######## design 1 ########
<file path="src/rtl/alu_pkg.sv">
// Shared ALU control encodings and the multiply sequencer state type.
package alu_pkg;

    localparam logic [3:0] ALU_AND = 4'b0000;
    localparam logic [3:0] ALU_OR  = 4'b0001;
    localparam logic [3:0] ALU_ADD = 4'b0010;
    localparam logic [3:0] ALU_SUB = 4'b0100;
    localparam logic [3:0] ALU_SLT = 4'b1000;

    typedef enum logic [1:0] {
        SEQ_IDLE = 2'd0,
        SEQ_RUN  = 2'd1,
        SEQ_DONE = 2'd2
    } seq_state_e;

endpackage

</file>
<file path="src/rtl/alu_mul_sequencer.sv">
// Shift-and-add unsigned multiplier that borrows the shared ALU adder, one bit per cycle.
// Latency WIDTH cycles start-edge to done; new starts are accepted only while ready (IDLE).
module alu_mul_sequencer
    import alu_pkg::*;
#(
    parameter int         WIDTH    = 32,
    parameter logic [3:0] CTRL_ADD = ALU_ADD
) (
    input  logic             clk,
    input  logic             reset,
    input  logic             start,
    input  logic [WIDTH-1:0] op_a,
    input  logic [WIDTH-1:0] op_b,
    output logic             ready,
    output logic             busy,
    output logic             done,
    output logic [WIDTH-1:0] product,
    output logic [WIDTH-1:0] alu_a,
    output logic [WIDTH-1:0] alu_b,
    output logic [3:0]       alu_ctrl,
    input  logic [WIDTH-1:0] alu_result
);

    localparam int CNT_W = $clog2(WIDTH);
    localparam logic [CNT_W-1:0] LAST_ITER = CNT_W'(WIDTH - 1);

    seq_state_e       state_q,   state_d;
    logic [WIDTH-1:0] acc_q,     acc_d;
    logic [WIDTH-1:0] mcand_q,   mcand_d;
    logic [WIDTH-1:0] mplier_q,  mplier_d;
    logic [WIDTH-1:0] product_q, product_d;
    logic [CNT_W-1:0] count_q,   count_d;

    always_ff @(posedge clk) begin
        if (reset) begin
            state_q   <= SEQ_IDLE;
            acc_q     <= '0;
            mcand_q   <= '0;
            mplier_q  <= '0;
            product_q <= '0;
            count_q   <= '0;
        end else begin
            state_q   <= state_d;
            acc_q     <= acc_d;
            mcand_q   <= mcand_d;
            mplier_q  <= mplier_d;
            product_q <= product_d;
            count_q   <= count_d;
        end
    end

    always_comb begin
        state_d   = state_q;
        acc_d     = acc_q;
        mcand_d   = mcand_q;
        mplier_d  = mplier_q;
        product_d = product_q;
        count_d   = count_q;

        unique case (state_q)
            SEQ_IDLE: begin
                if (start) begin
                    mcand_d  = op_a;
                    mplier_d = op_b;
                    acc_d    = '0;
                    count_d  = '0;
                    state_d  = SEQ_RUN;
                end
            end
            SEQ_RUN: begin
                if (mplier_q[0]) begin
                    acc_d = alu_result;
                end
                mcand_d  = mcand_q << 1;
                mplier_d = mplier_q >> 1;
                count_d  = count_q + 1'b1;
                // Final iteration: capture the updated accumulator, park the counter.
                if (count_q == LAST_ITER) begin
                    product_d = acc_d;
                    count_d   = '0;
                    state_d   = SEQ_DONE;
                end
            end
            SEQ_DONE: begin
                state_d = SEQ_IDLE;
            end
            default: begin
                state_d = SEQ_IDLE;
            end
        endcase
    end

    assign ready    = (state_q == SEQ_IDLE);
    assign busy     = (state_q == SEQ_RUN);
    assign done     = (state_q == SEQ_DONE);
    assign product  = product_q;
    assign alu_a    = acc_q;
    assign alu_b    = mcand_q;
    assign alu_ctrl = CTRL_ADD;

endmodule

</file>
<file path="config.mk">
export PLATFORM = sky130hd
export DESIGN_NAME = alu_mul_sequencer
export DESIGN_NICKNAME = d
export VERILOG_FILES = /design/src/rtl/alu_pkg.sv /design/src/rtl/alu_mul_sequencer.sv
export SDC_FILE = /design/constraint.sdc
export NUM_CORES = 1
export LEC_CHECK = 0
export ABC_AREA = 0
export CAP_MARGIN = 10
export CELL_PAD_IN_SITES_DETAIL_PLACEMENT = 1
export CELL_PAD_IN_SITES_GLOBAL_PLACEMENT = 1
export CORE_ASPECT_RATIO = 1.4
export CORE_MARGIN = 3
export CORE_UTILIZATION = 37
export DETAILED_ROUTE_END_ITERATION = 12
export PLACE_DENSITY = 0.95
export SLEW_MARGIN = 20
export SYNTH_ARGS = -nofsm -noshare
export SYNTH_HDL_FRONTEND = slang
export SYNTH_SLANG_ARGS = --single-unit
</file>
<file path="constraint.sdc">
create_clock -name clk -period 3.8 [get_ports clk]
set_input_delay 0.57 -clock clk [delete_from_list [all_inputs] [get_ports clk]]
set_output_delay 0.57 -clock clk [all_outputs]
set_load 0.01 [all_outputs]
</file>
######## design 2 ########
**src/rtl/mult_datapath.sv**
```systemverilog
// Shift-and-add multiplier datapath: accumulator/multiplier, multiplicand, shift counter.
// Optional completed-product holding register enabled by defining MULT_DP_PROD_HOLD_EN.
module mult_datapath #(
    parameter  int N  = 4,
    localparam int CW = $clog2(N)
) (
    input  logic           Clk,
    input  logic           Rst,
    input  logic           Load,
    input  logic           Ad,
    input  logic           Sh,
    input  logic [N-1:0]   Mplier,
    input  logic [N-1:0]   Mcand,
    output logic           M,
    output logic           K,
`ifdef MULT_DP_PROD_HOLD_EN
    output logic [2*N-1:0] ProdHold,
    output logic           PValid,
`endif
    output logic [2*N-1:0] Product
);

    logic [2*N:0]  acc_q, acc_d;
    logic [N-1:0]  mcand_q, mcand_d;
    logic [CW-1:0] cnt_q, cnt_d;
    logic [N:0]    sum;

    // Upper half plus multiplicand, carry kept in the top bit
    assign sum = {1'b0, acc_q[2*N-1:N]} + {1'b0, mcand_q};

    // Next-state selection; Load wins over Ad/Sh, Ad+Sh adds then shifts
    always_comb begin
        acc_d   = acc_q;
        mcand_d = mcand_q;
        cnt_d   = cnt_q;
        if (Load) begin
            acc_d   = {1'b0, {N{1'b0}}, Mplier};
            mcand_d = Mcand;
            cnt_d   = '0;
        end else if (Ad && Sh) begin
            acc_d = {1'b0, sum, acc_q[N-1:1]};
            cnt_d = cnt_q + CW'(1);
        end else if (Ad) begin
            acc_d = {sum, acc_q[N-1:0]};
        end else if (Sh) begin
            acc_d = {1'b0, acc_q[2*N:1]};
            cnt_d = cnt_q + CW'(1);
        end
    end

    // State registers with synchronous reset
    always_ff @(posedge Clk) begin
        if (Rst) begin
            acc_q   <= '0;
            mcand_q <= '0;
            cnt_q   <= '0;
        end else begin
            acc_q   <= acc_d;
            mcand_q <= mcand_d;
            cnt_q   <= cnt_d;
        end
    end

    assign M       = acc_q[0];
    assign K       = (cnt_q == CW'(N - 1));
    assign Product = acc_q[2*N-1:0];

`ifdef MULT_DP_PROD_HOLD_EN
    logic [2*N-1:0] hold_q;
    logic           pvalid_q;
    logic           done;

    // Final shift happens on a Sh edge with K set, unless Load pre-empts it
    assign done = Sh && K && !Load;

    // Capture the finished product and pulse valid for one cycle
    always_ff @(posedge Clk) begin
        if (Rst) begin
            hold_q   <= '0;
            pvalid_q <= 1'b0;
        end else begin
            pvalid_q <= done;
            if (done) begin
                hold_q <= acc_d[2*N-1:0];
            end
        end
    end

    assign ProdHold = hold_q;
    assign PValid   = pvalid_q;
`endif

endmodule

```
**config.mk**
```make
export PLATFORM = sky130hd
export DESIGN_NAME = mult_datapath
export DESIGN_NICKNAME = d
export VERILOG_FILES = /design/src/rtl/mult_datapath.sv
export SDC_FILE = /design/constraint.sdc
export NUM_CORES = 1
export LEC_CHECK = 0
export CORE_MARGIN = 2
export CORE_UTILIZATION = 40
export CTS_BUF_LIST = sky130_fd_sc_hd__clkbuf_16
export DETAILED_ROUTE_END_ITERATION = 7
export HOLD_SLACK_MARGIN = 0.12
export PLACE_DENSITY = 0.77
export SYNTH_ARGS = -nofsm -noshare
export SYNTH_HDL_FRONTEND = slang
export SYNTH_SLANG_ARGS = --single-unit
```
**constraint.sdc**
```tcl
create_clock -name Clk -period 4.7 [get_ports Clk]
set_input_delay 0.94 -clock Clk [delete_from_list [all_inputs] [get_ports Clk]]
set_output_delay 0.94 -clock Clk [all_outputs]
set_load 0.05 [all_outputs]
```
######## design 3 ########
--- config.mk ---
export PLATFORM = sky130hd
export DESIGN_NAME = control_principal_n
export DESIGN_NICKNAME = d
export VERILOG_FILES = /design/src/rtl/control_principal_n.sv
export SDC_FILE = /design/constraint.sdc
export NUM_CORES = 1
export LEC_CHECK = 0
export ABC_AREA = 1
export CELL_PAD_IN_SITES_DETAIL_PLACEMENT = 1
export CELL_PAD_IN_SITES_GLOBAL_PLACEMENT = 1
export CORE_MARGIN = 10
export CORE_UTILIZATION = 40
export CTS_CLUSTER_SIZE = 16
export DETAILED_ROUTE_END_ITERATION = 8
export PLACE_DENSITY = 0.79
export SLEW_MARGIN = 20
export SYNTH_ARGS = -nofsm -noshare
export SYNTH_HDL_FRONTEND = slang
export SYNTH_SLANG_ARGS = --single-unit
--- constraint.sdc ---
create_clock -name clk_i -period 1.15 [get_ports clk_i]
set_input_delay 0.23 -clock clk_i [delete_from_list [all_inputs] [get_ports clk_i]]
set_output_delay 0.23 -clock clk_i [all_outputs]
set_load 0.01 [all_outputs]
--- src/rtl/control_principal_n.sv ---
// control_principal_n: front-panel command conditioner. Every raw button is synchronised,
// debounced and edge-detected; command buttons emit single-cycle pulses with hold-to-repeat.
module control_principal_n #(
   parameter int N_CMD      = 4,
   parameter int DB_CYCLES  = 4,
   parameter int REP_DELAY  = 16,
   parameter int REP_PERIOD = 4,
   parameter int MRST_LEN   = 2
) (
   input  logic             clk_i,
   input  logic             rst_i,
   input  logic             en_i,
   input  logic [N_CMD-1:0] cmd_i,
   input  logic             modo_i,
   input  logic             mrst_i,
   output logic [N_CMD-1:0] cmd_o,
   output logic             modo_o,
   output logic             mrst_o
);

   localparam int N_IN   = N_CMD + 2;
   localparam int I_MODO = N_CMD;
   localparam int I_MRST = N_CMD + 1;
   localparam int DB_W   = $clog2(DB_CYCLES + 1);
   localparam int HC_W   = (REP_DELAY > 1) ? $clog2(REP_DELAY) : 1;
   localparam int MR_W   = (MRST_LEN > 1) ? $clog2(MRST_LEN) : 1;

   localparam logic [DB_W-1:0] DB_LAST   = DB_W'(DB_CYCLES - 1);
   localparam logic [HC_W-1:0] HOLD_LAST = HC_W'(REP_DELAY - 1);
   localparam logic [HC_W-1:0] PER_LAST  = HC_W'(REP_PERIOD - 1);
   localparam logic [MR_W-1:0] MR_LAST   = MR_W'(MRST_LEN - 1);

   typedef enum logic [1:0] {IDLE, HELD_WAIT, REPEAT} state_t;

   function automatic logic [HC_W-1:0] sat_inc(input logic [HC_W-1:0] v);
      return (v == {HC_W{1'b1}}) ? v : v + HC_W'(1);
   endfunction

   logic [N_IN-1:0]  w_raw;
   logic [N_IN-1:0]  r_sync1;
   logic [N_IN-1:0]  r_sync2;
   logic [N_IN-1:0]  r_lvl;
   logic [N_IN-1:0]  r_lvl_d;
   logic [DB_W-1:0]  r_db_cnt [N_IN];
   logic [N_IN-1:0]  w_rise;
   logic [N_CMD-1:0] w_conflict;

   state_t           r_state    [N_CMD];
   state_t           w_state_nx [N_CMD];
   logic [HC_W-1:0]  r_hold     [N_CMD];
   logic [HC_W-1:0]  w_hold_nx  [N_CMD];
   logic [N_CMD-1:0] w_pulse;
   logic [N_CMD-1:0] r_cmd;

   logic             r_modo;
   logic             r_mrst;
   logic [MR_W-1:0]  r_mrst_cnt;

   assign w_raw = {mrst_i, modo_i, cmd_i};

   // Input conditioning: 2-FF synchroniser followed by a stable-sample debounce counter
   always_ff @(posedge clk_i) begin
      if (rst_i) begin
         r_sync1 <= '0;
         r_sync2 <= '0;
         r_lvl   <= '0;
         r_lvl_d <= '0;
         for (int i = 0; i < N_IN; i++) r_db_cnt[i] <= '0;
      end else begin
         r_sync1 <= w_raw;
         r_sync2 <= r_sync1;
         r_lvl_d <= r_lvl;
         for (int i = 0; i < N_IN; i++) begin
            if (r_sync2[i] != r_lvl[i]) begin
               if (r_db_cnt[i] == DB_LAST) begin
                  r_lvl[i]    <= r_sync2[i];
                  r_db_cnt[i] <= '0;
               end else begin
                  r_db_cnt[i] <= r_db_cnt[i] + DB_W'(1);
               end
            end else begin
               r_db_cnt[i] <= '0;
            end
         end
      end
   end

   assign w_rise = r_lvl & ~r_lvl_d;

   // Opposing buttons of a pair held together cancel each other
   always_comb begin
      w_conflict = '0;
      for (int k = 0; k < N_CMD / 2; k++) begin
         w_conflict[2*k]   = r_lvl[2*k] & r_lvl[2*k+1];
         w_conflict[2*k+1] = r_lvl[2*k] & r_lvl[2*k+1];
      end
   end

   // Per-channel hold/repeat FSM: next state, hold counter and pulse request
   always_comb begin
      w_pulse = '0;
      for (int i = 0; i < N_CMD; i++) begin
         w_state_nx[i] = r_state[i];
         w_hold_nx[i]  = r_hold[i];
         if (!r_lvl[i] || !en_i || r_mrst || w_conflict[i]) begin
            w_state_nx[i] = IDLE;
            w_hold_nx[i]  = '0;
         end else begin
            case (r_state[i])
               IDLE: begin
                  if (w_rise[i]) begin
                     w_state_nx[i] = HELD_WAIT;
                     w_hold_nx[i]  = '0;
                     w_pulse[i]    = 1'b1;
                  end
               end
               HELD_WAIT: begin
                  if (r_hold[i] == HOLD_LAST) begin
                     w_state_nx[i] = REPEAT;
                     w_hold_nx[i]  = '0;
                     w_pulse[i]    = 1'b1;
                  end else begin
                     w_hold_nx[i]  = sat_inc(r_hold[i]);
                  end
               end
               REPEAT: begin
                  if (r_hold[i] == PER_LAST) begin
                     w_hold_nx[i]  = '0;
                     w_pulse[i]    = 1'b1;
                  end else begin
                     w_hold_nx[i]  = sat_inc(r_hold[i]);
                  end
               end
               default: begin
                  w_state_nx[i] = IDLE;
                  w_hold_nx[i]  = '0;
               end
            endcase
         end
      end
   end

   always_ff @(posedge clk_i) begin
      if (rst_i) begin
         r_cmd <= '0;
         for (int i = 0; i < N_CMD; i++) begin
            r_state[i] <= IDLE;
            r_hold[i]  <= '0;
         end
      end else begin
         r_cmd <= w_pulse;
         for (int i = 0; i < N_CMD; i++) begin
            r_state[i] <= w_state_nx[i];
            r_hold[i]  <= w_hold_nx[i];
         end
      end
   end

   // Master reset is never gated by en_i and cannot be retriggered while running
   always_ff @(posedge clk_i) begin
      if (rst_i) begin
         r_mrst     <= 1'b0;
         r_mrst_cnt <= '0;
         r_modo     <= 1'b0;
      end else begin
         if (r_mrst) begin
            if (r_mrst_cnt == '0) r_mrst <= 1'b0;
            else                  r_mrst_cnt <= r_mrst_cnt - MR_W'(1);
         end else if (w_rise[I_MRST]) begin
            r_mrst     <= 1'b1;
            r_mrst_cnt <= MR_LAST;
         end

         if (w_rise[I_MRST] && !r_mrst)
            r_modo <= 1'b0;
         else if (w_rise[I_MODO] && en_i && !r_mrst)
            r_modo <= ~r_modo;
      end
   end

   assign cmd_o  = r_cmd;
   assign modo_o = r_modo;
   assign mrst_o = r_mrst;

endmodule

######## design 4 ########
<file path="src/rtl/arbitro_entradas.sv">
// Front-panel input arbiter: per-channel 3-stage synchronizers, one shared round-robin debounce counter,
// and a single-entry valid/ready press-event register. Define RELEASE_EVT_EN to also report releases (evt_release).
module arbitro_entradas #(
  parameter int N_CH         = 4,
  parameter int DEBOUNCE_CYC = 250000,
  parameter int CNT_W        = 18,
  parameter int ID_W         = 2
) (
  input  logic            clk,
  input  logic            reset,
  input  logic [N_CH-1:0] in_async,
  output logic [N_CH-1:0] level,
  output logic            evt_valid,
  input  logic            evt_ready,
  output logic [ID_W-1:0] evt_id,
  output logic            overflow,
  input  logic            ovf_clr,
`ifdef RELEASE_EVT_EN
  output logic            evt_release,
`endif
  output logic            busy
);

  typedef enum logic [1:0] {IDLE, COUNT, COMMIT} state_t;

  localparam logic [CNT_W-1:0] CNT_LAST = CNT_W'(DEBOUNCE_CYC - 1);
  localparam logic [ID_W-1:0]  ID_LAST  = ID_W'(N_CH - 1);

  state_t          state_q;
  logic [N_CH-1:0] sync0_q, sync1_q, sync2_q;
  logic [N_CH-1:0] level_q;
  logic [ID_W-1:0] sel_q, ptr_q, evt_id_q;
  logic [CNT_W-1:0] cnt_q;
  logic            evt_valid_q, ovf_q;
`ifdef RELEASE_EVT_EN
  logic            evt_rel_q;
`endif

  logic [N_CH-1:0] pending_d;
  logic            grant_vld_d, hi_vld_d;
  logic [ID_W-1:0] grant_id_d, hi_id_d, lo_id_d, ptr_d;
  logic            evt_gen_d, evt_drop_d;

  always_ff @(posedge clk or negedge reset) begin
    if (!reset) begin
      sync0_q <= '0;
      sync1_q <= '0;
      sync2_q <= '0;
    end else begin
      sync0_q <= in_async;
      sync1_q <= sync0_q;
      sync2_q <= sync1_q;
    end
  end

  // Round-robin: smallest pending index >= ptr wins, otherwise wrap to the smallest pending index.
  always_comb begin
    pending_d = sync2_q ^ level_q;
    hi_vld_d  = 1'b0;
    hi_id_d   = '0;
    lo_id_d   = '0;
    grant_vld_d = 1'b0;
    for (int i = N_CH - 1; i >= 0; i--) begin
      if (pending_d[i]) begin
        grant_vld_d = 1'b1;
        lo_id_d     = ID_W'(i);
        if (i >= int'(ptr_q)) begin
          hi_vld_d = 1'b1;
          hi_id_d  = ID_W'(i);
        end
      end
    end
    grant_id_d = hi_vld_d ? hi_id_d : lo_id_d;
    ptr_d      = (sel_q == ID_LAST) ? '0 : sel_q + ID_W'(1);
  end

  always_comb begin
`ifdef RELEASE_EVT_EN
    evt_gen_d = (state_q == COMMIT);
`else
    evt_gen_d = (state_q == COMMIT) && !level_q[sel_q];
`endif
    evt_drop_d = evt_gen_d && evt_valid_q && !evt_ready;
  end

  always_ff @(posedge clk or negedge reset) begin
    if (!reset) begin
      state_q     <= IDLE;
      sel_q       <= '0;
      ptr_q       <= '0;
      cnt_q       <= '0;
      level_q     <= '0;
      evt_valid_q <= 1'b0;
      evt_id_q    <= '0;
      ovf_q       <= 1'b0;
`ifdef RELEASE_EVT_EN
      evt_rel_q   <= 1'b0;
`endif
    end else begin
      case (state_q)
        IDLE: begin
          if (grant_vld_d) begin
            sel_q   <= grant_id_d;
            cnt_q   <= '0;
            state_q <= COUNT;
          end
        end
        COUNT: begin
          // A level that falls back before the count completes is a glitch; the pointer stays put.
          if (sync2_q[sel_q] != level_q[sel_q]) begin
            if (cnt_q == CNT_LAST) state_q <= COMMIT;
            else                   cnt_q   <= cnt_q + CNT_W'(1);
          end else begin
            state_q <= IDLE;
          end
        end
        COMMIT: begin
          level_q[sel_q] <= ~level_q[sel_q];
          ptr_q          <= ptr_d;
          state_q        <= IDLE;
        end
        default: state_q <= IDLE;
      endcase

      if (evt_gen_d) begin
        if (!evt_valid_q || evt_ready) begin
          evt_valid_q <= 1'b1;
          evt_id_q    <= sel_q;
`ifdef RELEASE_EVT_EN
          evt_rel_q   <= level_q[sel_q];
`endif
        end
      end else if (evt_valid_q && evt_ready) begin
        evt_valid_q <= 1'b0;
      end

      if (evt_drop_d)   ovf_q <= 1'b1;
      else if (ovf_clr) ovf_q <= 1'b0;
    end
  end

  assign level     = level_q;
  assign evt_valid = evt_valid_q;
  assign evt_id    = evt_id_q;
  assign overflow  = ovf_q;
  assign busy      = (state_q != IDLE);
`ifdef RELEASE_EVT_EN
  assign evt_release = evt_rel_q;
`endif

endmodule

</file>
<file path="config.mk">
export PLATFORM = sky130hd
export DESIGN_NAME = arbitro_entradas
export DESIGN_NICKNAME = d
export VERILOG_FILES = /design/src/rtl/arbitro_entradas.sv
export SDC_FILE = /design/constraint.sdc
export NUM_CORES = 1
export LEC_CHECK = 0
export CAP_MARGIN = 40
export CORE_ASPECT_RATIO = 1.4
export CORE_MARGIN = 2
export CORE_UTILIZATION = 57
export DETAILED_ROUTE_END_ITERATION = 8
export GPL_ROUTABILITY_DRIVEN = 0
export PLACE_DENSITY_LB_ADDON = 0.08
export SKIP_LAST_GASP = 1
export SLEW_MARGIN = 10
export SYNTH_ARGS = -nofsm -noshare
export SYNTH_HDL_FRONTEND = slang
export SYNTH_SLANG_ARGS = --single-unit
</file>
<file path="constraint.sdc">
create_clock -name clk -period 2.2 [get_ports clk]
set_input_delay 0.33 -clock clk [delete_from_list [all_inputs] [get_ports clk]]
set_output_delay 0.33 -clock clk [all_outputs]
set_load 0.01 [all_outputs]
</file>
######## design 5 ########
--- src/rtl/spi_pkg.sv ---
// Shared constants for the SPI input frontend.
//   WAIT_TIME_DEFAULT : debounce length in clk cycles
//   *_RST             : level each conditioned channel takes in reset
package spi_pkg;

    localparam int   WAIT_TIME_DEFAULT = 3;

    localparam logic SCLK_RST = 1'b0;
    localparam logic CS_RST   = 1'b1;  // chip select idles deasserted
    localparam logic MOSI_RST = 1'b0;

endpackage

--- src/rtl/spi_input_frontend_if.sv ---
// Conditioned SPI levels and edge pulses handed to the control FSM and
// shift register.
//   master : driven by spi_input_frontend
//   slave  : consumed by the FSM / shift register
interface spi_input_frontend_if;

    logic sclk_cond;
    logic sclk_posedge;
    logic sclk_negedge;
    logic cs_cond;
    logic cs_negedge;
    logic cs_posedge;
    logic mosi_cond;

    modport master (
        output sclk_cond, sclk_posedge, sclk_negedge,
        output cs_cond, cs_negedge, cs_posedge,
        output mosi_cond
    );

    modport slave (
        input sclk_cond, sclk_posedge, sclk_negedge,
        input cs_cond, cs_negedge, cs_posedge,
        input mosi_cond
    );

endinterface

--- src/rtl/spi_input_frontend_conditioner.sv ---
// One input channel: 2-flop synchronizer, debounce filter, edge pulses.
//   clk, reset    : system clock, synchronous active-high reset
//   noisysignal   : raw asynchronous pin
//   conditioned   : debounced level (registered)
//   positiveedge  : one-cycle pulse when conditioned rises
//   negativeedge  : one-cycle pulse when conditioned falls
module input_conditioner
    import spi_pkg::*;
#(
    parameter int   WAIT_TIME = WAIT_TIME_DEFAULT,
    parameter logic RST_VAL   = 1'b0,
    localparam int  CNT_W     = $clog2(WAIT_TIME + 1)
) (
    input  logic clk,
    input  logic reset,
    input  logic noisysignal,
    output logic conditioned,
    output logic positiveedge,
    output logic negativeedge
);

    localparam logic [CNT_W-1:0] CNT_TC = CNT_W'(WAIT_TIME - 1);

    logic             sync0_q, sync0_d;
    logic             sync1_q, sync1_d;
    logic             cond_q, cond_d;
    logic [CNT_W-1:0] cnt_q, cnt_d;
    logic             pos_q, pos_d;
    logic             neg_q, neg_d;

    always_comb begin
        sync0_d = noisysignal;
        sync1_d = sync0_q;
        cond_d  = cond_q;
        cnt_d   = '0;
        pos_d   = 1'b0;
        neg_d   = 1'b0;
        // Any return to the old level drops the count, so bounce restarts it.
        if (sync1_q != cond_q) begin
            if (cnt_q == CNT_TC) begin
                cond_d = sync1_q;
                pos_d  = sync1_q;
                neg_d  = ~sync1_q;
            end else begin
                cnt_d = cnt_q + 1'b1;
            end
        end
    end

    always_ff @(posedge clk) begin
        if (reset) begin
            // Sync flops take the reset level too, so no edge fires on release.
            sync0_q <= RST_VAL;
            sync1_q <= RST_VAL;
            cond_q  <= RST_VAL;
            cnt_q   <= '0;
            pos_q   <= 1'b0;
            neg_q   <= 1'b0;
        end else begin
            sync0_q <= sync0_d;
            sync1_q <= sync1_d;
            cond_q  <= cond_d;
            cnt_q   <= cnt_d;
            pos_q   <= pos_d;
            neg_q   <= neg_d;
        end
    end

    assign conditioned  = cond_q;
    assign positiveedge = pos_q;
    assign negativeedge = neg_q;

endmodule

--- src/rtl/spi_input_frontend.sv ---
// Conditions raw SCLK, CS and MOSI pins into clean clk-domain levels and
// edge pulses.
//   clk, reset                  : system clock, synchronous active-high reset
//   sclk_pin, cs_pin, mosi_pin  : raw asynchronous pins (cs active low)
//   fe_o                        : conditioned levels and edge pulses
module spi_input_frontend
    import spi_pkg::*;
#(
    parameter int WAIT_TIME = WAIT_TIME_DEFAULT
) (
    input  logic                        clk,
    input  logic                        reset,
    input  logic                        sclk_pin,
    input  logic                        cs_pin,
    input  logic                        mosi_pin,
    spi_input_frontend_if.master        fe_o
);

    input_conditioner #(.WAIT_TIME(WAIT_TIME), .RST_VAL(SCLK_RST)) u_sclk (
        .clk          (clk),
        .reset        (reset),
        .noisysignal  (sclk_pin),
        .conditioned  (fe_o.sclk_cond),
        .positiveedge (fe_o.sclk_posedge),
        .negativeedge (fe_o.sclk_negedge)
    );

    input_conditioner #(.WAIT_TIME(WAIT_TIME), .RST_VAL(CS_RST)) u_cs (
        .clk          (clk),
        .reset        (reset),
        .noisysignal  (cs_pin),
        .conditioned  (fe_o.cs_cond),
        .positiveedge (fe_o.cs_posedge),
        .negativeedge (fe_o.cs_negedge)
    );

    // MOSI is consumed as a level only; its pulses are left unconnected.
    logic mosi_pos_unused;
    logic mosi_neg_unused;

    input_conditioner #(.WAIT_TIME(WAIT_TIME), .RST_VAL(MOSI_RST)) u_mosi (
        .clk          (clk),
        .reset        (reset),
        .noisysignal  (mosi_pin),
        .conditioned  (fe_o.mosi_cond),
        .positiveedge (mosi_pos_unused),
        .negativeedge (mosi_neg_unused)
    );

endmodule

--- src/flat_wrapper.sv ---
// flat-port wrapper written by rule: the top's interface ports become plain ports
module spi_input_frontend_flat import spi_pkg::*;
#(
    parameter int WAIT_TIME = WAIT_TIME_DEFAULT
)
  (clk, reset, sclk_pin, cs_pin, mosi_pin, fe_o_sclk_cond, fe_o_sclk_posedge, fe_o_sclk_negedge, fe_o_cs_cond, fe_o_cs_negedge, fe_o_cs_posedge, fe_o_mosi_cond);
  spi_input_frontend_if fe_o_i ();
  input  logic clk;
  input  logic reset;
  input  logic sclk_pin;
  input  logic cs_pin;
  input  logic mosi_pin;
  output wire logic [$bits(fe_o_i.sclk_cond)-1:0] fe_o_sclk_cond;
  output wire logic [$bits(fe_o_i.sclk_posedge)-1:0] fe_o_sclk_posedge;
  output wire logic [$bits(fe_o_i.sclk_negedge)-1:0] fe_o_sclk_negedge;
  output wire logic [$bits(fe_o_i.cs_cond)-1:0] fe_o_cs_cond;
  output wire logic [$bits(fe_o_i.cs_negedge)-1:0] fe_o_cs_negedge;
  output wire logic [$bits(fe_o_i.cs_posedge)-1:0] fe_o_cs_posedge;
  output wire logic [$bits(fe_o_i.mosi_cond)-1:0] fe_o_mosi_cond;
  assign fe_o_sclk_cond = fe_o_i.sclk_cond;
  assign fe_o_sclk_posedge = fe_o_i.sclk_posedge;
  assign fe_o_sclk_negedge = fe_o_i.sclk_negedge;
  assign fe_o_cs_cond = fe_o_i.cs_cond;
  assign fe_o_cs_negedge = fe_o_i.cs_negedge;
  assign fe_o_cs_posedge = fe_o_i.cs_posedge;
  assign fe_o_mosi_cond = fe_o_i.mosi_cond;
  spi_input_frontend #(.WAIT_TIME(WAIT_TIME)) u_core (.clk(clk), .reset(reset), .sclk_pin(sclk_pin), .cs_pin(cs_pin), .mosi_pin(mosi_pin), .fe_o(fe_o_i));
endmodule
--- config.mk ---
export PLATFORM = sky130hd
export DESIGN_NAME = spi_input_frontend_flat
export DESIGN_NICKNAME = d
export VERILOG_FILES = /design/src/rtl/spi_pkg.sv /design/src/rtl/spi_input_frontend_if.sv /design/src/rtl/spi_input_frontend_conditioner.sv /design/src/rtl/spi_input_frontend.sv /design/src/flat_wrapper.sv
export SDC_FILE = /design/constraint.sdc
export NUM_CORES = 1
export LEC_CHECK = 0
export CORE_AREA = 5 5 42 44
export CTS_BUF_LIST = sky130_fd_sc_hd__clkbuf_2
export DETAILED_ROUTE_END_ITERATION = 7
export DIE_AREA = 0 0 47 49
export PLACE_DENSITY = 0.79
export SLEW_MARGIN = 25
export SYNTH_ARGS = -nofsm -noshare
export SYNTH_HDL_FRONTEND = slang
export SYNTH_SLANG_ARGS = --single-unit
--- constraint.sdc ---
create_clock -name clk -period 1.4 [get_ports clk]
set_clock_uncertainty 0.05 [all_clocks]
set_input_delay 0.42 -clock clk [delete_from_list [all_inputs] [get_ports clk]]
set_output_delay 0.42 -clock clk [all_outputs]
set_load 0.05 [all_outputs]
### Clock routing, design 4

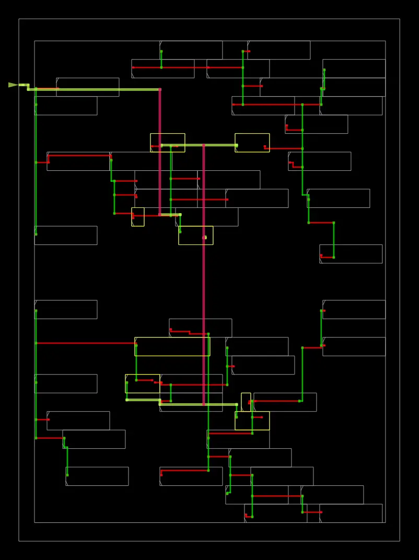
clk sinks: 44
Num CTS Buffers: 5
clkbuf count: 6
registers: 44

==> impl_metrics.py, design 4 <==
# Flow results
metrics = {
    "pwr": {
        "seq_cell_power_w": 0.000933,
        "p_per_area_mw_per_mm2": 826,
    },
    "setup_path": {
        "crit_path_end_kind": "register",
        "cp-endpoint": "cnt_q[3]$_DFFE_PN0P_",
        "critPathKind": "reg -> reg",
        "crit_family": "simple AND/OR/NAND/NOR gates",
    },
    "cells_and_area": {
        "fin_area_sq_mm": 0.00250,
        "syn_to_final_growth_pct": 16.1,
        "layout.cells.non_filler": 265,
        "layout_top_cells": "44 x dfrtp_1, 16 x nand2_1, 15 x clkdlybuf4s50_1",
        "fin_util": 0.685,
    },
    "sta": {
        "fmaxAchievable_mhz": 481,
    },
    "grt": {
        "grtUsageMet1": 0.271,
    },
    "status": {
        "status": "finished clean",
    },
    "floorplan": {
        "die-area_sq_mm": 0.00429,
        "die_y_um": 76.7,
    },
    "synthesis": {
        "netlist.area_leader.share": 0.512,
        "simple_gate_share": 0.184,
    },
    "hold_path": {
        "min_from": "sync0_q[1]$_DFF_PN0_",
    },
    "route": {
        "ant_nets": 0,
    },
}
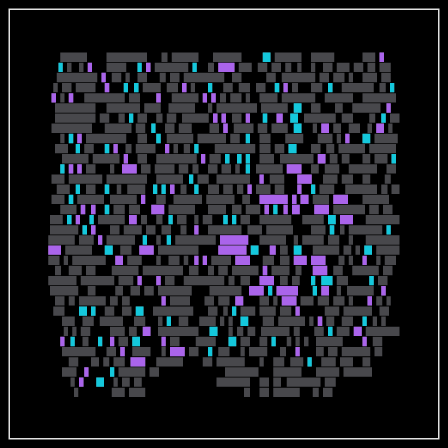
*Logic cells by family, design 3*
Key: nor cells = purple [cells 94, most used nor2_1]; inv cells = cyan [cells 79, most used inv_1]

==> impl_metrics.py, design 3 <==
# Flow results
metrics = {
    "cells_and_area": {
        "lay_top_count": "buf_4",
        "regArea_sq_mm": 0.00169,
        "layout.cells.non_filler": 682,
        "flops": 73,
    },
    "sta": {
        "fin_crit_ps": 1430,
        "finalMaxSlewViolations": 0,
        "fin_ws_ps": -282,
        "finalSetupViolCount": 52,
    },
    "clock_tree": {
        "cts_root_buf": "clkbuf_8",
    },
    "status": {
        "status": "finished with violations",
        "failed_checks": "setup timing",
    },
    "synthesis": {
        "simple_gate_share": 0.246,
        "synth_warnings": 0,
        "ys_seq_elements": 73,
        "common_cells": "75 x inv_1, 75 x nor2_1, 72 x nand2_1, 55 x dfxtp_1, 39 x a21oi_1",
        "yosysTopAreaCell": "dfxtp_1",
    },
    "grt": {
        "grt_use_total": 0.163,
        "grtUsageMet2": 0.318,
    },
    "pwr": {
        "power_w": 0.00519,
    },
    "route": {
        "drt_wl_total_mm": 12.6,
    },
    "placement": {
        "place_congestion": 0.766,
        "preCtsSetupSlack_ps": -585,
    },
    "setup_path": {
        "cp.depth": 7,
        "crit_family": "simple AND/OR/NAND/NOR gates",
    },
}
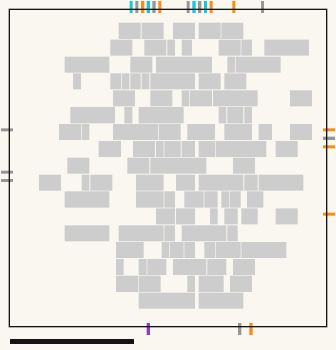
*I/O pins on the die edge, design 2*
Scale bar: 20 um. Pins as bars across the die edge, other pins in grey.
Key: Product = orange [pins 8, direction output, edge 4 top, 3 right, 1 bottom]; K = purple [pins 1, direction output, edge bottom]; Mplier = cyan [pins 4, direction input, edge top]
All pins by edge: 13 top, 4 right, 3 bottom, 3 left.

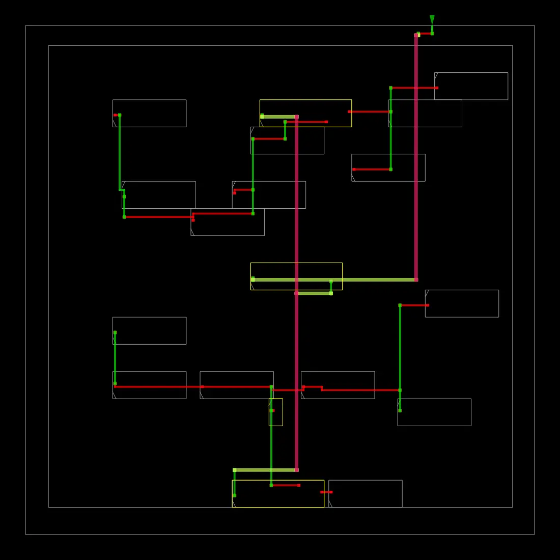
*Clock routing, design 2*
clk sinks: 15
Num CTS Buffers: 3
registers: 15

==> impl_metrics.py, design 2 <==
# Flow results
metrics = {
    "setup_path": {
        "cp-endpoint": "K",
        "cp.depth": 2,
        "cp-startpoint": "cnt_q[0]$_SDFFE_PP0P_",
    },
    "grt": {
        "grt_use_met3": 0.0292,
        "grt_pass1_wl_mm": 2.88,
    },
    "cells_and_area": {
        "seq_share": 0.271,
        "clk_share": 0.0711,
        "comb_cells": 62,
    },
    "pwr": {
        "power-top-group": "the clock network",
        "switching_share": 0.248,
        "p_int_w": 0.000277,
    },
    "sta": {
        "fin_tns_setup_ps": 0,
        "fin_ws_ps": 2220,
        "finClkSkew_ps": 1.18,
    },
    "floorplan": {
        "tap_cells": 28,
        "coreArea_sq_mm": 0.00215,
    },
    "synthesis": {
        "synth_warnings": 0,
        "postSynth.asyncResetShare": 0,
        "yosysMostFrequentCell": "nor2_1",
    },
    "status": {
        "status": "finished clean",
    },
    "route": {
        "remaining_drc_errors": 0,
    },
}
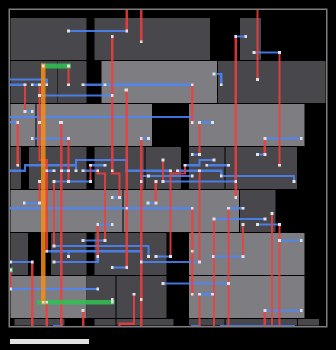
*Layout detail, design 5*
Scale bar: 5 um. Region (14, 24) to (34, 44) um. Cells in grey, sequential cells in the stronger grey; small squares are vias.
Key: M3 = green; M4 = orange; M2 = red; M1 = blue
Most frequent: dfxtp_1 (7), nor4_1 (3), buf_12 (3). 24 logic cells have their middle in the window. Netlist names of flops here include u_core.u_cs.cnt_q (2), u_core.u_mosi.cnt_q (2). Sequential cells in the window: 8.

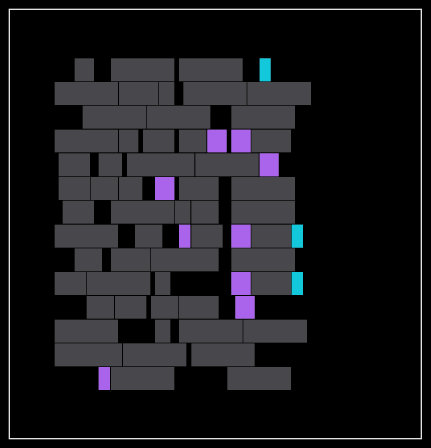
*Logic cells by family, design 5*
Key: nor cells = purple [cells 9, most used nor4_1]; inv cells = cyan [cells 3, most used inv_1]

==> impl_metrics.py, design 5 <==
# Flow results
metrics = {
    "placement": {
        "dp_cells": 79,
    },
    "setup_path": {
        "critPathArrivalTime_ps": 860,
        "rr_endpoint": "u_core.u_cs.conditioned$_SDFFE_PP1P_",
        "crit_family": "flip-flops",
    },
    "cells_and_area": {
        "syn_to_final_growth_pct": 32.2,
        "lay_top_count": "dfxtp_1",
        "flops": 19,
    },
    "route": {
        "first_iter_violations": 2,
        "drt_wl_total_um": 881,
        "dr.pass1.iters": 2,
    },
    "synthesis": {
        "fa_ha_area_frac": 0.0568,
        "common_cells": "19 x dfxtp_1, 6 x nor4_1, 4 x and2b_2, 4 x and4bb_2",
        "synth_cell_type_count": 14,
        "ys_area_sq_um": 661,
    },
    "sta": {
        "hold_viol_final": 0,
        "fin_ws_ps": 68.7,
        "rsz0062_at_grt": "false",
    },
    "grt": {
        "grt_use_met3": 0.0221,
        "grt_pass1_vias": 351,
    },
    "clock_tree": {
        "clock_sinks": 19,
        "path_clk_slew_ps": 170,
    },
    "pwr": {
        "power-top-group": "registers",
        "p_int_w": 0.000643,
    },
    "floorplan": {
        "die_x_um": 47,
        "coreArea_sq_mm": 0.00140,
    },
    "status": {
        "status": "finished clean",
    },
}
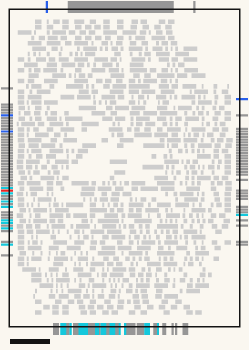
*I/O pins on the die edge, design 1*
Scale bar: 20 um. Pins as bars across the die edge, other pins in grey.
Key: alu_ctrl = blue [pins 4, direction output, edge 2 left, 1 top, 1 right]; reset = red [pins 1, direction input, edge left]; alu_b = cyan [pins 32, direction output, edge 23 bottom, 8 left, 1 right]
All pins by edge: 60 top, 58 bottom, 51 left, 33 right.
DIE WIDTH: 116 um
Port Buffers: 197
Die Height: 160 um

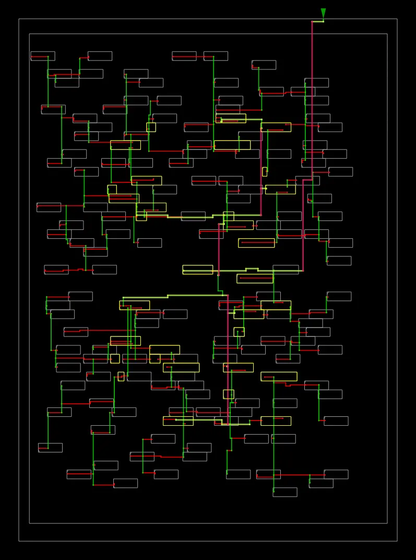
*Clock routing, design 1*
registers: 135
clk latency late pin: 410 ps

==> impl_metrics.py, design 1 <==
# Flow results
metrics = {
    "synthesis": {
        "synth_area_sq_mm": 0.00624,
        "yosysMostFrequentCell": "dfxtp_1",
        "aoi_share": 0.217,
        "ys_area_sq_mm": 0.00624,
        "simple_gate_share": 0.221,
        "synth_warnings": 0,
    },
    "pwr": {
        "p_leak_nw": 3.18,
        "p_int_w": 0.00294,
        "ir_worst_vdd_uv": 206,
        "p_seq_frac": 0.394,
        "switching_share": 0.248,
    },
    "setup_path": {
        "cp-endpoint": "busy",
        "crit_path_end_kind": "output port",
        "crit_family": "buffers and inverters",
        "critPathBufInv": 2,
        "r2r_slack_ps": 1240,
    },
    "sta": {
        "min_period_over_period": 0.731,
        "finClkSkew_ps": 10.2,
    },
    "floorplan": {
        "initial_utilization": 0.381,
    },
    "cells_and_area": {
        "seq_share": 0.306,
        "dominant_cells": "logic gates",
        "layout-drive-gt1-share": 0.110,
        "nNetsFinal": 953,
        "layout.cells.non_filler": 1063,
    },
    "placement": {
        "dpl_cell_area_sq_mm": 0.00818,
    },
    "status": {
        "status": "finished clean",
    },
    "clock_tree": {
        "ctsHtreeMaxLevel": 4,
        "clock_sinks": 135,
    },
}

######## design 6 ########
### Layout detail, design 6

Scale bar: 5 um. Region (18, 29) to (38, 49) um. Cells in grey, sequential cells in the stronger grey; small squares are vias.
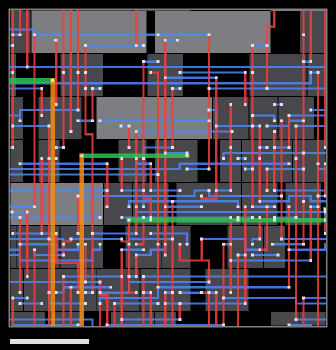

===== config.mk =====
export PLATFORM = sky130hd
export DESIGN_NAME = product_accumulator
export DESIGN_NICKNAME = d
export VERILOG_FILES = /design/src/rtl/product_accumulator_pkg.sv /design/src/rtl/product_accumulator_counter.sv /design/src/rtl/product_accumulator.sv
export SDC_FILE = /design/constraint.sdc
export NUM_CORES = 1
export LEC_CHECK = 0
export ABC_AREA = 0
export CORE_MARGIN = 2
export CORE_UTILIZATION = 47
export DETAILED_ROUTE_END_ITERATION = 16
export PLACE_DENSITY = 0.78
export RECOVER_POWER = 25
export SYNTH_ARGS = -nofsm -noshare
export SYNTH_HDL_FRONTEND = slang
export SYNTH_SLANG_ARGS = --single-unit

===== constraint.sdc =====
create_clock -name clk -period 2.2 [get_ports clk]
set_input_delay 0.22 -clock clk [delete_from_list [all_inputs] [get_ports clk]]
set_output_delay 0.22 -clock clk [all_outputs]
set_load 0.005 [all_outputs]

===== src/rtl/product_accumulator_pkg.sv =====
// Shared definitions for the product accumulator and related frame stages.
package product_accumulator_pkg;

    // FSM state encoding for the accumulate/hold controller
    typedef enum logic {
        ST_ACCUM = 1'b0,
        ST_HOLD  = 1'b1
    } state_e;

    // Default widths matching the 4x4 multiplier output
    localparam int PROD_W_DEF = 8;
    localparam int ACC_W_DEF  = 16;

    // Width of a beat counter for a frame of 'count' beats (never below 1 bit)
    function automatic int cnt_w(input int count);
        if (count > 1) begin
            return $clog2(count);
        end else begin
            return 1;
        end
    endfunction

endpackage


===== src/rtl/product_accumulator_counter.sv =====
// Frame beat counter: counts 0..COUNT-1, wraps on the last beat, flags last beat.
module frame_beat_counter
    import product_accumulator_pkg::*;
#(
    parameter int COUNT = 4
) (
    input  logic                    clk,
    input  logic                    rst_n,
    input  logic                    inc,
    input  logic                    clr,
    output logic [cnt_w(COUNT)-1:0] cnt,
    output logic                    last
);

    localparam int             CW       = cnt_w(COUNT);
    localparam logic [CW-1:0]  LAST_VAL = CW'(COUNT - 1);

    logic [CW-1:0] cnt_d;
    logic [CW-1:0] cnt_q;

    // Next count: clear wins, otherwise step on inc and wrap after the last beat
    always_comb begin
        cnt_d = cnt_q;
        if (clr) begin
            cnt_d = '0;
        end else if (inc) begin
            if (cnt_q == LAST_VAL) begin
                cnt_d = '0;
            end else begin
                cnt_d = cnt_q + CW'(1);
            end
        end else begin
            cnt_d = cnt_q;
        end
    end

    // Count register with synchronous active-low reset
    always_ff @(posedge clk) begin
        if (!rst_n) begin
            cnt_q <= '0;
        end else begin
            cnt_q <= cnt_d;
        end
    end

    assign cnt  = cnt_q;
    assign last = (cnt_q == LAST_VAL);

endmodule


===== src/rtl/product_accumulator.sv =====
// Sums a frame of COUNT unsigned products and presents the total on a
// valid/ready port, with a sticky per-frame overflow flag.
module product_accumulator
    import product_accumulator_pkg::*;
#(
    parameter int PROD_W = PROD_W_DEF,
    parameter int ACC_W  = ACC_W_DEF,
    parameter int COUNT  = 4
) (
    input  logic                       clk,
    input  logic                       rst_n,
    input  logic [PROD_W-1:0]          prod,
    input  logic                       prod_valid,
    output logic                       prod_ready,
    input  logic                       clear,
    output logic [ACC_W-1:0]           acc_out,
    output logic                       out_valid,
    input  logic                       out_ready,
    output logic                       overflow,
    output logic [$clog2(COUNT)-1:0]   beat_cnt
);

    state_e             state_d;
    state_e             state_q;
    logic [ACC_W-1:0]   acc_d;
    logic [ACC_W-1:0]   acc_q;
    logic               ovf_d;
    logic               ovf_q;
    logic [ACC_W:0]     sum_s;
    logic               accept_s;
    logic               cnt_inc_s;
    logic               cnt_clr_s;
    logic               cnt_last_s;

    // Handshakes depend only on the state register
    assign prod_ready = (state_q == ST_ACCUM);
    assign out_valid  = (state_q == ST_HOLD);
    assign accept_s   = prod_valid & prod_ready;

    // One extra bit so the carry out of the accumulator is visible
    assign sum_s = {1'b0, acc_q} + {{(ACC_W + 1 - PROD_W){1'b0}}, prod};

    frame_beat_counter #(
        .COUNT (COUNT)
    ) u_beat_counter (
        .clk   (clk),
        .rst_n (rst_n),
        .inc   (cnt_inc_s),
        .clr   (cnt_clr_s),
        .cnt   (beat_cnt),
        .last  (cnt_last_s)
    );

    // Next-state, accumulator and overflow update; clear aborts the frame in any state
    always_comb begin
        state_d   = state_q;
        acc_d     = acc_q;
        ovf_d     = ovf_q;
        cnt_inc_s = 1'b0;
        cnt_clr_s = 1'b0;
        if (clear) begin
            state_d   = ST_ACCUM;
            acc_d     = '0;
            ovf_d     = 1'b0;
            cnt_clr_s = 1'b1;
        end else begin
            case (state_q)
                ST_ACCUM: begin
                    if (accept_s) begin
                        acc_d     = sum_s[ACC_W-1:0];
                        ovf_d     = ovf_q | sum_s[ACC_W];
                        cnt_inc_s = 1'b1;
                        if (cnt_last_s) begin
                            state_d = ST_HOLD;
                        end else begin
                            state_d = ST_ACCUM;
                        end
                    end else begin
                        state_d = ST_ACCUM;
                    end
                end
                ST_HOLD: begin
                    if (out_ready) begin
                        state_d = ST_ACCUM;
                        acc_d   = '0;
                        ovf_d   = 1'b0;
                    end else begin
                        state_d = ST_HOLD;
                    end
                end
                default: begin
                    state_d   = ST_ACCUM;
                    acc_d     = '0;
                    ovf_d     = 1'b0;
                    cnt_clr_s = 1'b1;
                end
            endcase
        end
    end

    // State, accumulator and overflow registers with synchronous active-low reset
    always_ff @(posedge clk) begin
        if (!rst_n) begin
            state_q <= ST_ACCUM;
            acc_q   <= '0;
            ovf_q   <= 1'b0;
        end else begin
            state_q <= state_d;
            acc_q   <= acc_d;
            ovf_q   <= ovf_d;
        end
    end

    assign acc_out  = acc_q;
    assign overflow = ovf_q;

endmodule

######## design 7 ########
[config.mk]
export PLATFORM = sky130hd
export DESIGN_NAME = demux16_rr_sched
export DESIGN_NICKNAME = d
export VERILOG_FILES = /design/src/rtl/demux16_rr_sched.sv
export SDC_FILE = /design/constraint.sdc
export NUM_CORES = 1
export LEC_CHECK = 0
export ABC_AREA = 1
export CORE_MARGIN = 2
export CORE_UTILIZATION = 50
export DETAILED_ROUTE_END_ITERATION = 16
export MAX_ROUTING_LAYER = met4
export PLACE_DENSITY = 0.82
export SETUP_SLACK_MARGIN = 0.1
export SLEW_MARGIN = 20
export SYNTH_ARGS = -nofsm -noshare
export SYNTH_HDL_FRONTEND = slang
export SYNTH_SLANG_ARGS = --single-unit
export TNS_END_PERCENT = 30
[constraint.sdc]
create_clock -name i_clk -period 5.36 [get_ports i_clk]
set_input_delay 1.072 -clock i_clk [delete_from_list [all_inputs] [get_ports i_clk]]
set_output_delay 1.072 -clock i_clk [all_outputs]
set_load 0.02 [all_outputs]
[src/rtl/demux16_rr_sched.sv]
// demux16_rr_sched: round-robin scheduler that grants one of 16 requesters a bounded burst on the demux16 In line
// Ports: i_clk/i_rst (async, active-high), i_enable gates new grants, i_req per-channel level requests;
//        o_choice demux select, o_in demux data, o_busy grant active, o_last most recently granted channel.
module demux16_rr_sched #(
  parameter int HOLD_CYCLES = 4,
  parameter int CNT_W = 8
) (
  input  logic        i_clk,
  input  logic        i_rst,
  input  logic        i_enable,
  input  logic [15:0] i_req,
  output logic [3:0]  o_choice,
  output logic        o_in,
  output logic        o_busy,
  output logic [3:0]  o_last
);
  typedef enum logic {IDLE, GRANT} state_t;
  localparam logic [CNT_W-1:0] HOLD = CNT_W'(HOLD_CYCLES);
  state_t r_state, w_next;
  logic [CNT_W-1:0] r_cnt;
  logic [3:0] w_win, w_idx;
  logic w_found, w_start, w_done;
  // search downward so the channel closest after o_last overwrites the rest and wins
  always_comb begin
    w_win = '0;
    w_found = 1'b0;
    w_idx = '0;
    for (int i = 16; i >= 1; i--) begin
      w_idx = o_last + 4'(i);
      w_win = i_req[w_idx] ? w_idx : w_win;
      w_found = w_found | i_req[w_idx];
    end
  end
  assign w_start = i_enable & w_found;
  assign w_done = !i_req[o_choice] || r_cnt == HOLD;
  always_comb begin
    w_next = r_state;
    w_next = r_state == IDLE ? (w_start ? GRANT : IDLE) : (w_done ? IDLE : GRANT);
  end
  always_ff @(posedge i_clk or posedge i_rst)
    if (i_rst) r_state <= IDLE;
    else r_state <= w_next;
  always_ff @(posedge i_clk or posedge i_rst) begin
    if (i_rst) begin
      o_choice <= '0;
      o_in <= 1'b0;
      o_busy <= 1'b0;
      o_last <= 4'd15;
      r_cnt <= '0;
    end else begin
      o_in <= w_next == GRANT;
      o_busy <= w_next == GRANT;
      if (r_state == IDLE && w_start) begin
        o_choice <= w_win;
        o_last <= w_win;
        r_cnt <= CNT_W'(1);
      end else if (r_state == GRANT) begin
        r_cnt <= w_done ? '0 : r_cnt + CNT_W'(1);
      end
    end
  end
endmodule

######## design 8 ########
**src/rtl/l2_port_arb.sv**
```systemverilog
// rtl/l2_port_arb.sv - two-master round-robin AXI arbiter feeding the l2_cache inport
module l2_port_arb #(
  parameter int ADDR_W = 32,
  parameter int DATA_W = 256,
  parameter int ID_W   = 4
) (
  input  logic                clk_i,
  input  logic                rst_ni,
  // master 0 (instruction fetch)
  input  logic                m0_awvalid_i,
  input  logic [ADDR_W-1:0]   m0_awaddr_i,
  input  logic [ID_W-1:0]     m0_awid_i,
  input  logic [7:0]          m0_awlen_i,
  input  logic [1:0]          m0_awburst_i,
  input  logic [2:0]          m0_awsize_i,
  output logic                m0_awready_o,
  input  logic                m0_wvalid_i,
  input  logic [DATA_W-1:0]   m0_wdata_i,
  input  logic [DATA_W/8-1:0] m0_wstrb_i,
  input  logic                m0_wlast_i,
  output logic                m0_wready_o,
  output logic                m0_bvalid_o,
  output logic [1:0]          m0_bresp_o,
  output logic [ID_W-1:0]     m0_bid_o,
  input  logic                m0_bready_i,
  input  logic                m0_arvalid_i,
  input  logic [ADDR_W-1:0]   m0_araddr_i,
  input  logic [ID_W-1:0]     m0_arid_i,
  input  logic [7:0]          m0_arlen_i,
  input  logic [1:0]          m0_arburst_i,
  input  logic [2:0]          m0_arsize_i,
  output logic                m0_arready_o,
  output logic                m0_rvalid_o,
  output logic [DATA_W-1:0]   m0_rdata_o,
  output logic [1:0]          m0_rresp_o,
  output logic [ID_W-1:0]     m0_rid_o,
  output logic                m0_rlast_o,
  input  logic                m0_rready_i,
  // master 1 (data)
  input  logic                m1_awvalid_i,
  input  logic [ADDR_W-1:0]   m1_awaddr_i,
  input  logic [ID_W-1:0]     m1_awid_i,
  input  logic [7:0]          m1_awlen_i,
  input  logic [1:0]          m1_awburst_i,
  input  logic [2:0]          m1_awsize_i,
  output logic                m1_awready_o,
  input  logic                m1_wvalid_i,
  input  logic [DATA_W-1:0]   m1_wdata_i,
  input  logic [DATA_W/8-1:0] m1_wstrb_i,
  input  logic                m1_wlast_i,
  output logic                m1_wready_o,
  output logic                m1_bvalid_o,
  output logic [1:0]          m1_bresp_o,
  output logic [ID_W-1:0]     m1_bid_o,
  input  logic                m1_bready_i,
  input  logic                m1_arvalid_i,
  input  logic [ADDR_W-1:0]   m1_araddr_i,
  input  logic [ID_W-1:0]     m1_arid_i,
  input  logic [7:0]          m1_arlen_i,
  input  logic [1:0]          m1_arburst_i,
  input  logic [2:0]          m1_arsize_i,
  output logic                m1_arready_o,
  output logic                m1_rvalid_o,
  output logic [DATA_W-1:0]   m1_rdata_o,
  output logic [1:0]          m1_rresp_o,
  output logic [ID_W-1:0]     m1_rid_o,
  output logic                m1_rlast_o,
  input  logic                m1_rready_i,
  // slave side to l2_cache inport
  output logic                s_awvalid_o,
  output logic [ADDR_W-1:0]   s_awaddr_o,
  output logic [ID_W-1:0]     s_awid_o,
  output logic [7:0]          s_awlen_o,
  output logic [1:0]          s_awburst_o,
  output logic [2:0]          s_awsize_o,
  input  logic                s_awready_i,
  output logic                s_wvalid_o,
  output logic [DATA_W-1:0]   s_wdata_o,
  output logic [DATA_W/8-1:0] s_wstrb_o,
  output logic                s_wlast_o,
  input  logic                s_wready_i,
  input  logic                s_bvalid_i,
  input  logic [1:0]          s_bresp_i,
  input  logic [ID_W-1:0]     s_bid_i,
  output logic                s_bready_o,
  output logic                s_arvalid_o,
  output logic [ADDR_W-1:0]   s_araddr_o,
  output logic [ID_W-1:0]     s_arid_o,
  output logic [7:0]          s_arlen_o,
  output logic [1:0]          s_arburst_o,
  output logic [2:0]          s_arsize_o,
  input  logic                s_arready_i,
  input  logic                s_rvalid_i,
  input  logic [DATA_W-1:0]   s_rdata_i,
  input  logic [1:0]          s_rresp_i,
  input  logic [ID_W-1:0]     s_rid_i,
  input  logic                s_rlast_i,
  output logic                s_rready_o
);

  typedef enum logic [2:0] {IDLE, AW, W, B, AR, R} state_e;

  state_e            state_q;
  logic              gnt_q, rr_q;
  logic [ADDR_W-1:0] addr_q;
  logic [ID_W-1:0]   id_q;
  logic [7:0]        len_q;
  logic [1:0]        burst_q;
  logic [2:0]        size_q;

  logic req0, req1, win, win_aw, grant;
  logic [ADDR_W-1:0] sel_addr;
  logic [ID_W-1:0]   sel_id;
  logic [7:0]        sel_len;
  logic [1:0]        sel_burst;
  logic [2:0]        sel_size;
  logic in_w, in_b, in_r;

  // A lone requester wins outright; the rr pointer only breaks ties.
  assign req0   = m0_awvalid_i | m0_arvalid_i;
  assign req1   = m1_awvalid_i | m1_arvalid_i;
  assign win    = (req0 & req1) ? rr_q : req1;
  assign win_aw = win ? m1_awvalid_i : m0_awvalid_i;
  assign grant  = rst_ni & (state_q == IDLE) & (req0 | req1);

  assign m0_awready_o = grant & ~win & m0_awvalid_i;
  assign m0_arready_o = grant & ~win & ~m0_awvalid_i & m0_arvalid_i;
  assign m1_awready_o = grant & win & m1_awvalid_i;
  assign m1_arready_o = grant & win & ~m1_awvalid_i & m1_arvalid_i;

  always_comb begin
    sel_addr  = '0;
    sel_id    = '0;
    sel_len   = '0;
    sel_burst = '0;
    sel_size  = '0;
    if (win_aw) begin
      sel_addr  = win ? m1_awaddr_i  : m0_awaddr_i;
      sel_id    = win ? m1_awid_i    : m0_awid_i;
      sel_len   = win ? m1_awlen_i   : m0_awlen_i;
      sel_burst = win ? m1_awburst_i : m0_awburst_i;
      sel_size  = win ? m1_awsize_i  : m0_awsize_i;
    end else begin
      sel_addr  = win ? m1_araddr_i  : m0_araddr_i;
      sel_id    = win ? m1_arid_i    : m0_arid_i;
      sel_len   = win ? m1_arlen_i   : m0_arlen_i;
      sel_burst = win ? m1_arburst_i : m0_arburst_i;
      sel_size  = win ? m1_arsize_i  : m0_arsize_i;
    end
  end

  always_ff @(posedge clk_i) begin
    if (!rst_ni) begin
      state_q <= IDLE;
      gnt_q   <= 1'b0;
      rr_q    <= 1'b0;
      addr_q  <= '0;
      id_q    <= '0;
      len_q   <= '0;
      burst_q <= '0;
      size_q  <= '0;
    end else begin
      unique case (state_q)
        IDLE: if (grant) begin
          gnt_q   <= win;
          addr_q  <= sel_addr;
          id_q    <= sel_id;
          len_q   <= sel_len;
          burst_q <= sel_burst;
          size_q  <= sel_size;
          state_q <= win_aw ? AW : AR;
        end
        AW: if (s_awready_i) state_q <= W;
        W:  if (s_wvalid_o && s_wready_i && s_wlast_o) state_q <= B;
        B:  if (s_bvalid_i && s_bready_o) begin
          state_q <= IDLE;
          rr_q    <= ~gnt_q;
        end
        AR: if (s_arready_i) state_q <= R;
        R:  if (s_rvalid_i && s_rready_o && s_rlast_i) begin
          state_q <= IDLE;
          rr_q    <= ~gnt_q;
        end
        default: state_q <= IDLE;
      endcase
    end
  end

  // Both address channels show the latched fields; only the valid differs.
  assign s_awvalid_o = (state_q == AW);
  assign s_awaddr_o  = addr_q;
  assign s_awid_o    = {gnt_q, id_q[ID_W-2:0]};
  assign s_awlen_o   = len_q;
  assign s_awburst_o = burst_q;
  assign s_awsize_o  = size_q;
  assign s_arvalid_o = (state_q == AR);
  assign s_araddr_o  = addr_q;
  assign s_arid_o    = {gnt_q, id_q[ID_W-2:0]};
  assign s_arlen_o   = len_q;
  assign s_arburst_o = burst_q;
  assign s_arsize_o  = size_q;

  assign in_w = (state_q == W);
  assign in_b = (state_q == B);
  assign in_r = (state_q == R);

  assign s_wvalid_o  = in_w & (gnt_q ? m1_wvalid_i : m0_wvalid_i);
  assign s_wdata_o   = in_w ? (gnt_q ? m1_wdata_i : m0_wdata_i) : '0;
  assign s_wstrb_o   = in_w ? (gnt_q ? m1_wstrb_i : m0_wstrb_i) : '0;
  assign s_wlast_o   = in_w & (gnt_q ? m1_wlast_i : m0_wlast_i);
  assign m0_wready_o = in_w & ~gnt_q & s_wready_i;
  assign m1_wready_o = in_w & gnt_q & s_wready_i;

  // Responses carry the master's original ID, not the slave's tagged one.
  assign s_bready_o  = in_b & (gnt_q ? m1_bready_i : m0_bready_i);
  assign m0_bvalid_o = in_b & ~gnt_q & s_bvalid_i;
  assign m0_bresp_o  = (in_b & ~gnt_q) ? s_bresp_i : '0;
  assign m0_bid_o    = (in_b & ~gnt_q) ? id_q : '0;
  assign m1_bvalid_o = in_b & gnt_q & s_bvalid_i;
  assign m1_bresp_o  = (in_b & gnt_q) ? s_bresp_i : '0;
  assign m1_bid_o    = (in_b & gnt_q) ? id_q : '0;

  assign s_rready_o  = in_r & (gnt_q ? m1_rready_i : m0_rready_i);
  assign m0_rvalid_o = in_r & ~gnt_q & s_rvalid_i;
  assign m0_rdata_o  = (in_r & ~gnt_q) ? s_rdata_i : '0;
  assign m0_rresp_o  = (in_r & ~gnt_q) ? s_rresp_i : '0;
  assign m0_rid_o    = (in_r & ~gnt_q) ? id_q : '0;
  assign m0_rlast_o  = in_r & ~gnt_q & s_rlast_i;
  assign m1_rvalid_o = in_r & gnt_q & s_rvalid_i;
  assign m1_rdata_o  = (in_r & gnt_q) ? s_rdata_i : '0;
  assign m1_rresp_o  = (in_r & gnt_q) ? s_rresp_i : '0;
  assign m1_rid_o    = (in_r & gnt_q) ? id_q : '0;
  assign m1_rlast_o  = in_r & gnt_q & s_rlast_i;

  logic unused_ids;
  assign unused_ids = ^{s_bid_i, s_rid_i, id_q[ID_W-1]};

endmodule

```
**config.mk**
```make
export PLATFORM = sky130hd
export DESIGN_NAME = l2_port_arb
export DESIGN_NICKNAME = d
export VERILOG_FILES = /design/src/rtl/l2_port_arb.sv
export SDC_FILE = /design/constraint.sdc
export NUM_CORES = 1
export LEC_CHECK = 0
export ABC_CLOCK_PERIOD_IN_PS = 2200
export CAP_MARGIN = 40
export CORE_AREA = 2 2 779 781
export DETAILED_ROUTE_END_ITERATION = 10
export DIE_AREA = 0 0 781 783
export PLACE_DENSITY = 0.3
export SKIP_CTS_REPAIR_TIMING = 1
export SYNTH_ARGS = -nofsm -noshare
export SYNTH_HDL_FRONTEND = slang
export SYNTH_SLANG_ARGS = --single-unit
```
**constraint.sdc**
```tcl
create_clock -name clk_i -period 2.2 [get_ports clk_i]
set_input_delay 0.22 -clock clk_i [delete_from_list [all_inputs] [get_ports clk_i]]
set_output_delay 0.22 -clock clk_i [all_outputs]
set_load 0.02 [all_outputs]
```
######## design 9 ########
--- config.mk ---
export PLATFORM = sky130hd
export DESIGN_NAME = mac_accumulator_flat
export DESIGN_NICKNAME = d
export VERILOG_FILES = /design/src/rtl/mac_accumulator_if.sv /design/src/rtl/mac_accumulator.sv /design/src/flat_wrapper.sv
export SDC_FILE = /design/constraint.sdc
export NUM_CORES = 1
export LEC_CHECK = 0
export CORE_MARGIN = 2
export CORE_UTILIZATION = 55
export DETAILED_ROUTE_END_ITERATION = 6
export PLACE_DENSITY = 0.81
export SLEW_MARGIN = 10
export SYNTH_ARGS = -nofsm -noshare
export SYNTH_HDL_FRONTEND = slang
export SYNTH_SLANG_ARGS = --single-unit
--- constraint.sdc ---
create_clock -name clk -period 6.48 [get_ports clk]
set_input_delay 1.296 -clock clk [delete_from_list [all_inputs] [get_ports clk]]
set_output_delay 1.296 -clock clk [all_outputs]
set_load 0.005 [all_outputs]
--- src/rtl/mac_accumulator_if.sv ---
`default_nettype none
// ============================================================================
// Module      : mac_accumulator_if
// Description : Product-stream input and result output bundle for
//               mac_accumulator.
//   in_valid/in_ready/in_data       : product stream (master -> slave)
//   out_valid/out_ready/out_data    : result port    (slave -> master)
//   out_ovf                         : result overflowed during its group
//   cnt                             : products accepted in current group
// Revision    : 1.0 - initial release
// ============================================================================
interface mac_accumulator_if #(
  parameter int IN_W  = 9,
  parameter int ACC_W = 12,
  parameter int CNT_W = 8
);
  logic             in_valid;
  logic             in_ready;
  logic [IN_W-1:0]  in_data;
  logic             out_valid;
  logic             out_ready;
  logic [ACC_W-1:0] out_data;
  logic             out_ovf;
  logic [CNT_W-1:0] cnt;

  // Upstream sequencer / downstream consumer side
  modport master (
    output in_valid, in_data, out_ready,
    input  in_ready, out_valid, out_data, out_ovf, cnt
  );

  // Accumulator side
  modport slave (
    input  in_valid, in_data, out_ready,
    output in_ready, out_valid, out_data, out_ovf, cnt
  );
endinterface
`default_nettype wire

--- src/rtl/mac_accumulator.sv ---
`default_nettype none
// ============================================================================
// Module      : mac_accumulator
// Description : Sums each group of ACC_LEN consecutive unsigned products into
//               one ACC_W-bit result, presented on a valid/ready port together
//               with an overflow flag. A pending result may retire in the same
//               cycle that the first product of the next group is accepted,
//               giving one product per cycle sustained throughput.
// Ports       : clk   - clock, rising edge
//               rst_n - synchronous reset, active-high (asserted = 1)
//               clear - synchronous abort of the partial accumulation
//               bus   - mac_accumulator_if.slave (stream in, result out, cnt)
// Config      : MAC_ACCUMULATOR_SATURATE_EN - when defined, the accumulator
//               clamps at 2^ACC_W-1 after an overflow instead of wrapping.
// Revision    : 1.0 - initial release
// ============================================================================
module mac_accumulator #(
  parameter int IN_W    = 9,
  parameter int ACC_W   = 12,
  parameter int ACC_LEN = 16,
  parameter int CNT_W   = 8
) (
  input  wire logic          clk,
  input  wire logic          rst_n,
  input  wire logic          clear,
  mac_accumulator_if.slave   bus
);

  typedef enum logic [0:0] {
    ST_ACCUM = 1'b0,
    ST_HOLD  = 1'b1
  } state_t;

  localparam logic [CNT_W-1:0] C_LAST = CNT_W'(ACC_LEN - 1);
  localparam logic [ACC_W-1:0] C_MAX  = '1;

  state_t           r_state;
  logic [ACC_W-1:0] r_acc;
  logic [CNT_W-1:0] r_cnt;
  logic             r_ovf_acc;
  logic             r_out_valid;
  logic [ACC_W-1:0] r_out_data;
  logic             r_out_ovf;

  state_t           w_state_nx;
  logic [ACC_W-1:0] w_acc_nx;
  logic [CNT_W-1:0] w_cnt_nx;
  logic             w_ovf_acc_nx;
  logic             w_out_valid_nx;
  logic [ACC_W-1:0] w_out_data_nx;
  logic             w_out_ovf_nx;

  logic             w_in_ready;
  logic             w_accept;
  logic [ACC_W:0]   w_sum;
  logic             w_ovf_next;
  logic [ACC_W-1:0] w_acc_next;

  // in_ready uses only registered state, out_ready and clear: no path from
  // in_valid/in_data, so upstream can safely wait on it.
  assign w_in_ready = ~clear & ((r_state == ST_ACCUM) | bus.out_ready);
  assign w_accept   = bus.in_valid & w_in_ready & ~clear;

  // One extra bit captures the carry out of the accumulator.
  assign w_sum      = {1'b0, r_acc} + (ACC_W + 1)'(bus.in_data);
  assign w_ovf_next = r_ovf_acc | w_sum[ACC_W];

`ifdef MAC_ACCUMULATOR_SATURATE_EN
  // Clamp once overflow has been seen; further additions keep it at max.
  assign w_acc_next = w_ovf_next ? C_MAX : w_sum[ACC_W-1:0];
`else
  assign w_acc_next = w_sum[ACC_W-1:0];
`endif

  always_comb begin
    w_state_nx     = r_state;
    w_acc_nx       = r_acc;
    w_cnt_nx       = r_cnt;
    w_ovf_acc_nx   = r_ovf_acc;
    w_out_valid_nx = r_out_valid;
    w_out_data_nx  = r_out_data;
    w_out_ovf_nx   = r_out_ovf;

    case (r_state)
      ST_ACCUM: begin
        if (clear) begin
          w_acc_nx     = '0;
          w_cnt_nx     = '0;
          w_ovf_acc_nx = 1'b0;
        end else if (w_accept) begin
          if (r_cnt == C_LAST) begin
            w_out_data_nx  = w_acc_next;
            w_out_ovf_nx   = w_ovf_next;
            w_out_valid_nx = 1'b1;
            w_acc_nx       = '0;
            w_cnt_nx       = '0;
            w_ovf_acc_nx   = 1'b0;
            w_state_nx     = ST_HOLD;
          end else begin
            w_acc_nx     = w_acc_next;
            w_cnt_nx     = r_cnt + CNT_W'(1);
            w_ovf_acc_nx = w_ovf_next;
          end
        end
      end

      ST_HOLD: begin
        if (bus.out_ready) begin
          w_out_valid_nx = 1'b0;
          w_state_nx     = ST_ACCUM;
          // The accumulator is already empty here, so the accepted product
          // simply becomes the first addend of the next group.
          if (w_accept) begin
            w_acc_nx     = w_acc_next;
            w_cnt_nx     = r_cnt + CNT_W'(1);
            w_ovf_acc_nx = w_ovf_next;
          end
        end
      end

      default: begin
        w_state_nx = ST_ACCUM;
      end
    endcase
  end

  always_ff @(posedge clk) begin
    if (rst_n) begin
      r_state     <= ST_ACCUM;
      r_acc       <= '0;
      r_cnt       <= '0;
      r_ovf_acc   <= 1'b0;
      r_out_valid <= 1'b0;
      r_out_data  <= '0;
      r_out_ovf   <= 1'b0;
    end else begin
      r_state     <= w_state_nx;
      r_acc       <= w_acc_nx;
      r_cnt       <= w_cnt_nx;
      r_ovf_acc   <= w_ovf_acc_nx;
      r_out_valid <= w_out_valid_nx;
      r_out_data  <= w_out_data_nx;
      r_out_ovf   <= w_out_ovf_nx;
    end
  end

  assign bus.in_ready  = w_in_ready;
  assign bus.out_valid = r_out_valid;
  assign bus.out_data  = r_out_data;
  assign bus.out_ovf   = r_out_ovf;
  assign bus.cnt       = r_cnt;

endmodule
`default_nettype wire

--- src/flat_wrapper.sv ---
// flat-port wrapper written by rule: the top's interface ports become plain ports
module mac_accumulator_flat 
#(
  parameter int IN_W    = 9,
  parameter int ACC_W   = 12,
  parameter int ACC_LEN = 16,
  parameter int CNT_W   = 8
)
  (clk, rst_n, clear, bus_in_valid, bus_in_data, bus_out_ready, bus_in_ready, bus_out_valid, bus_out_data, bus_out_ovf, bus_cnt);
  mac_accumulator_if #(.IN_W(IN_W), .ACC_W(ACC_W), .CNT_W(CNT_W)) bus_i ();
  input  wire logic clk;
  input  wire logic rst_n;
  input  wire logic clear;
  input wire logic [$bits(bus_i.in_valid)-1:0] bus_in_valid;
  input wire logic [$bits(bus_i.in_data)-1:0] bus_in_data;
  input wire logic [$bits(bus_i.out_ready)-1:0] bus_out_ready;
  output wire logic [$bits(bus_i.in_ready)-1:0] bus_in_ready;
  output wire logic [$bits(bus_i.out_valid)-1:0] bus_out_valid;
  output wire logic [$bits(bus_i.out_data)-1:0] bus_out_data;
  output wire logic [$bits(bus_i.out_ovf)-1:0] bus_out_ovf;
  output wire logic [$bits(bus_i.cnt)-1:0] bus_cnt;
  assign bus_i.in_valid = bus_in_valid;
  assign bus_i.in_data = bus_in_data;
  assign bus_i.out_ready = bus_out_ready;
  assign bus_in_ready = bus_i.in_ready;
  assign bus_out_valid = bus_i.out_valid;
  assign bus_out_data = bus_i.out_data;
  assign bus_out_ovf = bus_i.out_ovf;
  assign bus_cnt = bus_i.cnt;
  mac_accumulator #(.IN_W(IN_W), .ACC_W(ACC_W), .ACC_LEN(ACC_LEN), .CNT_W(CNT_W)) u_core (.clk(clk), .rst_n(rst_n), .clear(clear), .bus(bus_i));
endmodule
### Clock routing, design 7

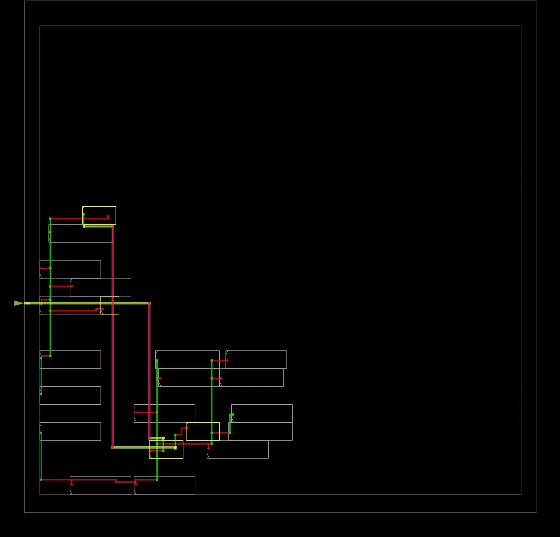
clkbuf count: 3
clk latency late pin: 260 ps
Clock Skew: 6.79 ps

==> impl_metrics.py, design 7 <==
# Flow results
metrics = {
    "status": {
        "status": "finished clean",
    },
    "cells_and_area": {
        "largest_reg_flops": 8,
        "regArea_sq_um": 430,
        "signal_buffers": 28,
        "nNetsFinal": 510,
        "n_antenna_cell": 0,
        "logic_area_sq_mm": 0.00193,
    },
    "sta": {
        "worstMarginPinSlew_ps": 623,
        "fin_tns_setup_ps": 0,
    },
    "grt": {
        "grt_overflow": 0,
    },
    "setup_path": {
        "crit_path_end_kind": "register",
    },
    "floorplan": {
        "die_x_um": 77.2,
        "rows": 26,
    },
    "route": {
        "dr.pass1.iters": 5,
    },
    "clock_tree": {
        "clock_sinks": 17,
    },
    "synthesis": {
        "ys_seq_share": 0.161,
    },
}
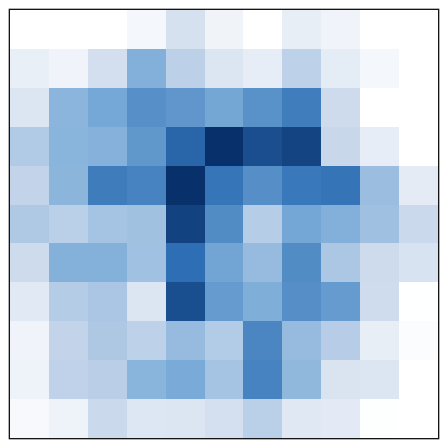
*Signal metal coverage by tile, design 6*
The die is cut into 11 by 11 equal tiles; white is low, dark blue is high, scaled to the fullest tile. Values are wire area over tile area, all layers added.
The emptiest ninth of the die: top right. The densest ninth of the die: middle. The mean over all tiles is 0.16. The fullest tile reaches 0.49. 12% of the tiles are nearly empty. 25% of the tiles are over half the peak.
GRT Total Usage: 0.220
via count: 1,322
Routed Wire Length: 3.21 mm

About 'Layout detail' of design 6:
Key: M3 = green; M4 = orange; M1 = blue; M2 = red
Sequential cells in the window: 4. 35 logic cells have their middle in the window. Netlist names of flops here include acc_out (3), overflow (1). Most frequent: nand2_1 (4), dfxtp_1 (4).

==> impl_metrics.py, design 6 <==
# Flow results
metrics = {
    "hold_path": {
        "hold_class": "reg -> reg",
        "hold_depth": 2,
    },
    "cells_and_area": {
        "fin_util": 0.702,
        "inverters": 5,
        "lay_top_count": "clkdlybuf4s50_1",
        "largest_reg_flops": 16,
        "nNetsFinal": 223,
    },
    "route": {
        "dr.pass1.iters": 4,
        "wl_met2_mm": 1.52,
        "wl_met1_mm": 1.50,
    },
    "status": {
        "status": "finished clean",
    },
    "placement": {
        "port_buffers": 33,
    },
    "synthesis": {
        "common_cells": "20 x dfxtp_1, 12 x nor2_1, 11 x a21oi_1, 10 x nand2_1, 9 x ha_1",
        "fa_ha_area_frac": 0.106,
    },
    "sta": {
        "worstMarginPinSlew_ps": 394,
        "slew_headroom": 0.737,
        "fin_hold_ws_ps": 473,
        "min_period_over_period": 0.930,
        "hold_viol_final": 0,
    },
    "grt": {
        "grt_pass1_vias": 1286,
        "grt_overflow": 0,
    },
    "clock_tree": {
        "ctsHtreeMaxLevel": 1,
    },
}
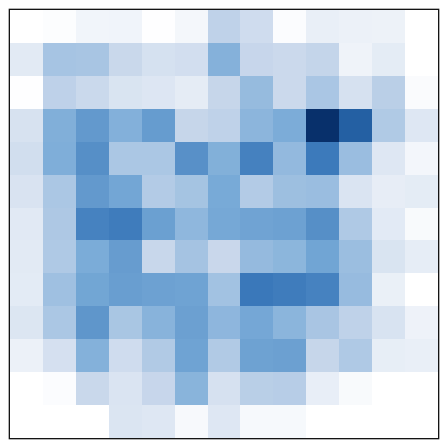
*Signal metal coverage by tile, design 9*
The die is cut into 13 by 13 equal tiles; white is low, dark blue is high, scaled to the fullest tile. Values are wire area over tile area, all layers added.
The emptiest ninth of the die: bottom right. The fullest tile reaches 0.57. The mean over all tiles is 0.17. 11% of the tiles are nearly empty. The densest ninth of the die: middle.
Routed Wire Length: 4.18 mm
drt wl/cell: 13.9 um
via count: 1,746
GRT Total Usage: 0.230

==> impl_metrics.py, design 9 <==
# Flow results
metrics = {
    "synthesis": {
        "top_cells_by_area": "dfxtp_1 38%, ha_1 6.6%, nor2_1 5.1%, a21oi_1 4.2%, xnor2_1 4.2%",
        "syn_nets": 244,
        "ys_seq_share": 0.379,
    },
    "clock_tree": {
        "post_cts_buffers": 0,
    },
    "cells_and_area": {
        "fillers": 280,
        "fin_util": 0.705,
        "layout_top_cells": "36 x clkdlybuf4s50_1, 36 x dfxtp_1, 26 x nor2_1",
    },
    "status": {
        "status": "finished clean",
    },
    "hold_path": {
        "hold_class": "reg -> reg",
    },
    "placement": {
        "place_congestion": 0.807,
    },
    "setup_path": {
        "timing.rr.start": "u_core.bus.cnt[4]$_SDFFE_PP0P_",
        "cpMostUsedCell": "clkdlybuf4s50_1",
        "critPathKind": "in -> out",
    },
    "route": {
        "ant_nets": 0,
    },
    "floorplan": {
        "coreArea_sq_mm": 0.00334,
        "die-area_sq_mm": 0.00394,
    },
    "sta": {
        "fin_crit_ps": 3940,
        "finalMaxSlewViolations": 0,
    },
}
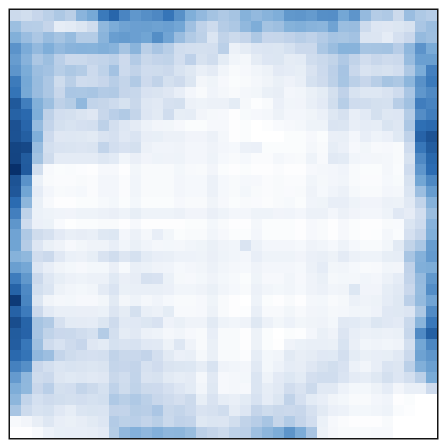
*Signal metal coverage by tile, design 8*
The die is cut into 39 by 39 equal tiles; white is low, dark blue is high, scaled to the fullest tile. Values are wire area over tile area, all layers added.
4.4% of the tiles are nearly empty. The densest ninth of the die: top left. The mean over all tiles is 0.13. The emptiest ninth of the die: middle.
via count: 23,700
GRT Total Usage: 0.132

==> impl_metrics.py, design 8 <==
# Flow results
metrics = {
    "status": {
        "status": "finished with violations",
        "failed_checks": "setup timing",
    },
    "sta": {
        "fin_ws_ps": -323,
        "finalSetupViolCount": 662,
        "min_period_over_period": 1.15,
        "rsz0062_at_grt": "true",
        "hold_viol_final": 0,
    },
    "route": {
        "routed.top_layer": "met5",
        "wl_met1_mm": 162,
    },
    "synthesis": {
        "synth_area_sq_mm": 0.0117,
        "ys_seq_elements": 54,
        "yosysTopAreaCell": "and2_1",
        "ys_seq_share": 0.0922,
        "edf_count": 0,
    },
    "setup_path": {
        "required_ps": 1980,
        "critPathArrivalTime_ps": 2300,
        "rr_endpoint": "s_araddr_o[20]$_SDFFE_PN0P_",
        "crit_family": "buffers and inverters",
        "reg2regPathDepth": 7,
    },
    "clock_tree": {
        "ctsHtreeMaxLevel": 2,
    },
    "cells_and_area": {
        "fin_util": 0.0846,
    },
    "floorplan": {
        "tap_cells": 8064,
    },
}

==> gallery <==
Logic cells by family.
Plate I
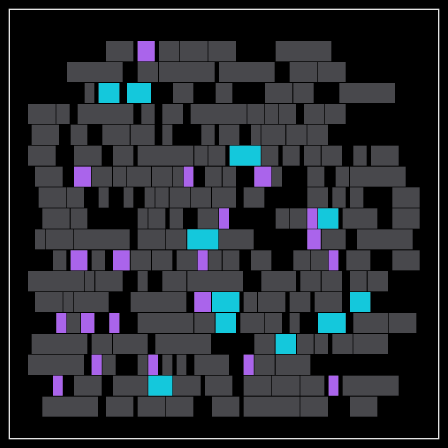
Plate II
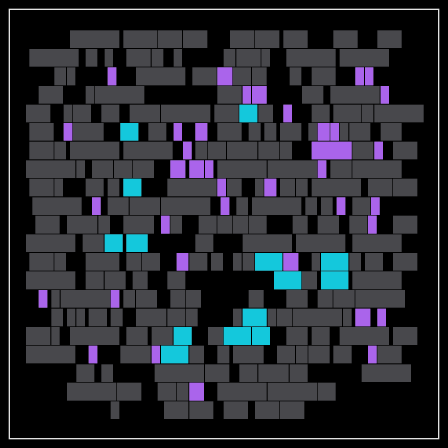
Plate III
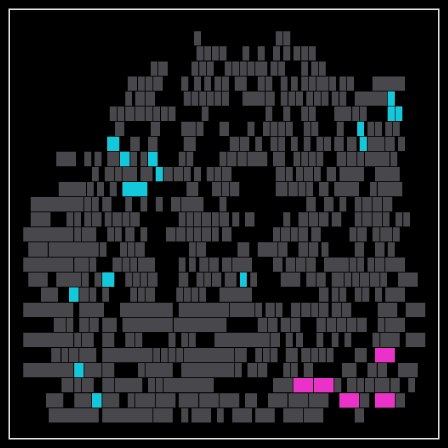
Design 9 is Plate II.
Design 6 is Plate I.
Design 7 is Plate III.
Of these, most cells: Plate III
Of these, fewest cells: Plate I


######## design 10 ########
File: src/rtl/v_sync_gen.sv
// Vertical timing stage. Counts lines from the horizontal stage's pixel x and
// produces vsync, the combined video enable, frame markers and a test-pattern
// pixel. Every output comes out of a single register stage, so hsync, vsync, x,
// y and rgb leave on the same cycle and stay mutually aligned.
module v_sync_gen #(
   parameter int unsigned H_TOTAL  = 800,
   parameter int unsigned V_ACTIVE = 480,
   parameter int unsigned V_FRONT  = 10,
   parameter int unsigned V_SYNC   = 2,
   parameter int unsigned V_BACK   = 33
) (
   input  logic       clk,
   input  logic       reset,
   input  logic       hsync_in,
   input  logic       h_active_in,
   input  logic [9:0] x_in,
   input  logic [1:0] pattern_sel,
   output logic       hsync,
   output logic       vsync,
   output logic [9:0] x,
   output logic [9:0] y,
   output logic       is_vertical_active,
   output logic       video_on,
   output logic       frame_start,
   output logic [7:0] frame_count,
   output logic [7:0] rgb
);

   localparam int unsigned V_TOTAL = V_ACTIVE + V_FRONT + V_SYNC + V_BACK;

   localparam logic [9:0] HLast      = 10'(H_TOTAL - 1);
   localparam logic [9:0] VLast      = 10'(V_TOTAL - 1);
   localparam logic [9:0] VActive    = 10'(V_ACTIVE);
   localparam logic [9:0] VSyncStart = 10'(V_ACTIVE + V_FRONT);
   localparam logic [9:0] VSyncEnd   = 10'(V_ACTIVE + V_FRONT + V_SYNC);

   // Line/frame state
   logic [9:0] v_cnt_q, v_cnt_d;
   logic [7:0] frame_count_q, frame_count_d;
   logic [1:0] pattern_q, pattern_d;

   // Output register stage
   logic       hsync_q, hsync_d;
   logic       vsync_q, vsync_d;
   logic [9:0] x_q, x_d;
   logic [9:0] y_q, y_d;
   logic       v_active_q, v_active_d;
   logic       video_on_q, video_on_d;
   logic       frame_start_q, frame_start_d;
   logic [7:0] rgb_q, rgb_d;

   // Decodes on the current inputs and the pre-update line count
   logic line_end;
   logic v_last;
   logic frame_end;
   logic v_active;
   logic in_vsync;
   logic pix_on;
   logic [7:0] pattern_pix;

   // Line/frame decodes; out-of-range x_in simply never produces a line end
   always_comb begin
      line_end  = (x_in == HLast);
      v_last    = (v_cnt_q == VLast);
      frame_end = line_end && v_last;
      v_active  = (v_cnt_q < VActive);
      in_vsync  = (v_cnt_q >= VSyncStart) && (v_cnt_q < VSyncEnd);
      pix_on    = h_active_in && v_active;
   end

   // Line counter, frame counter and pattern latch; pattern only moves at frame end
   always_comb begin
      v_cnt_d       = v_cnt_q;
      frame_count_d = frame_count_q;
      pattern_d     = pattern_q;
      if (line_end) begin
         v_cnt_d = v_last ? 10'd0 : v_cnt_q + 10'd1;
      end
      if (frame_end) begin
         frame_count_d = frame_count_q + 8'd1;
         pattern_d     = pattern_sel;
      end
   end

   // Test-pattern pixel, selected by the frame-stable pattern register
   always_comb begin
      pattern_pix = 8'h00;
      unique case (pattern_q)
         2'd0: pattern_pix = 8'hFF;
         2'd1: pattern_pix = {x_in[9:7], x_in[9:7], x_in[8:7]};
         2'd2: pattern_pix = (x_in[5] ^ v_cnt_q[5]) ? 8'hFF : 8'h00;
         2'd3: pattern_pix = frame_count_q;
         default: pattern_pix = 8'h00;
      endcase
   end

   // Next values for the aligned output stage, all from pre-update state
   always_comb begin
      hsync_d       = hsync_in;
      x_d           = x_in;
      y_d           = v_cnt_q;
      vsync_d       = ~in_vsync;
      v_active_d    = v_active;
      video_on_d    = pix_on;
      frame_start_d = (x_in == 10'd0) && (v_cnt_q == 10'd0);
      rgb_d         = pix_on ? pattern_pix : 8'h00;
   end

   // State and output registers with synchronous reset taking priority
   always_ff @(posedge clk) begin
      if (reset) begin
         v_cnt_q       <= 10'd0;
         frame_count_q <= 8'd0;
         pattern_q     <= 2'd0;
         hsync_q       <= 1'b1;
         vsync_q       <= 1'b1;
         x_q           <= 10'd0;
         y_q           <= 10'd0;
         v_active_q    <= 1'b0;
         video_on_q    <= 1'b0;
         frame_start_q <= 1'b0;
         rgb_q         <= 8'h00;
      end else begin
         v_cnt_q       <= v_cnt_d;
         frame_count_q <= frame_count_d;
         pattern_q     <= pattern_d;
         hsync_q       <= hsync_d;
         vsync_q       <= vsync_d;
         x_q           <= x_d;
         y_q           <= y_d;
         v_active_q    <= v_active_d;
         video_on_q    <= video_on_d;
         frame_start_q <= frame_start_d;
         rgb_q         <= rgb_d;
      end
   end

   assign hsync              = hsync_q;
   assign vsync              = vsync_q;
   assign x                  = x_q;
   assign y                  = y_q;
   assign is_vertical_active = v_active_q;
   assign video_on           = video_on_q;
   assign frame_start        = frame_start_q;
   assign frame_count        = frame_count_q;
   assign rgb                = rgb_q;

endmodule

File: config.mk
export PLATFORM = sky130hd
export DESIGN_NAME = v_sync_gen
export DESIGN_NICKNAME = d
export VERILOG_FILES = /design/src/rtl/v_sync_gen.sv
export SDC_FILE = /design/constraint.sdc
export NUM_CORES = 1
export LEC_CHECK = 0
export ABC_AREA = 1
export CAP_MARGIN = 20
export CORE_ASPECT_RATIO = 0.8
export CORE_MARGIN = 4
export CORE_UTILIZATION = 52
export CTS_BUF_LIST = sky130_fd_sc_hd__clkbuf_8 sky130_fd_sc_hd__clkbuf_16
export DETAILED_ROUTE_END_ITERATION = 8
export PLACE_DENSITY = 0.81
export SKIP_LAST_GASP = 1
export SYNTH_ARGS = -nofsm -noshare
export SYNTH_HDL_FRONTEND = slang
export SYNTH_SLANG_ARGS = --single-unit
File: constraint.sdc
create_clock -name clk -period 3.35 [get_ports clk]
set_input_delay 0.5025 -clock clk [delete_from_list [all_inputs] [get_ports clk]]
set_output_delay 0.5025 -clock clk [all_outputs]
set_load 0.01 [all_outputs]
######## design 11 ########
--- src/rtl/alu_mul_sequencer.sv ---
`default_nettype none
// ============================================================================
// Module      : alu_mul_sequencer
// Description : Shift-and-add 16-bit multiplier (low 16 bits of the product)
//               that borrows the CPU's shared combinational ALU for every add.
//               Optional macro ALU_MUL_EARLY_EXIT_EN stops once the remaining
//               multiplier is exhausted.
// Revision    : 1.0 - initial release
// ============================================================================
module alu_mul_sequencer (
  input  logic        clk,
  input  logic        reset,
  input  logic        start,
  input  logic [15:0] a,
  input  logic [15:0] b,
  output logic        busy,
  output logic        done,
  output logic [15:0] result,
  output logic        alu_own,
  output logic [15:0] alu_x,
  output logic [15:0] alu_y,
  output logic        alu_zx,
  output logic        alu_nx,
  output logic        alu_zy,
  output logic        alu_ny,
  output logic        alu_f,
  output logic        alu_no,
  input  logic [15:0] alu_out
);

  typedef enum logic [1:0] {
    S_IDLE = 2'd0,
    S_ADD  = 2'd1,
    S_DBL  = 2'd2,
    S_DONE = 2'd3
  } state_t;

  localparam logic [4:0] C_LAST_ITER = 5'd15;

  state_t      r_state;
  state_t      w_next_state;
  logic [15:0] r_acc;
  logic [15:0] r_mc;
  logic [15:0] r_mp;
  logic [4:0]  r_cnt;
  logic [15:0] r_result;

  always_ff @(posedge clk) begin
    if (reset) begin
      r_state <= S_IDLE;
    end else begin
      r_state <= w_next_state;
    end
  end

  always_comb begin
    w_next_state = r_state;
    case (r_state)
      S_IDLE: begin
        if (start) begin
`ifdef ALU_MUL_EARLY_EXIT_EN
          w_next_state = (b == 16'd0) ? S_DONE : S_ADD;
`else
          w_next_state = S_ADD;
`endif
        end
      end
      S_ADD: w_next_state = S_DBL;
      S_DBL: begin
`ifdef ALU_MUL_EARLY_EXIT_EN
        // Remaining multiplier empty after this shift: no more partial products.
        if ((r_cnt == C_LAST_ITER) || (r_mp[15:1] == 15'd0)) begin
`else
        if (r_cnt == C_LAST_ITER) begin
`endif
          w_next_state = S_DONE;
        end else begin
          w_next_state = S_ADD;
        end
      end
      S_DONE: w_next_state = S_IDLE;
      default: w_next_state = S_IDLE;
    endcase
  end

  // ALU drive is a pure decode of state and datapath registers.
  always_comb begin
    alu_x  = 16'd0;
    alu_y  = 16'd0;
    alu_zx = 1'b0;
    alu_nx = 1'b0;
    alu_zy = 1'b0;
    alu_ny = 1'b0;
    alu_f  = 1'b0;
    alu_no = 1'b0;
    case (r_state)
      S_ADD: begin
        alu_x = r_acc;
        alu_y = r_mc;
        alu_f = 1'b1;
      end
      S_DBL: begin
        alu_x = r_mc;
        alu_y = r_mc;
        alu_f = 1'b1;
      end
      default: ;
    endcase
  end

  always_ff @(posedge clk) begin
    if (reset) begin
      r_acc    <= 16'd0;
      r_mc     <= 16'd0;
      r_mp     <= 16'd0;
      r_cnt    <= 5'd0;
      r_result <= 16'd0;
    end else begin
      case (r_state)
        S_IDLE: begin
          if (start) begin
            r_acc <= 16'd0;
            r_mc  <= a;
            r_mp  <= b;
            r_cnt <= 5'd0;
          end
        end
        S_ADD: begin
          if (r_mp[0]) begin
            r_acc <= alu_out;
          end
        end
        S_DBL: begin
          r_mc  <= alu_out;
          r_mp  <= {1'b0, r_mp[15:1]};
          r_cnt <= r_cnt + 5'd1;
        end
        S_DONE: r_result <= r_acc;
        default: ;
      endcase
    end
  end

  assign busy    = (r_state != S_IDLE);
  assign alu_own = busy;
  assign done    = (r_state == S_DONE);
  assign result  = r_result;

endmodule
`default_nettype wire

--- config.mk ---
export PLATFORM = sky130hd
export DESIGN_NAME = alu_mul_sequencer
export DESIGN_NICKNAME = d
export VERILOG_FILES = /design/src/rtl/alu_mul_sequencer.sv
export SDC_FILE = /design/constraint.sdc
export NUM_CORES = 1
export LEC_CHECK = 0
export ABC_CLOCK_PERIOD_IN_PS = 2200
export CORE_UTILIZATION = 31
export CTS_CLUSTER_DIAMETER = 50
export DETAILED_ROUTE_END_ITERATION = 16
export PLACE_DENSITY = 0.66
export SYNTH_ARGS = -nofsm -noshare
export SYNTH_HDL_FRONTEND = slang
export SYNTH_SLANG_ARGS = --single-unit
export TNS_END_PERCENT = 100
--- constraint.sdc ---
create_clock -name clk -period 2.2 [get_ports clk]
set_clock_uncertainty 0.1 [all_clocks]
set_input_delay 0.44 -clock clk [delete_from_list [all_inputs] [get_ports clk]]
set_output_delay 0.44 -clock clk [all_outputs]
set_load 0.05 [all_outputs]
######## design 12 ########
$ cat src/rtl/register_file_if.sv
// register_file_if: write-side controls and read-port operands between the register file and its driver.
interface register_file_if #(
    parameter int WIDTH = 32
);
    logic [WIDTH-1:0] I;
    logic [2:0]       FunSel;
    logic [3:0]       RegSel;
    logic [3:0]       ScrSel;
    logic [2:0]       OutASel;
    logic [2:0]       OutBSel;
    logic [WIDTH-1:0] OutA;
    logic [WIDTH-1:0] OutB;

    modport master (
        output I, FunSel, RegSel, ScrSel, OutASel, OutBSel,
        input  OutA, OutB
    );

    modport slave (
        input  I, FunSel, RegSel, ScrSel, OutASel, OutBSel,
        output OutA, OutB
    );
endinterface

$ cat src/rtl/register_file.sv
// register_file: general registers R1-R4 and optional scratch S1-S4 driving the ALU operand ports.
// Scratch bank is built only when REGFILE_SCRATCH_EN is defined; otherwise select codes 1xx read 0.
module register_file #(
    parameter int WIDTH = 32
) (
    input  logic           clock,
    input  logic           reset,
    register_file_if.slave bus
);
    logic [WIDTH-1:0] r [4];

    // Each register derives its result from its own current value, so multi-register ops stay independent.
    function automatic logic [WIDTH-1:0] next_val(
        input logic [2:0]       f,
        input logic [WIDTH-1:0] q,
        input logic [WIDTH-1:0] d
    );
        case (f)
            3'b000:  return q - WIDTH'(1);
            3'b001:  return q + WIDTH'(1);
            3'b010:  return d;
            3'b011:  return '0;
            3'b100:  return WIDTH'(d[7:0]);
            3'b101:  return WIDTH'(d[15:0]);
            3'b110:  return {q[WIDTH-9:0], d[7:0]};
            default: return WIDTH'($signed(d[15:0]));
        endcase
    endfunction

    always_ff @(posedge clock) begin
        for (int k = 0; k < 4; k++)
            if (reset) r[k] <= '0;
            else if (bus.RegSel[3-k]) r[k] <= next_val(bus.FunSel, r[k], bus.I);
    end

`ifdef REGFILE_SCRATCH_EN
    logic [WIDTH-1:0] s [4];

    always_ff @(posedge clock) begin
        for (int k = 0; k < 4; k++)
            if (reset) s[k] <= '0;
            else if (bus.ScrSel[3-k]) s[k] <= next_val(bus.FunSel, s[k], bus.I);
    end

    always_comb begin
        bus.OutA = bus.OutASel[2] ? s[bus.OutASel[1:0]] : r[bus.OutASel[1:0]];
        bus.OutB = bus.OutBSel[2] ? s[bus.OutBSel[1:0]] : r[bus.OutBSel[1:0]];
    end
`else
    logic unused_scr;

    assign unused_scr = ^bus.ScrSel;

    always_comb begin
        bus.OutA = bus.OutASel[2] ? '0 : r[bus.OutASel[1:0]];
        bus.OutB = bus.OutBSel[2] ? '0 : r[bus.OutBSel[1:0]];
    end
`endif
endmodule
$ cat src/flat_wrapper.sv
// flat-port wrapper written by rule: the top's interface ports become plain ports
module register_file_flat 
#(
    parameter int WIDTH = 32
)
  (clock, reset, bus_I, bus_FunSel, bus_RegSel, bus_ScrSel, bus_OutASel, bus_OutBSel, bus_OutA, bus_OutB);
  register_file_if #(.WIDTH(WIDTH)) bus_i ();
  input  logic clock;
  input  logic reset;
  input wire logic [$bits(bus_i.I)-1:0] bus_I;
  input wire logic [$bits(bus_i.FunSel)-1:0] bus_FunSel;
  input wire logic [$bits(bus_i.RegSel)-1:0] bus_RegSel;
  input wire logic [$bits(bus_i.ScrSel)-1:0] bus_ScrSel;
  input wire logic [$bits(bus_i.OutASel)-1:0] bus_OutASel;
  input wire logic [$bits(bus_i.OutBSel)-1:0] bus_OutBSel;
  output wire logic [$bits(bus_i.OutA)-1:0] bus_OutA;
  output wire logic [$bits(bus_i.OutB)-1:0] bus_OutB;
  assign bus_i.I = bus_I;
  assign bus_i.FunSel = bus_FunSel;
  assign bus_i.RegSel = bus_RegSel;
  assign bus_i.ScrSel = bus_ScrSel;
  assign bus_i.OutASel = bus_OutASel;
  assign bus_i.OutBSel = bus_OutBSel;
  assign bus_OutA = bus_i.OutA;
  assign bus_OutB = bus_i.OutB;
  register_file #(.WIDTH(WIDTH)) u_core (.clock(clock), .reset(reset), .bus(bus_i));
endmodule
$ cat config.mk
export PLATFORM = sky130hd
export DESIGN_NAME = register_file_flat
export DESIGN_NICKNAME = d
export VERILOG_FILES = /design/src/rtl/register_file_if.sv /design/src/rtl/register_file.sv /design/src/flat_wrapper.sv
export SDC_FILE = /design/constraint.sdc
export NUM_CORES = 1
export LEC_CHECK = 0
export CAP_MARGIN = 5
export CORE_AREA = 2 2 171 257
export DETAILED_ROUTE_END_ITERATION = 6
export DIE_AREA = 0 0 173 259
export RECOVER_POWER = 100
export SLEW_MARGIN = 5
export SYNTH_ARGS = -nofsm -noshare
export SYNTH_HDL_FRONTEND = slang
export SYNTH_SLANG_ARGS = --single-unit
$ cat constraint.sdc
create_clock -name clock -period 10.5 [get_ports clock]
set_clock_uncertainty 0.05 [all_clocks]
set_input_delay 2.1 -clock clock [delete_from_list [all_inputs] [get_ports clock]]
set_output_delay 2.1 -clock clock [all_outputs]
set_load 0.02 [all_outputs]
######## design 13 ########
[src/rtl/traffic_light_monitor.sv]
// Lamp driver and safety monitor for a two-approach traffic controller.
// Define LIGHT_MON_STATS_EN to add the saturating preempt_count output.
//
// state    | meaning
// ---------+--------------------------------------------------------
// ST_INIT  | first cycle after reset/clear, only ILLEGAL/CONFLICT
// ST_RUN   | full sequence and dwell checking every cycle
// ST_FAULT | fault latched, both approaches flash red
module traffic_light_monitor #(
  parameter int MIN_GREEN  = 25,
  parameter int MIN_YELLOW = 5,
  parameter int FLASH_HALF = 1
) (
  input  logic       clk,
  input  logic       rst,
  input  logic [1:0] t1_code,
  input  logic [1:0] t2_code,
  input  logic       preempt,
  input  logic       fault_clr,
  output logic       t1_red,
  output logic       t1_yellow,
  output logic       t1_green,
  output logic       t2_red,
  output logic       t2_yellow,
  output logic       t2_green,
  output logic       fault,
  output logic [2:0] fault_code,
  output logic       fault_side
`ifdef LIGHT_MON_STATS_EN
  ,
  output logic [7:0] preempt_count
`endif
);

  localparam logic [1:0] C_RED    = 2'b00;
  localparam logic [1:0] C_GREEN  = 2'b01;
  localparam logic [1:0] C_YELLOW = 2'b10;
  localparam logic [1:0] C_ILL    = 2'b11;

  localparam logic [7:0] FLASH_RELOAD = 8'(FLASH_HALF);
  localparam logic [7:0] MIN_G8       = 8'(MIN_GREEN);
  localparam logic [7:0] MIN_Y8       = 8'(MIN_YELLOW);

  typedef enum logic [1:0] {ST_INIT, ST_RUN, ST_FAULT} state_t;

  state_t     state, state_nx;
  logic [1:0] s1, s2, p1, p2, sv1, sv2;
  logic       sp, pp;
  logic [7:0] d1, d2;
  logic       flash;
  logic [7:0] flash_cnt;

  logic       run_chk, ill1, ill2, confl, bad1, bad2, sy1, sy2, sg1, sg2;
  logic       viol, clr_ok;
  logic [2:0] vcode;
  logic       vside;

  function automatic logic step_ok(input logic [1:0] p, input logic [1:0] s);
    return (p == s) ||
           (p == C_RED    && s == C_GREEN)  ||
           (p == C_GREEN  && s == C_YELLOW) ||
           (p == C_YELLOW && s == C_RED);
  endfunction

  // During preemption only red is allowed; on resume each side must return
  // to the code it showed just before the preempt started.
  function automatic logic bad_seq(input logic [1:0] s, input logic [1:0] p,
                                   input logic [1:0] sv, input logic sp_i,
                                   input logic pp_i);
    if (sp_i)
      return s != C_RED;
    else if (pp_i)
      return s != sv;
    else
      return !step_ok(p, s);
  endfunction

  // Dwell is frozen across a preempt and resumes counting if the side comes
  // back on its saved code, so split greens add up.
  function automatic logic [7:0] dwell_next(input logic [7:0] d, input logic [1:0] s,
                                            input logic [1:0] p, input logic [1:0] sv,
                                            input logic sp_i, input logic pp_i);
    logic same;
    same = pp_i ? (s == sv) : (s == p);
    if (sp_i)
      return d;
    else if (!same)
      return 8'd1;
    else if (d == 8'hFF)
      return d;
    else
      return d + 8'd1;
  endfunction

  always_comb begin
    run_chk = (state != ST_INIT);
    ill1    = (s1 == C_ILL);
    ill2    = (s2 == C_ILL);
    confl   = (s1 != C_RED) && (s2 != C_RED);
    bad1    = run_chk && bad_seq(s1, p1, sv1, sp, pp);
    bad2    = run_chk && bad_seq(s2, p2, sv2, sp, pp);
    sy1     = run_chk && !sp && p1 == C_YELLOW && s1 == C_RED    && d1 < MIN_Y8;
    sy2     = run_chk && !sp && p2 == C_YELLOW && s2 == C_RED    && d2 < MIN_Y8;
    sg1     = run_chk && !sp && p1 == C_GREEN  && s1 == C_YELLOW && d1 < MIN_G8;
    sg2     = run_chk && !sp && p2 == C_GREEN  && s2 == C_YELLOW && d2 < MIN_G8;

    viol  = 1'b1;
    vcode = 3'd0;
    vside = 1'b0;
    if      (ill1)  begin vcode = 3'd1; vside = 1'b0; end
    else if (ill2)  begin vcode = 3'd1; vside = 1'b1; end
    else if (confl) begin vcode = 3'd2; vside = 1'b0; end
    else if (bad1)  begin vcode = 3'd3; vside = 1'b0; end
    else if (bad2)  begin vcode = 3'd3; vside = 1'b1; end
    else if (sy1)   begin vcode = 3'd4; vside = 1'b0; end
    else if (sy2)   begin vcode = 3'd4; vside = 1'b1; end
    else if (sg1)   begin vcode = 3'd5; vside = 1'b0; end
    else if (sg2)   begin vcode = 3'd5; vside = 1'b1; end
    else            viol = 1'b0;

    clr_ok = fault_clr && s1 == C_RED && s2 == C_RED && !sp && !viol;

    state_nx = state;
    case (state)
      ST_INIT, ST_RUN: state_nx = viol ? ST_FAULT : ST_RUN;
      ST_FAULT:        if (clr_ok) state_nx = ST_INIT;
      default:         state_nx = ST_INIT;
    endcase
  end

  always_comb begin
    t1_red    = 1'b1;
    t1_yellow = 1'b0;
    t1_green  = 1'b0;
    t2_red    = 1'b1;
    t2_yellow = 1'b0;
    t2_green  = 1'b0;
    if (state == ST_FAULT) begin
      t1_red = flash;
      t2_red = flash;
    end else if (!viol && !ill1 && !ill2) begin
      t1_red    = (s1 == C_RED);
      t1_yellow = (s1 == C_YELLOW);
      t1_green  = (s1 == C_GREEN);
      t2_red    = (s2 == C_RED);
      t2_yellow = (s2 == C_YELLOW);
      t2_green  = (s2 == C_GREEN);
    end
  end

  always_ff @(posedge clk or posedge rst) begin
    if (rst) begin
      state      <= ST_INIT;
      s1         <= C_RED;
      s2         <= C_RED;
      p1         <= C_RED;
      p2         <= C_RED;
      sv1        <= C_RED;
      sv2        <= C_RED;
      sp         <= 1'b0;
      pp         <= 1'b0;
      d1         <= 8'd0;
      d2         <= 8'd0;
      flash      <= 1'b1;
      flash_cnt  <= FLASH_RELOAD;
      fault      <= 1'b0;
      fault_code <= 3'd0;
      fault_side <= 1'b0;
    end else begin
      s1    <= t1_code;
      s2    <= t2_code;
      sp    <= preempt;
      p1    <= s1;
      p2    <= s2;
      pp    <= sp;
      state <= state_nx;
      d1    <= dwell_next(d1, s1, p1, sv1, sp, pp);
      d2    <= dwell_next(d2, s2, p2, sv2, sp, pp);
      if (sp && !pp) begin
        sv1 <= p1;
        sv2 <= p2;
      end
      if (state != ST_FAULT && viol) begin
        fault      <= 1'b1;
        fault_code <= vcode;
        fault_side <= vside;
        flash      <= 1'b1;
        flash_cnt  <= FLASH_RELOAD;
      end else if (state == ST_FAULT) begin
        if (clr_ok) begin
          fault      <= 1'b0;
          fault_code <= 3'd0;
          fault_side <= 1'b0;
        end
        if (flash_cnt <= 8'd1) begin
          flash     <= ~flash;
          flash_cnt <= FLASH_RELOAD;
        end else begin
          flash_cnt <= flash_cnt - 8'd1;
        end
      end
    end
  end

`ifdef LIGHT_MON_STATS_EN
  always_ff @(posedge clk or posedge rst) begin
    if (rst)
      preempt_count <= 8'd0;
    else if (sp && !pp && preempt_count != 8'hFF)
      preempt_count <= preempt_count + 8'd1;
  end
`endif

endmodule

[config.mk]
export PLATFORM = sky130hd
export DESIGN_NAME = traffic_light_monitor
export DESIGN_NICKNAME = d
export VERILOG_FILES = /design/src/rtl/traffic_light_monitor.sv
export SDC_FILE = /design/constraint.sdc
export NUM_CORES = 1
export LEC_CHECK = 0
export CAP_MARGIN = 20
export CORE_ASPECT_RATIO = 1.1
export CORE_MARGIN = 5
export CORE_UTILIZATION = 59
export CTS_BUF_LIST = sky130_fd_sc_hd__clkbuf_16
export CTS_CLUSTER_DIAMETER = 40
export DETAILED_ROUTE_END_ITERATION = 7
export GPL_ROUTABILITY_DRIVEN = 0
export PLACE_DENSITY_LB_ADDON = 0.08
export SETUP_SLACK_MARGIN = 0.5
export SLEW_MARGIN = 0
export SYNTH_ARGS = -nofsm -noshare
export SYNTH_HDL_FRONTEND = slang
export SYNTH_SLANG_ARGS = --single-unit
[constraint.sdc]
create_clock -name clk -period 3.2 [get_ports clk]
set_clock_uncertainty 0.05 [all_clocks]
set_input_delay 0.48 -clock clk [delete_from_list [all_inputs] [get_ports clk]]
set_output_delay 0.48 -clock clk [all_outputs]
set_load 0.01 [all_outputs]

==> gallery <==
I/O pins on the die edge.
picture 1
Scale bar: 20 um. Pins as bars across the die edge, other pins in grey.
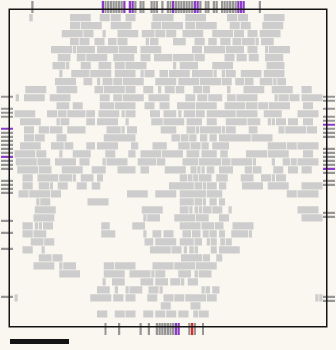
picture 2
Scale bar: 50 um. Pins as bars across the die edge, other pins in grey.
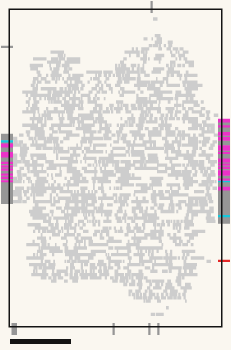
picture 3
Scale bar: 20 um. Pins as bars across the die edge, other pins in grey.
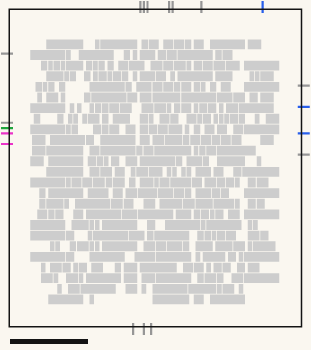
picture 4
Scale bar: 20 um. Pins as bars across the die edge, other pins in grey.
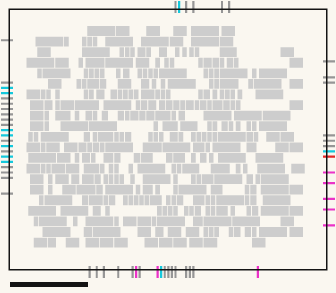
design 11: picture 1
design 12: picture 2
design 10: picture 4
design 13: picture 3
- largest die: picture 2
- fewest pins: picture 3

### Logic cells by family, design 12

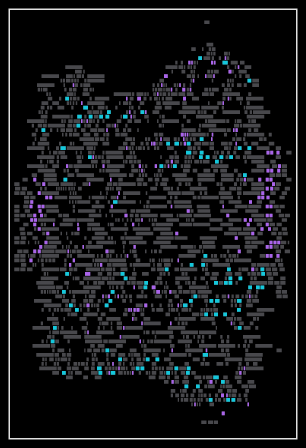
Key: non-inverting ao/oa cells = cyan [cells 95, most used a21o_1]; nor cells = purple [cells 181, most used nor2_1]

==> impl_metrics.py, design 12 <==
# Flow results
metrics = {
    "status": {
        "status": "finished with violations",
        "failed_checks": "capacitance limit, slew limit",
    },
    "floorplan": {
        "coreArea_sq_mm": 0.0426,
    },
    "synthesis": {
        "edf_count": 128,
        "synth_cell_type_count": 78,
        "xor_share": 0.0630,
        "simple_gate_share": 0.163,
    },
    "pwr": {
        "ir_worst_vdd_uv": 91.5,
        "seq_cell_power_w": 0.000694,
    },
    "grt": {
        "grt_overflow": 0,
        "grt_pass1_vias": 13600,
    },
    "route": {
        "vias": 14000,
        "routed.top_layer": "met4",
        "remaining_drc_errors": 0,
    },
    "setup_path": {
        "crit_path_end_kind": "register",
        "critPathBufInv": 2,
        "cp-endpoint": "u_core.r[1][28]$_SDFFCE_PN0P_",
        "crit_chain": "dlygate4sd3_1, nor2_1, nand2_4, clkbuf_1, ha_1, a21o_1, a21oi_1, a2bb2oi_1, a211oi_1, nor3b_1, nor3_1, o32a_1, xnor2_1, o22ai_1",
    },
    "sta": {
        "finalSetupViolCount": 0,
        "fin_hold_ws_ps": 686,
        "fin_tns_setup_ps": 0,
        "finalMaxSlewViolations": 298,
        "min_period_over_period": 0.771,
    },
    "job": {
        "maxCapViolations": 8,
    },
    "clock_tree": {
        "clock_sinks": 128,
    },
    "placement": {
        "port_buffers": 110,
    },
    "cells_and_area": {
        "clk_share": 0.0370,
        "largest_reg_flops": 128,
        "fillers": 4334,
    },
}
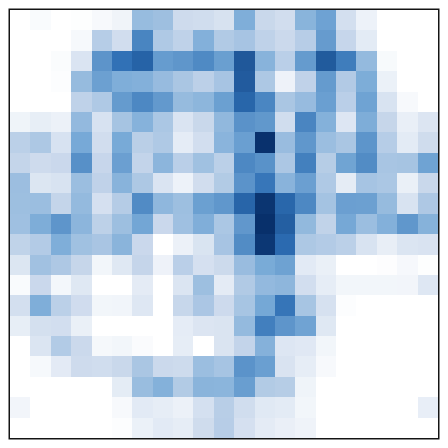
*Signal metal coverage by tile, design 11*
The die is cut into 21 by 21 equal tiles; white is low, dark blue is high, scaled to the fullest tile. Values are wire area over tile area, all layers added.
21% of the tiles are nearly empty. 16% of the tiles are over half the peak. The mean over all tiles is 0.13. The emptiest ninth of the die: bottom right. The fullest tile reaches 0.48.

==> impl_metrics.py, design 11 <==
# Flow results
metrics = {
    "status": {
        "status": "finished with violations",
        "failed_checks": "setup timing",
    },
    "cells_and_area": {
        "dominant_cells": "logic gates",
        "inverters": 6,
        "syn_to_final_growth_pct": 59.6,
    },
    "pwr": {
        "pg_clk_w": 0.00120,
        "seq_cell_power_w": 0.00149,
    },
    "floorplan": {
        "tap_cells": 140,
        "ioPinCount": 108,
    },
    "route": {
        "wl_met2_mm": 4.60,
        "drt_wl_total_mm": 9.30,
    },
    "sta": {
        "finalSetupViolCount": 30,
        "fin_ws_ps": -135,
    },
    "setup_path": {
        "cp-endpoint": "alu_x[15]",
        "rr_endpoint": "r_mp[3]$_SDFFE_PP0P_",
    },
    "clock_tree": {
        "cts_resized": 23,
    },
}
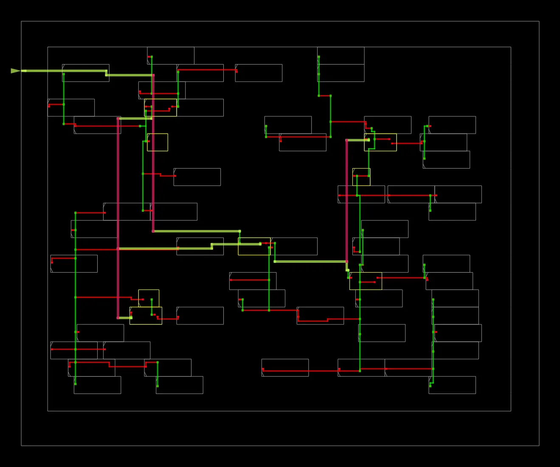
*Clock routing, design 10*
clk latency late pin: 320 ps
clkbuf count: 5
Clock Skew: 12.4 ps

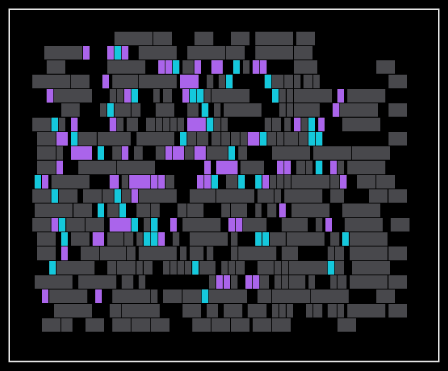
*Logic cells by family, design 10*
Key: inv cells = cyan [cells 43, most used inv_1]; nor cells = purple [cells 60, most used nor2_1]

==> impl_metrics.py, design 10 <==
# Flow results
metrics = {
    "cells_and_area": {
        "sh_comb_area": 0.329,
        "fillers": 364,
        "nNetsFinal": 372,
        "lay_top_count": "nand2_1",
        "clk_share": 0.0322,
        "fin_util": 0.702,
    },
    "synthesis": {
        "avgSynthCellArea_sq_um": 7.54,
        "synth_area_sq_mm": 0.00223,
    },
    "pwr": {
        "p_int_w": 0.000840,
        "combPwrFrac": 0.079,
        "pg_clk_w": 0.000370,
        "power_w": 0.00110,
        "switching_share": 0.238,
        "ir_worst_vdd_uv": 316,
        "p_comb_w": 0.0000868,
    },
    "status": {
        "status": "finished clean",
    },
    "job": {
        "maxCapViolations": 0,
    },
    "setup_path": {
        "crit_chain": "clkdlybuf4s50_1",
    },
    "sta": {
        "min_period_over_period": 0.570,
    },
}
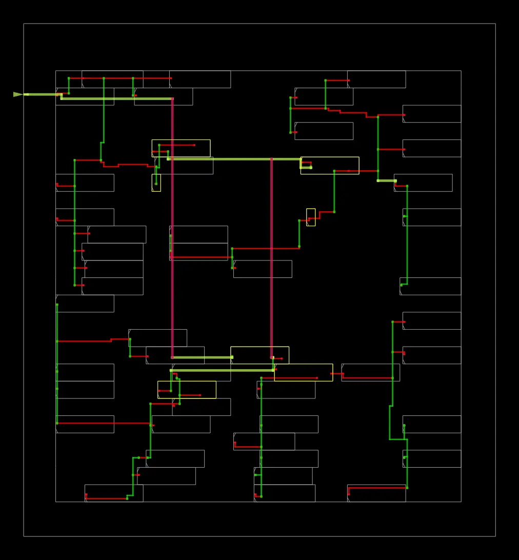
*Clock routing, design 13*
clk latency late pin: 280 ps
clkbuf count: 5

==> impl_metrics.py, design 13 <==
# Flow results
metrics = {
    "setup_path": {
        "cp-endpoint": "t2_yellow",
        "reg2regPathDepth": 15,
    },
    "synthesis": {
        "postSynth.asyncResetShare": 1.00,
    },
    "floorplan": {
        "coreArea_sq_mm": 0.00435,
        "die_y_um": 80.9,
        "initial_utilization": 0.620,
    },
    "cells_and_area": {
        "comb_cells": 227,
        "lay_top_count": "dfrtp_1",
        "reg.largest.list": "d1: 8 flops, d2: 8 flops, flash_cnt: 8 flops",
    },
    "pwr": {
        "switching_share": 0.285,
        "seq_cell_power_w": 0.000693,
    },
    "status": {
        "status": "finished clean",
    },
    "sta": {
        "slew_headroom": 0.372,
        "fin_hold_ws_ps": 463,
    },
    "grt": {
        "grtUsageMet1": 0.294,
    },
}


==> notes/layouts.md <==
Pictures saved along the way, in no particular order.

Clock routing.
(a)
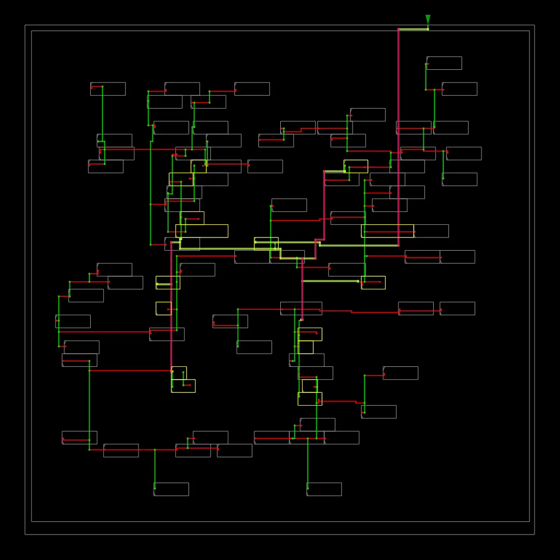
(b)
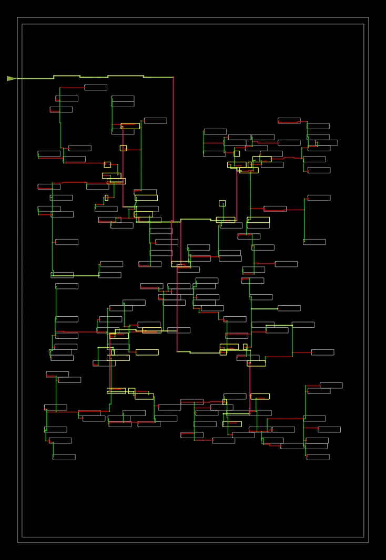
(c)
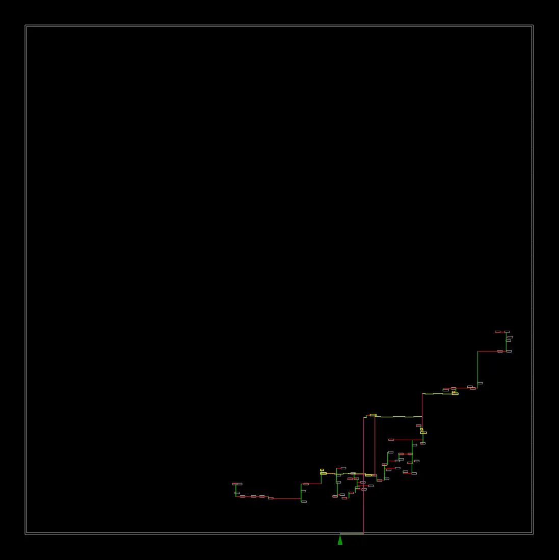
(d)
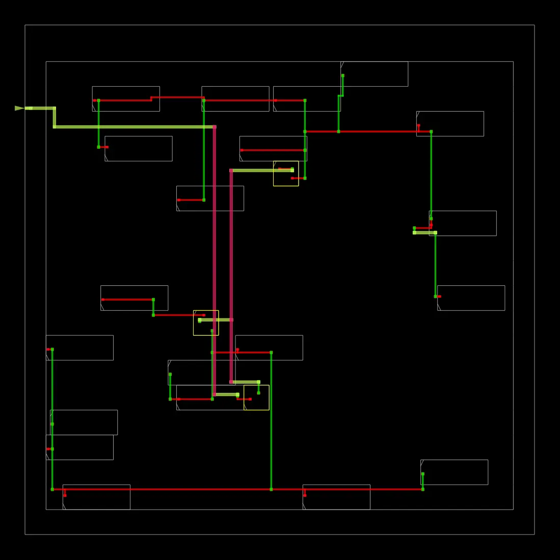
(e)
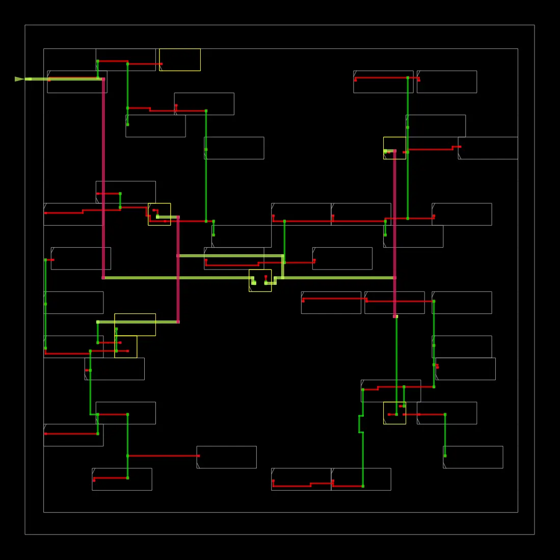
(f)
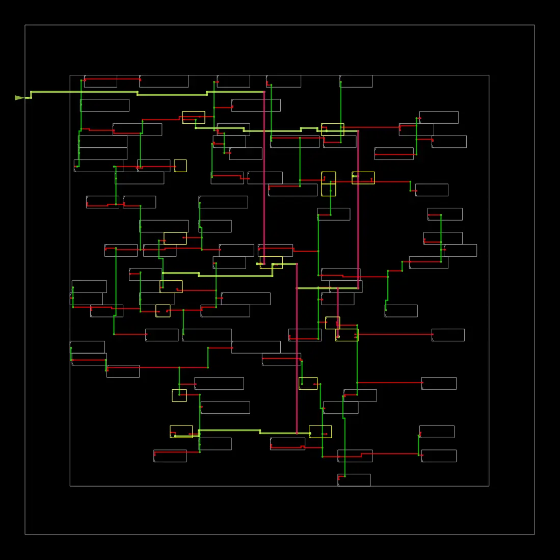
(a): design 11
(c): design 8
(e): design 9
(b): design 12
(f): design 3
(d): design 6
The one with the most clock buffers is (b).
The one with the fewest clock buffers is (d).


## Gallery

Layout detail.
image #1
Scale bar: 5 um. Region (29, 44) to (49, 64) um. Cells in grey, sequential cells in the stronger grey; small squares are vias.
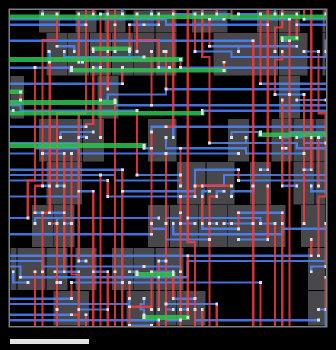
image #2
Scale bar: 5 um. Region (76, 171) to (96, 191) um. Cells in grey, sequential cells in the stronger grey; small squares are vias.
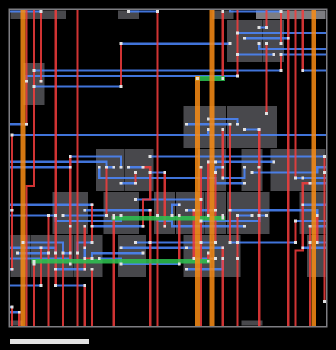
image #3
Scale bar: 5 um. Region (27, 47) to (47, 67) um. Cells in grey, sequential cells in the stronger grey; small squares are vias.
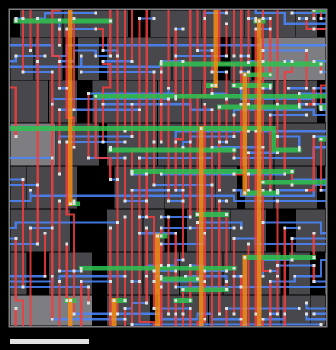
image #4
Scale bar: 5 um. Region (47, 70) to (67, 90) um. Cells in grey, sequential cells in the stronger grey; small squares are vias.
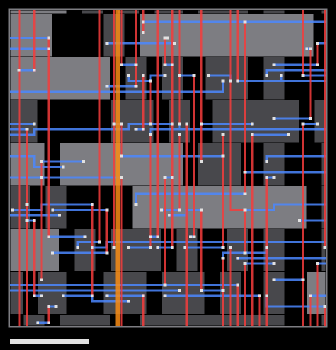
image #5
Scale bar: 5 um. Region (15, 26) to (35, 46) um. Cells in grey, sequential cells in the stronger grey; small squares are vias.
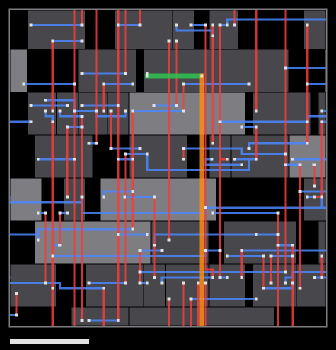
image #6
Scale bar: 5 um. Region (31, 37) to (51, 57) um. Cells in grey, sequential cells in the stronger grey; small squares are vias.
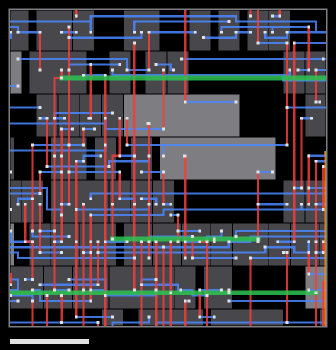
| from | picture |
|---|---|
| design 10 | image #6 |
| design 2 | image #5 |
| design 12 | image #2 |
| design 7 | image #1 |
| design 13 | image #3 |
| design 3 | image #4 |
Of these, smallest die: image #5
Of these, largest die: image #2

Power and IR drop assume default switching activity.
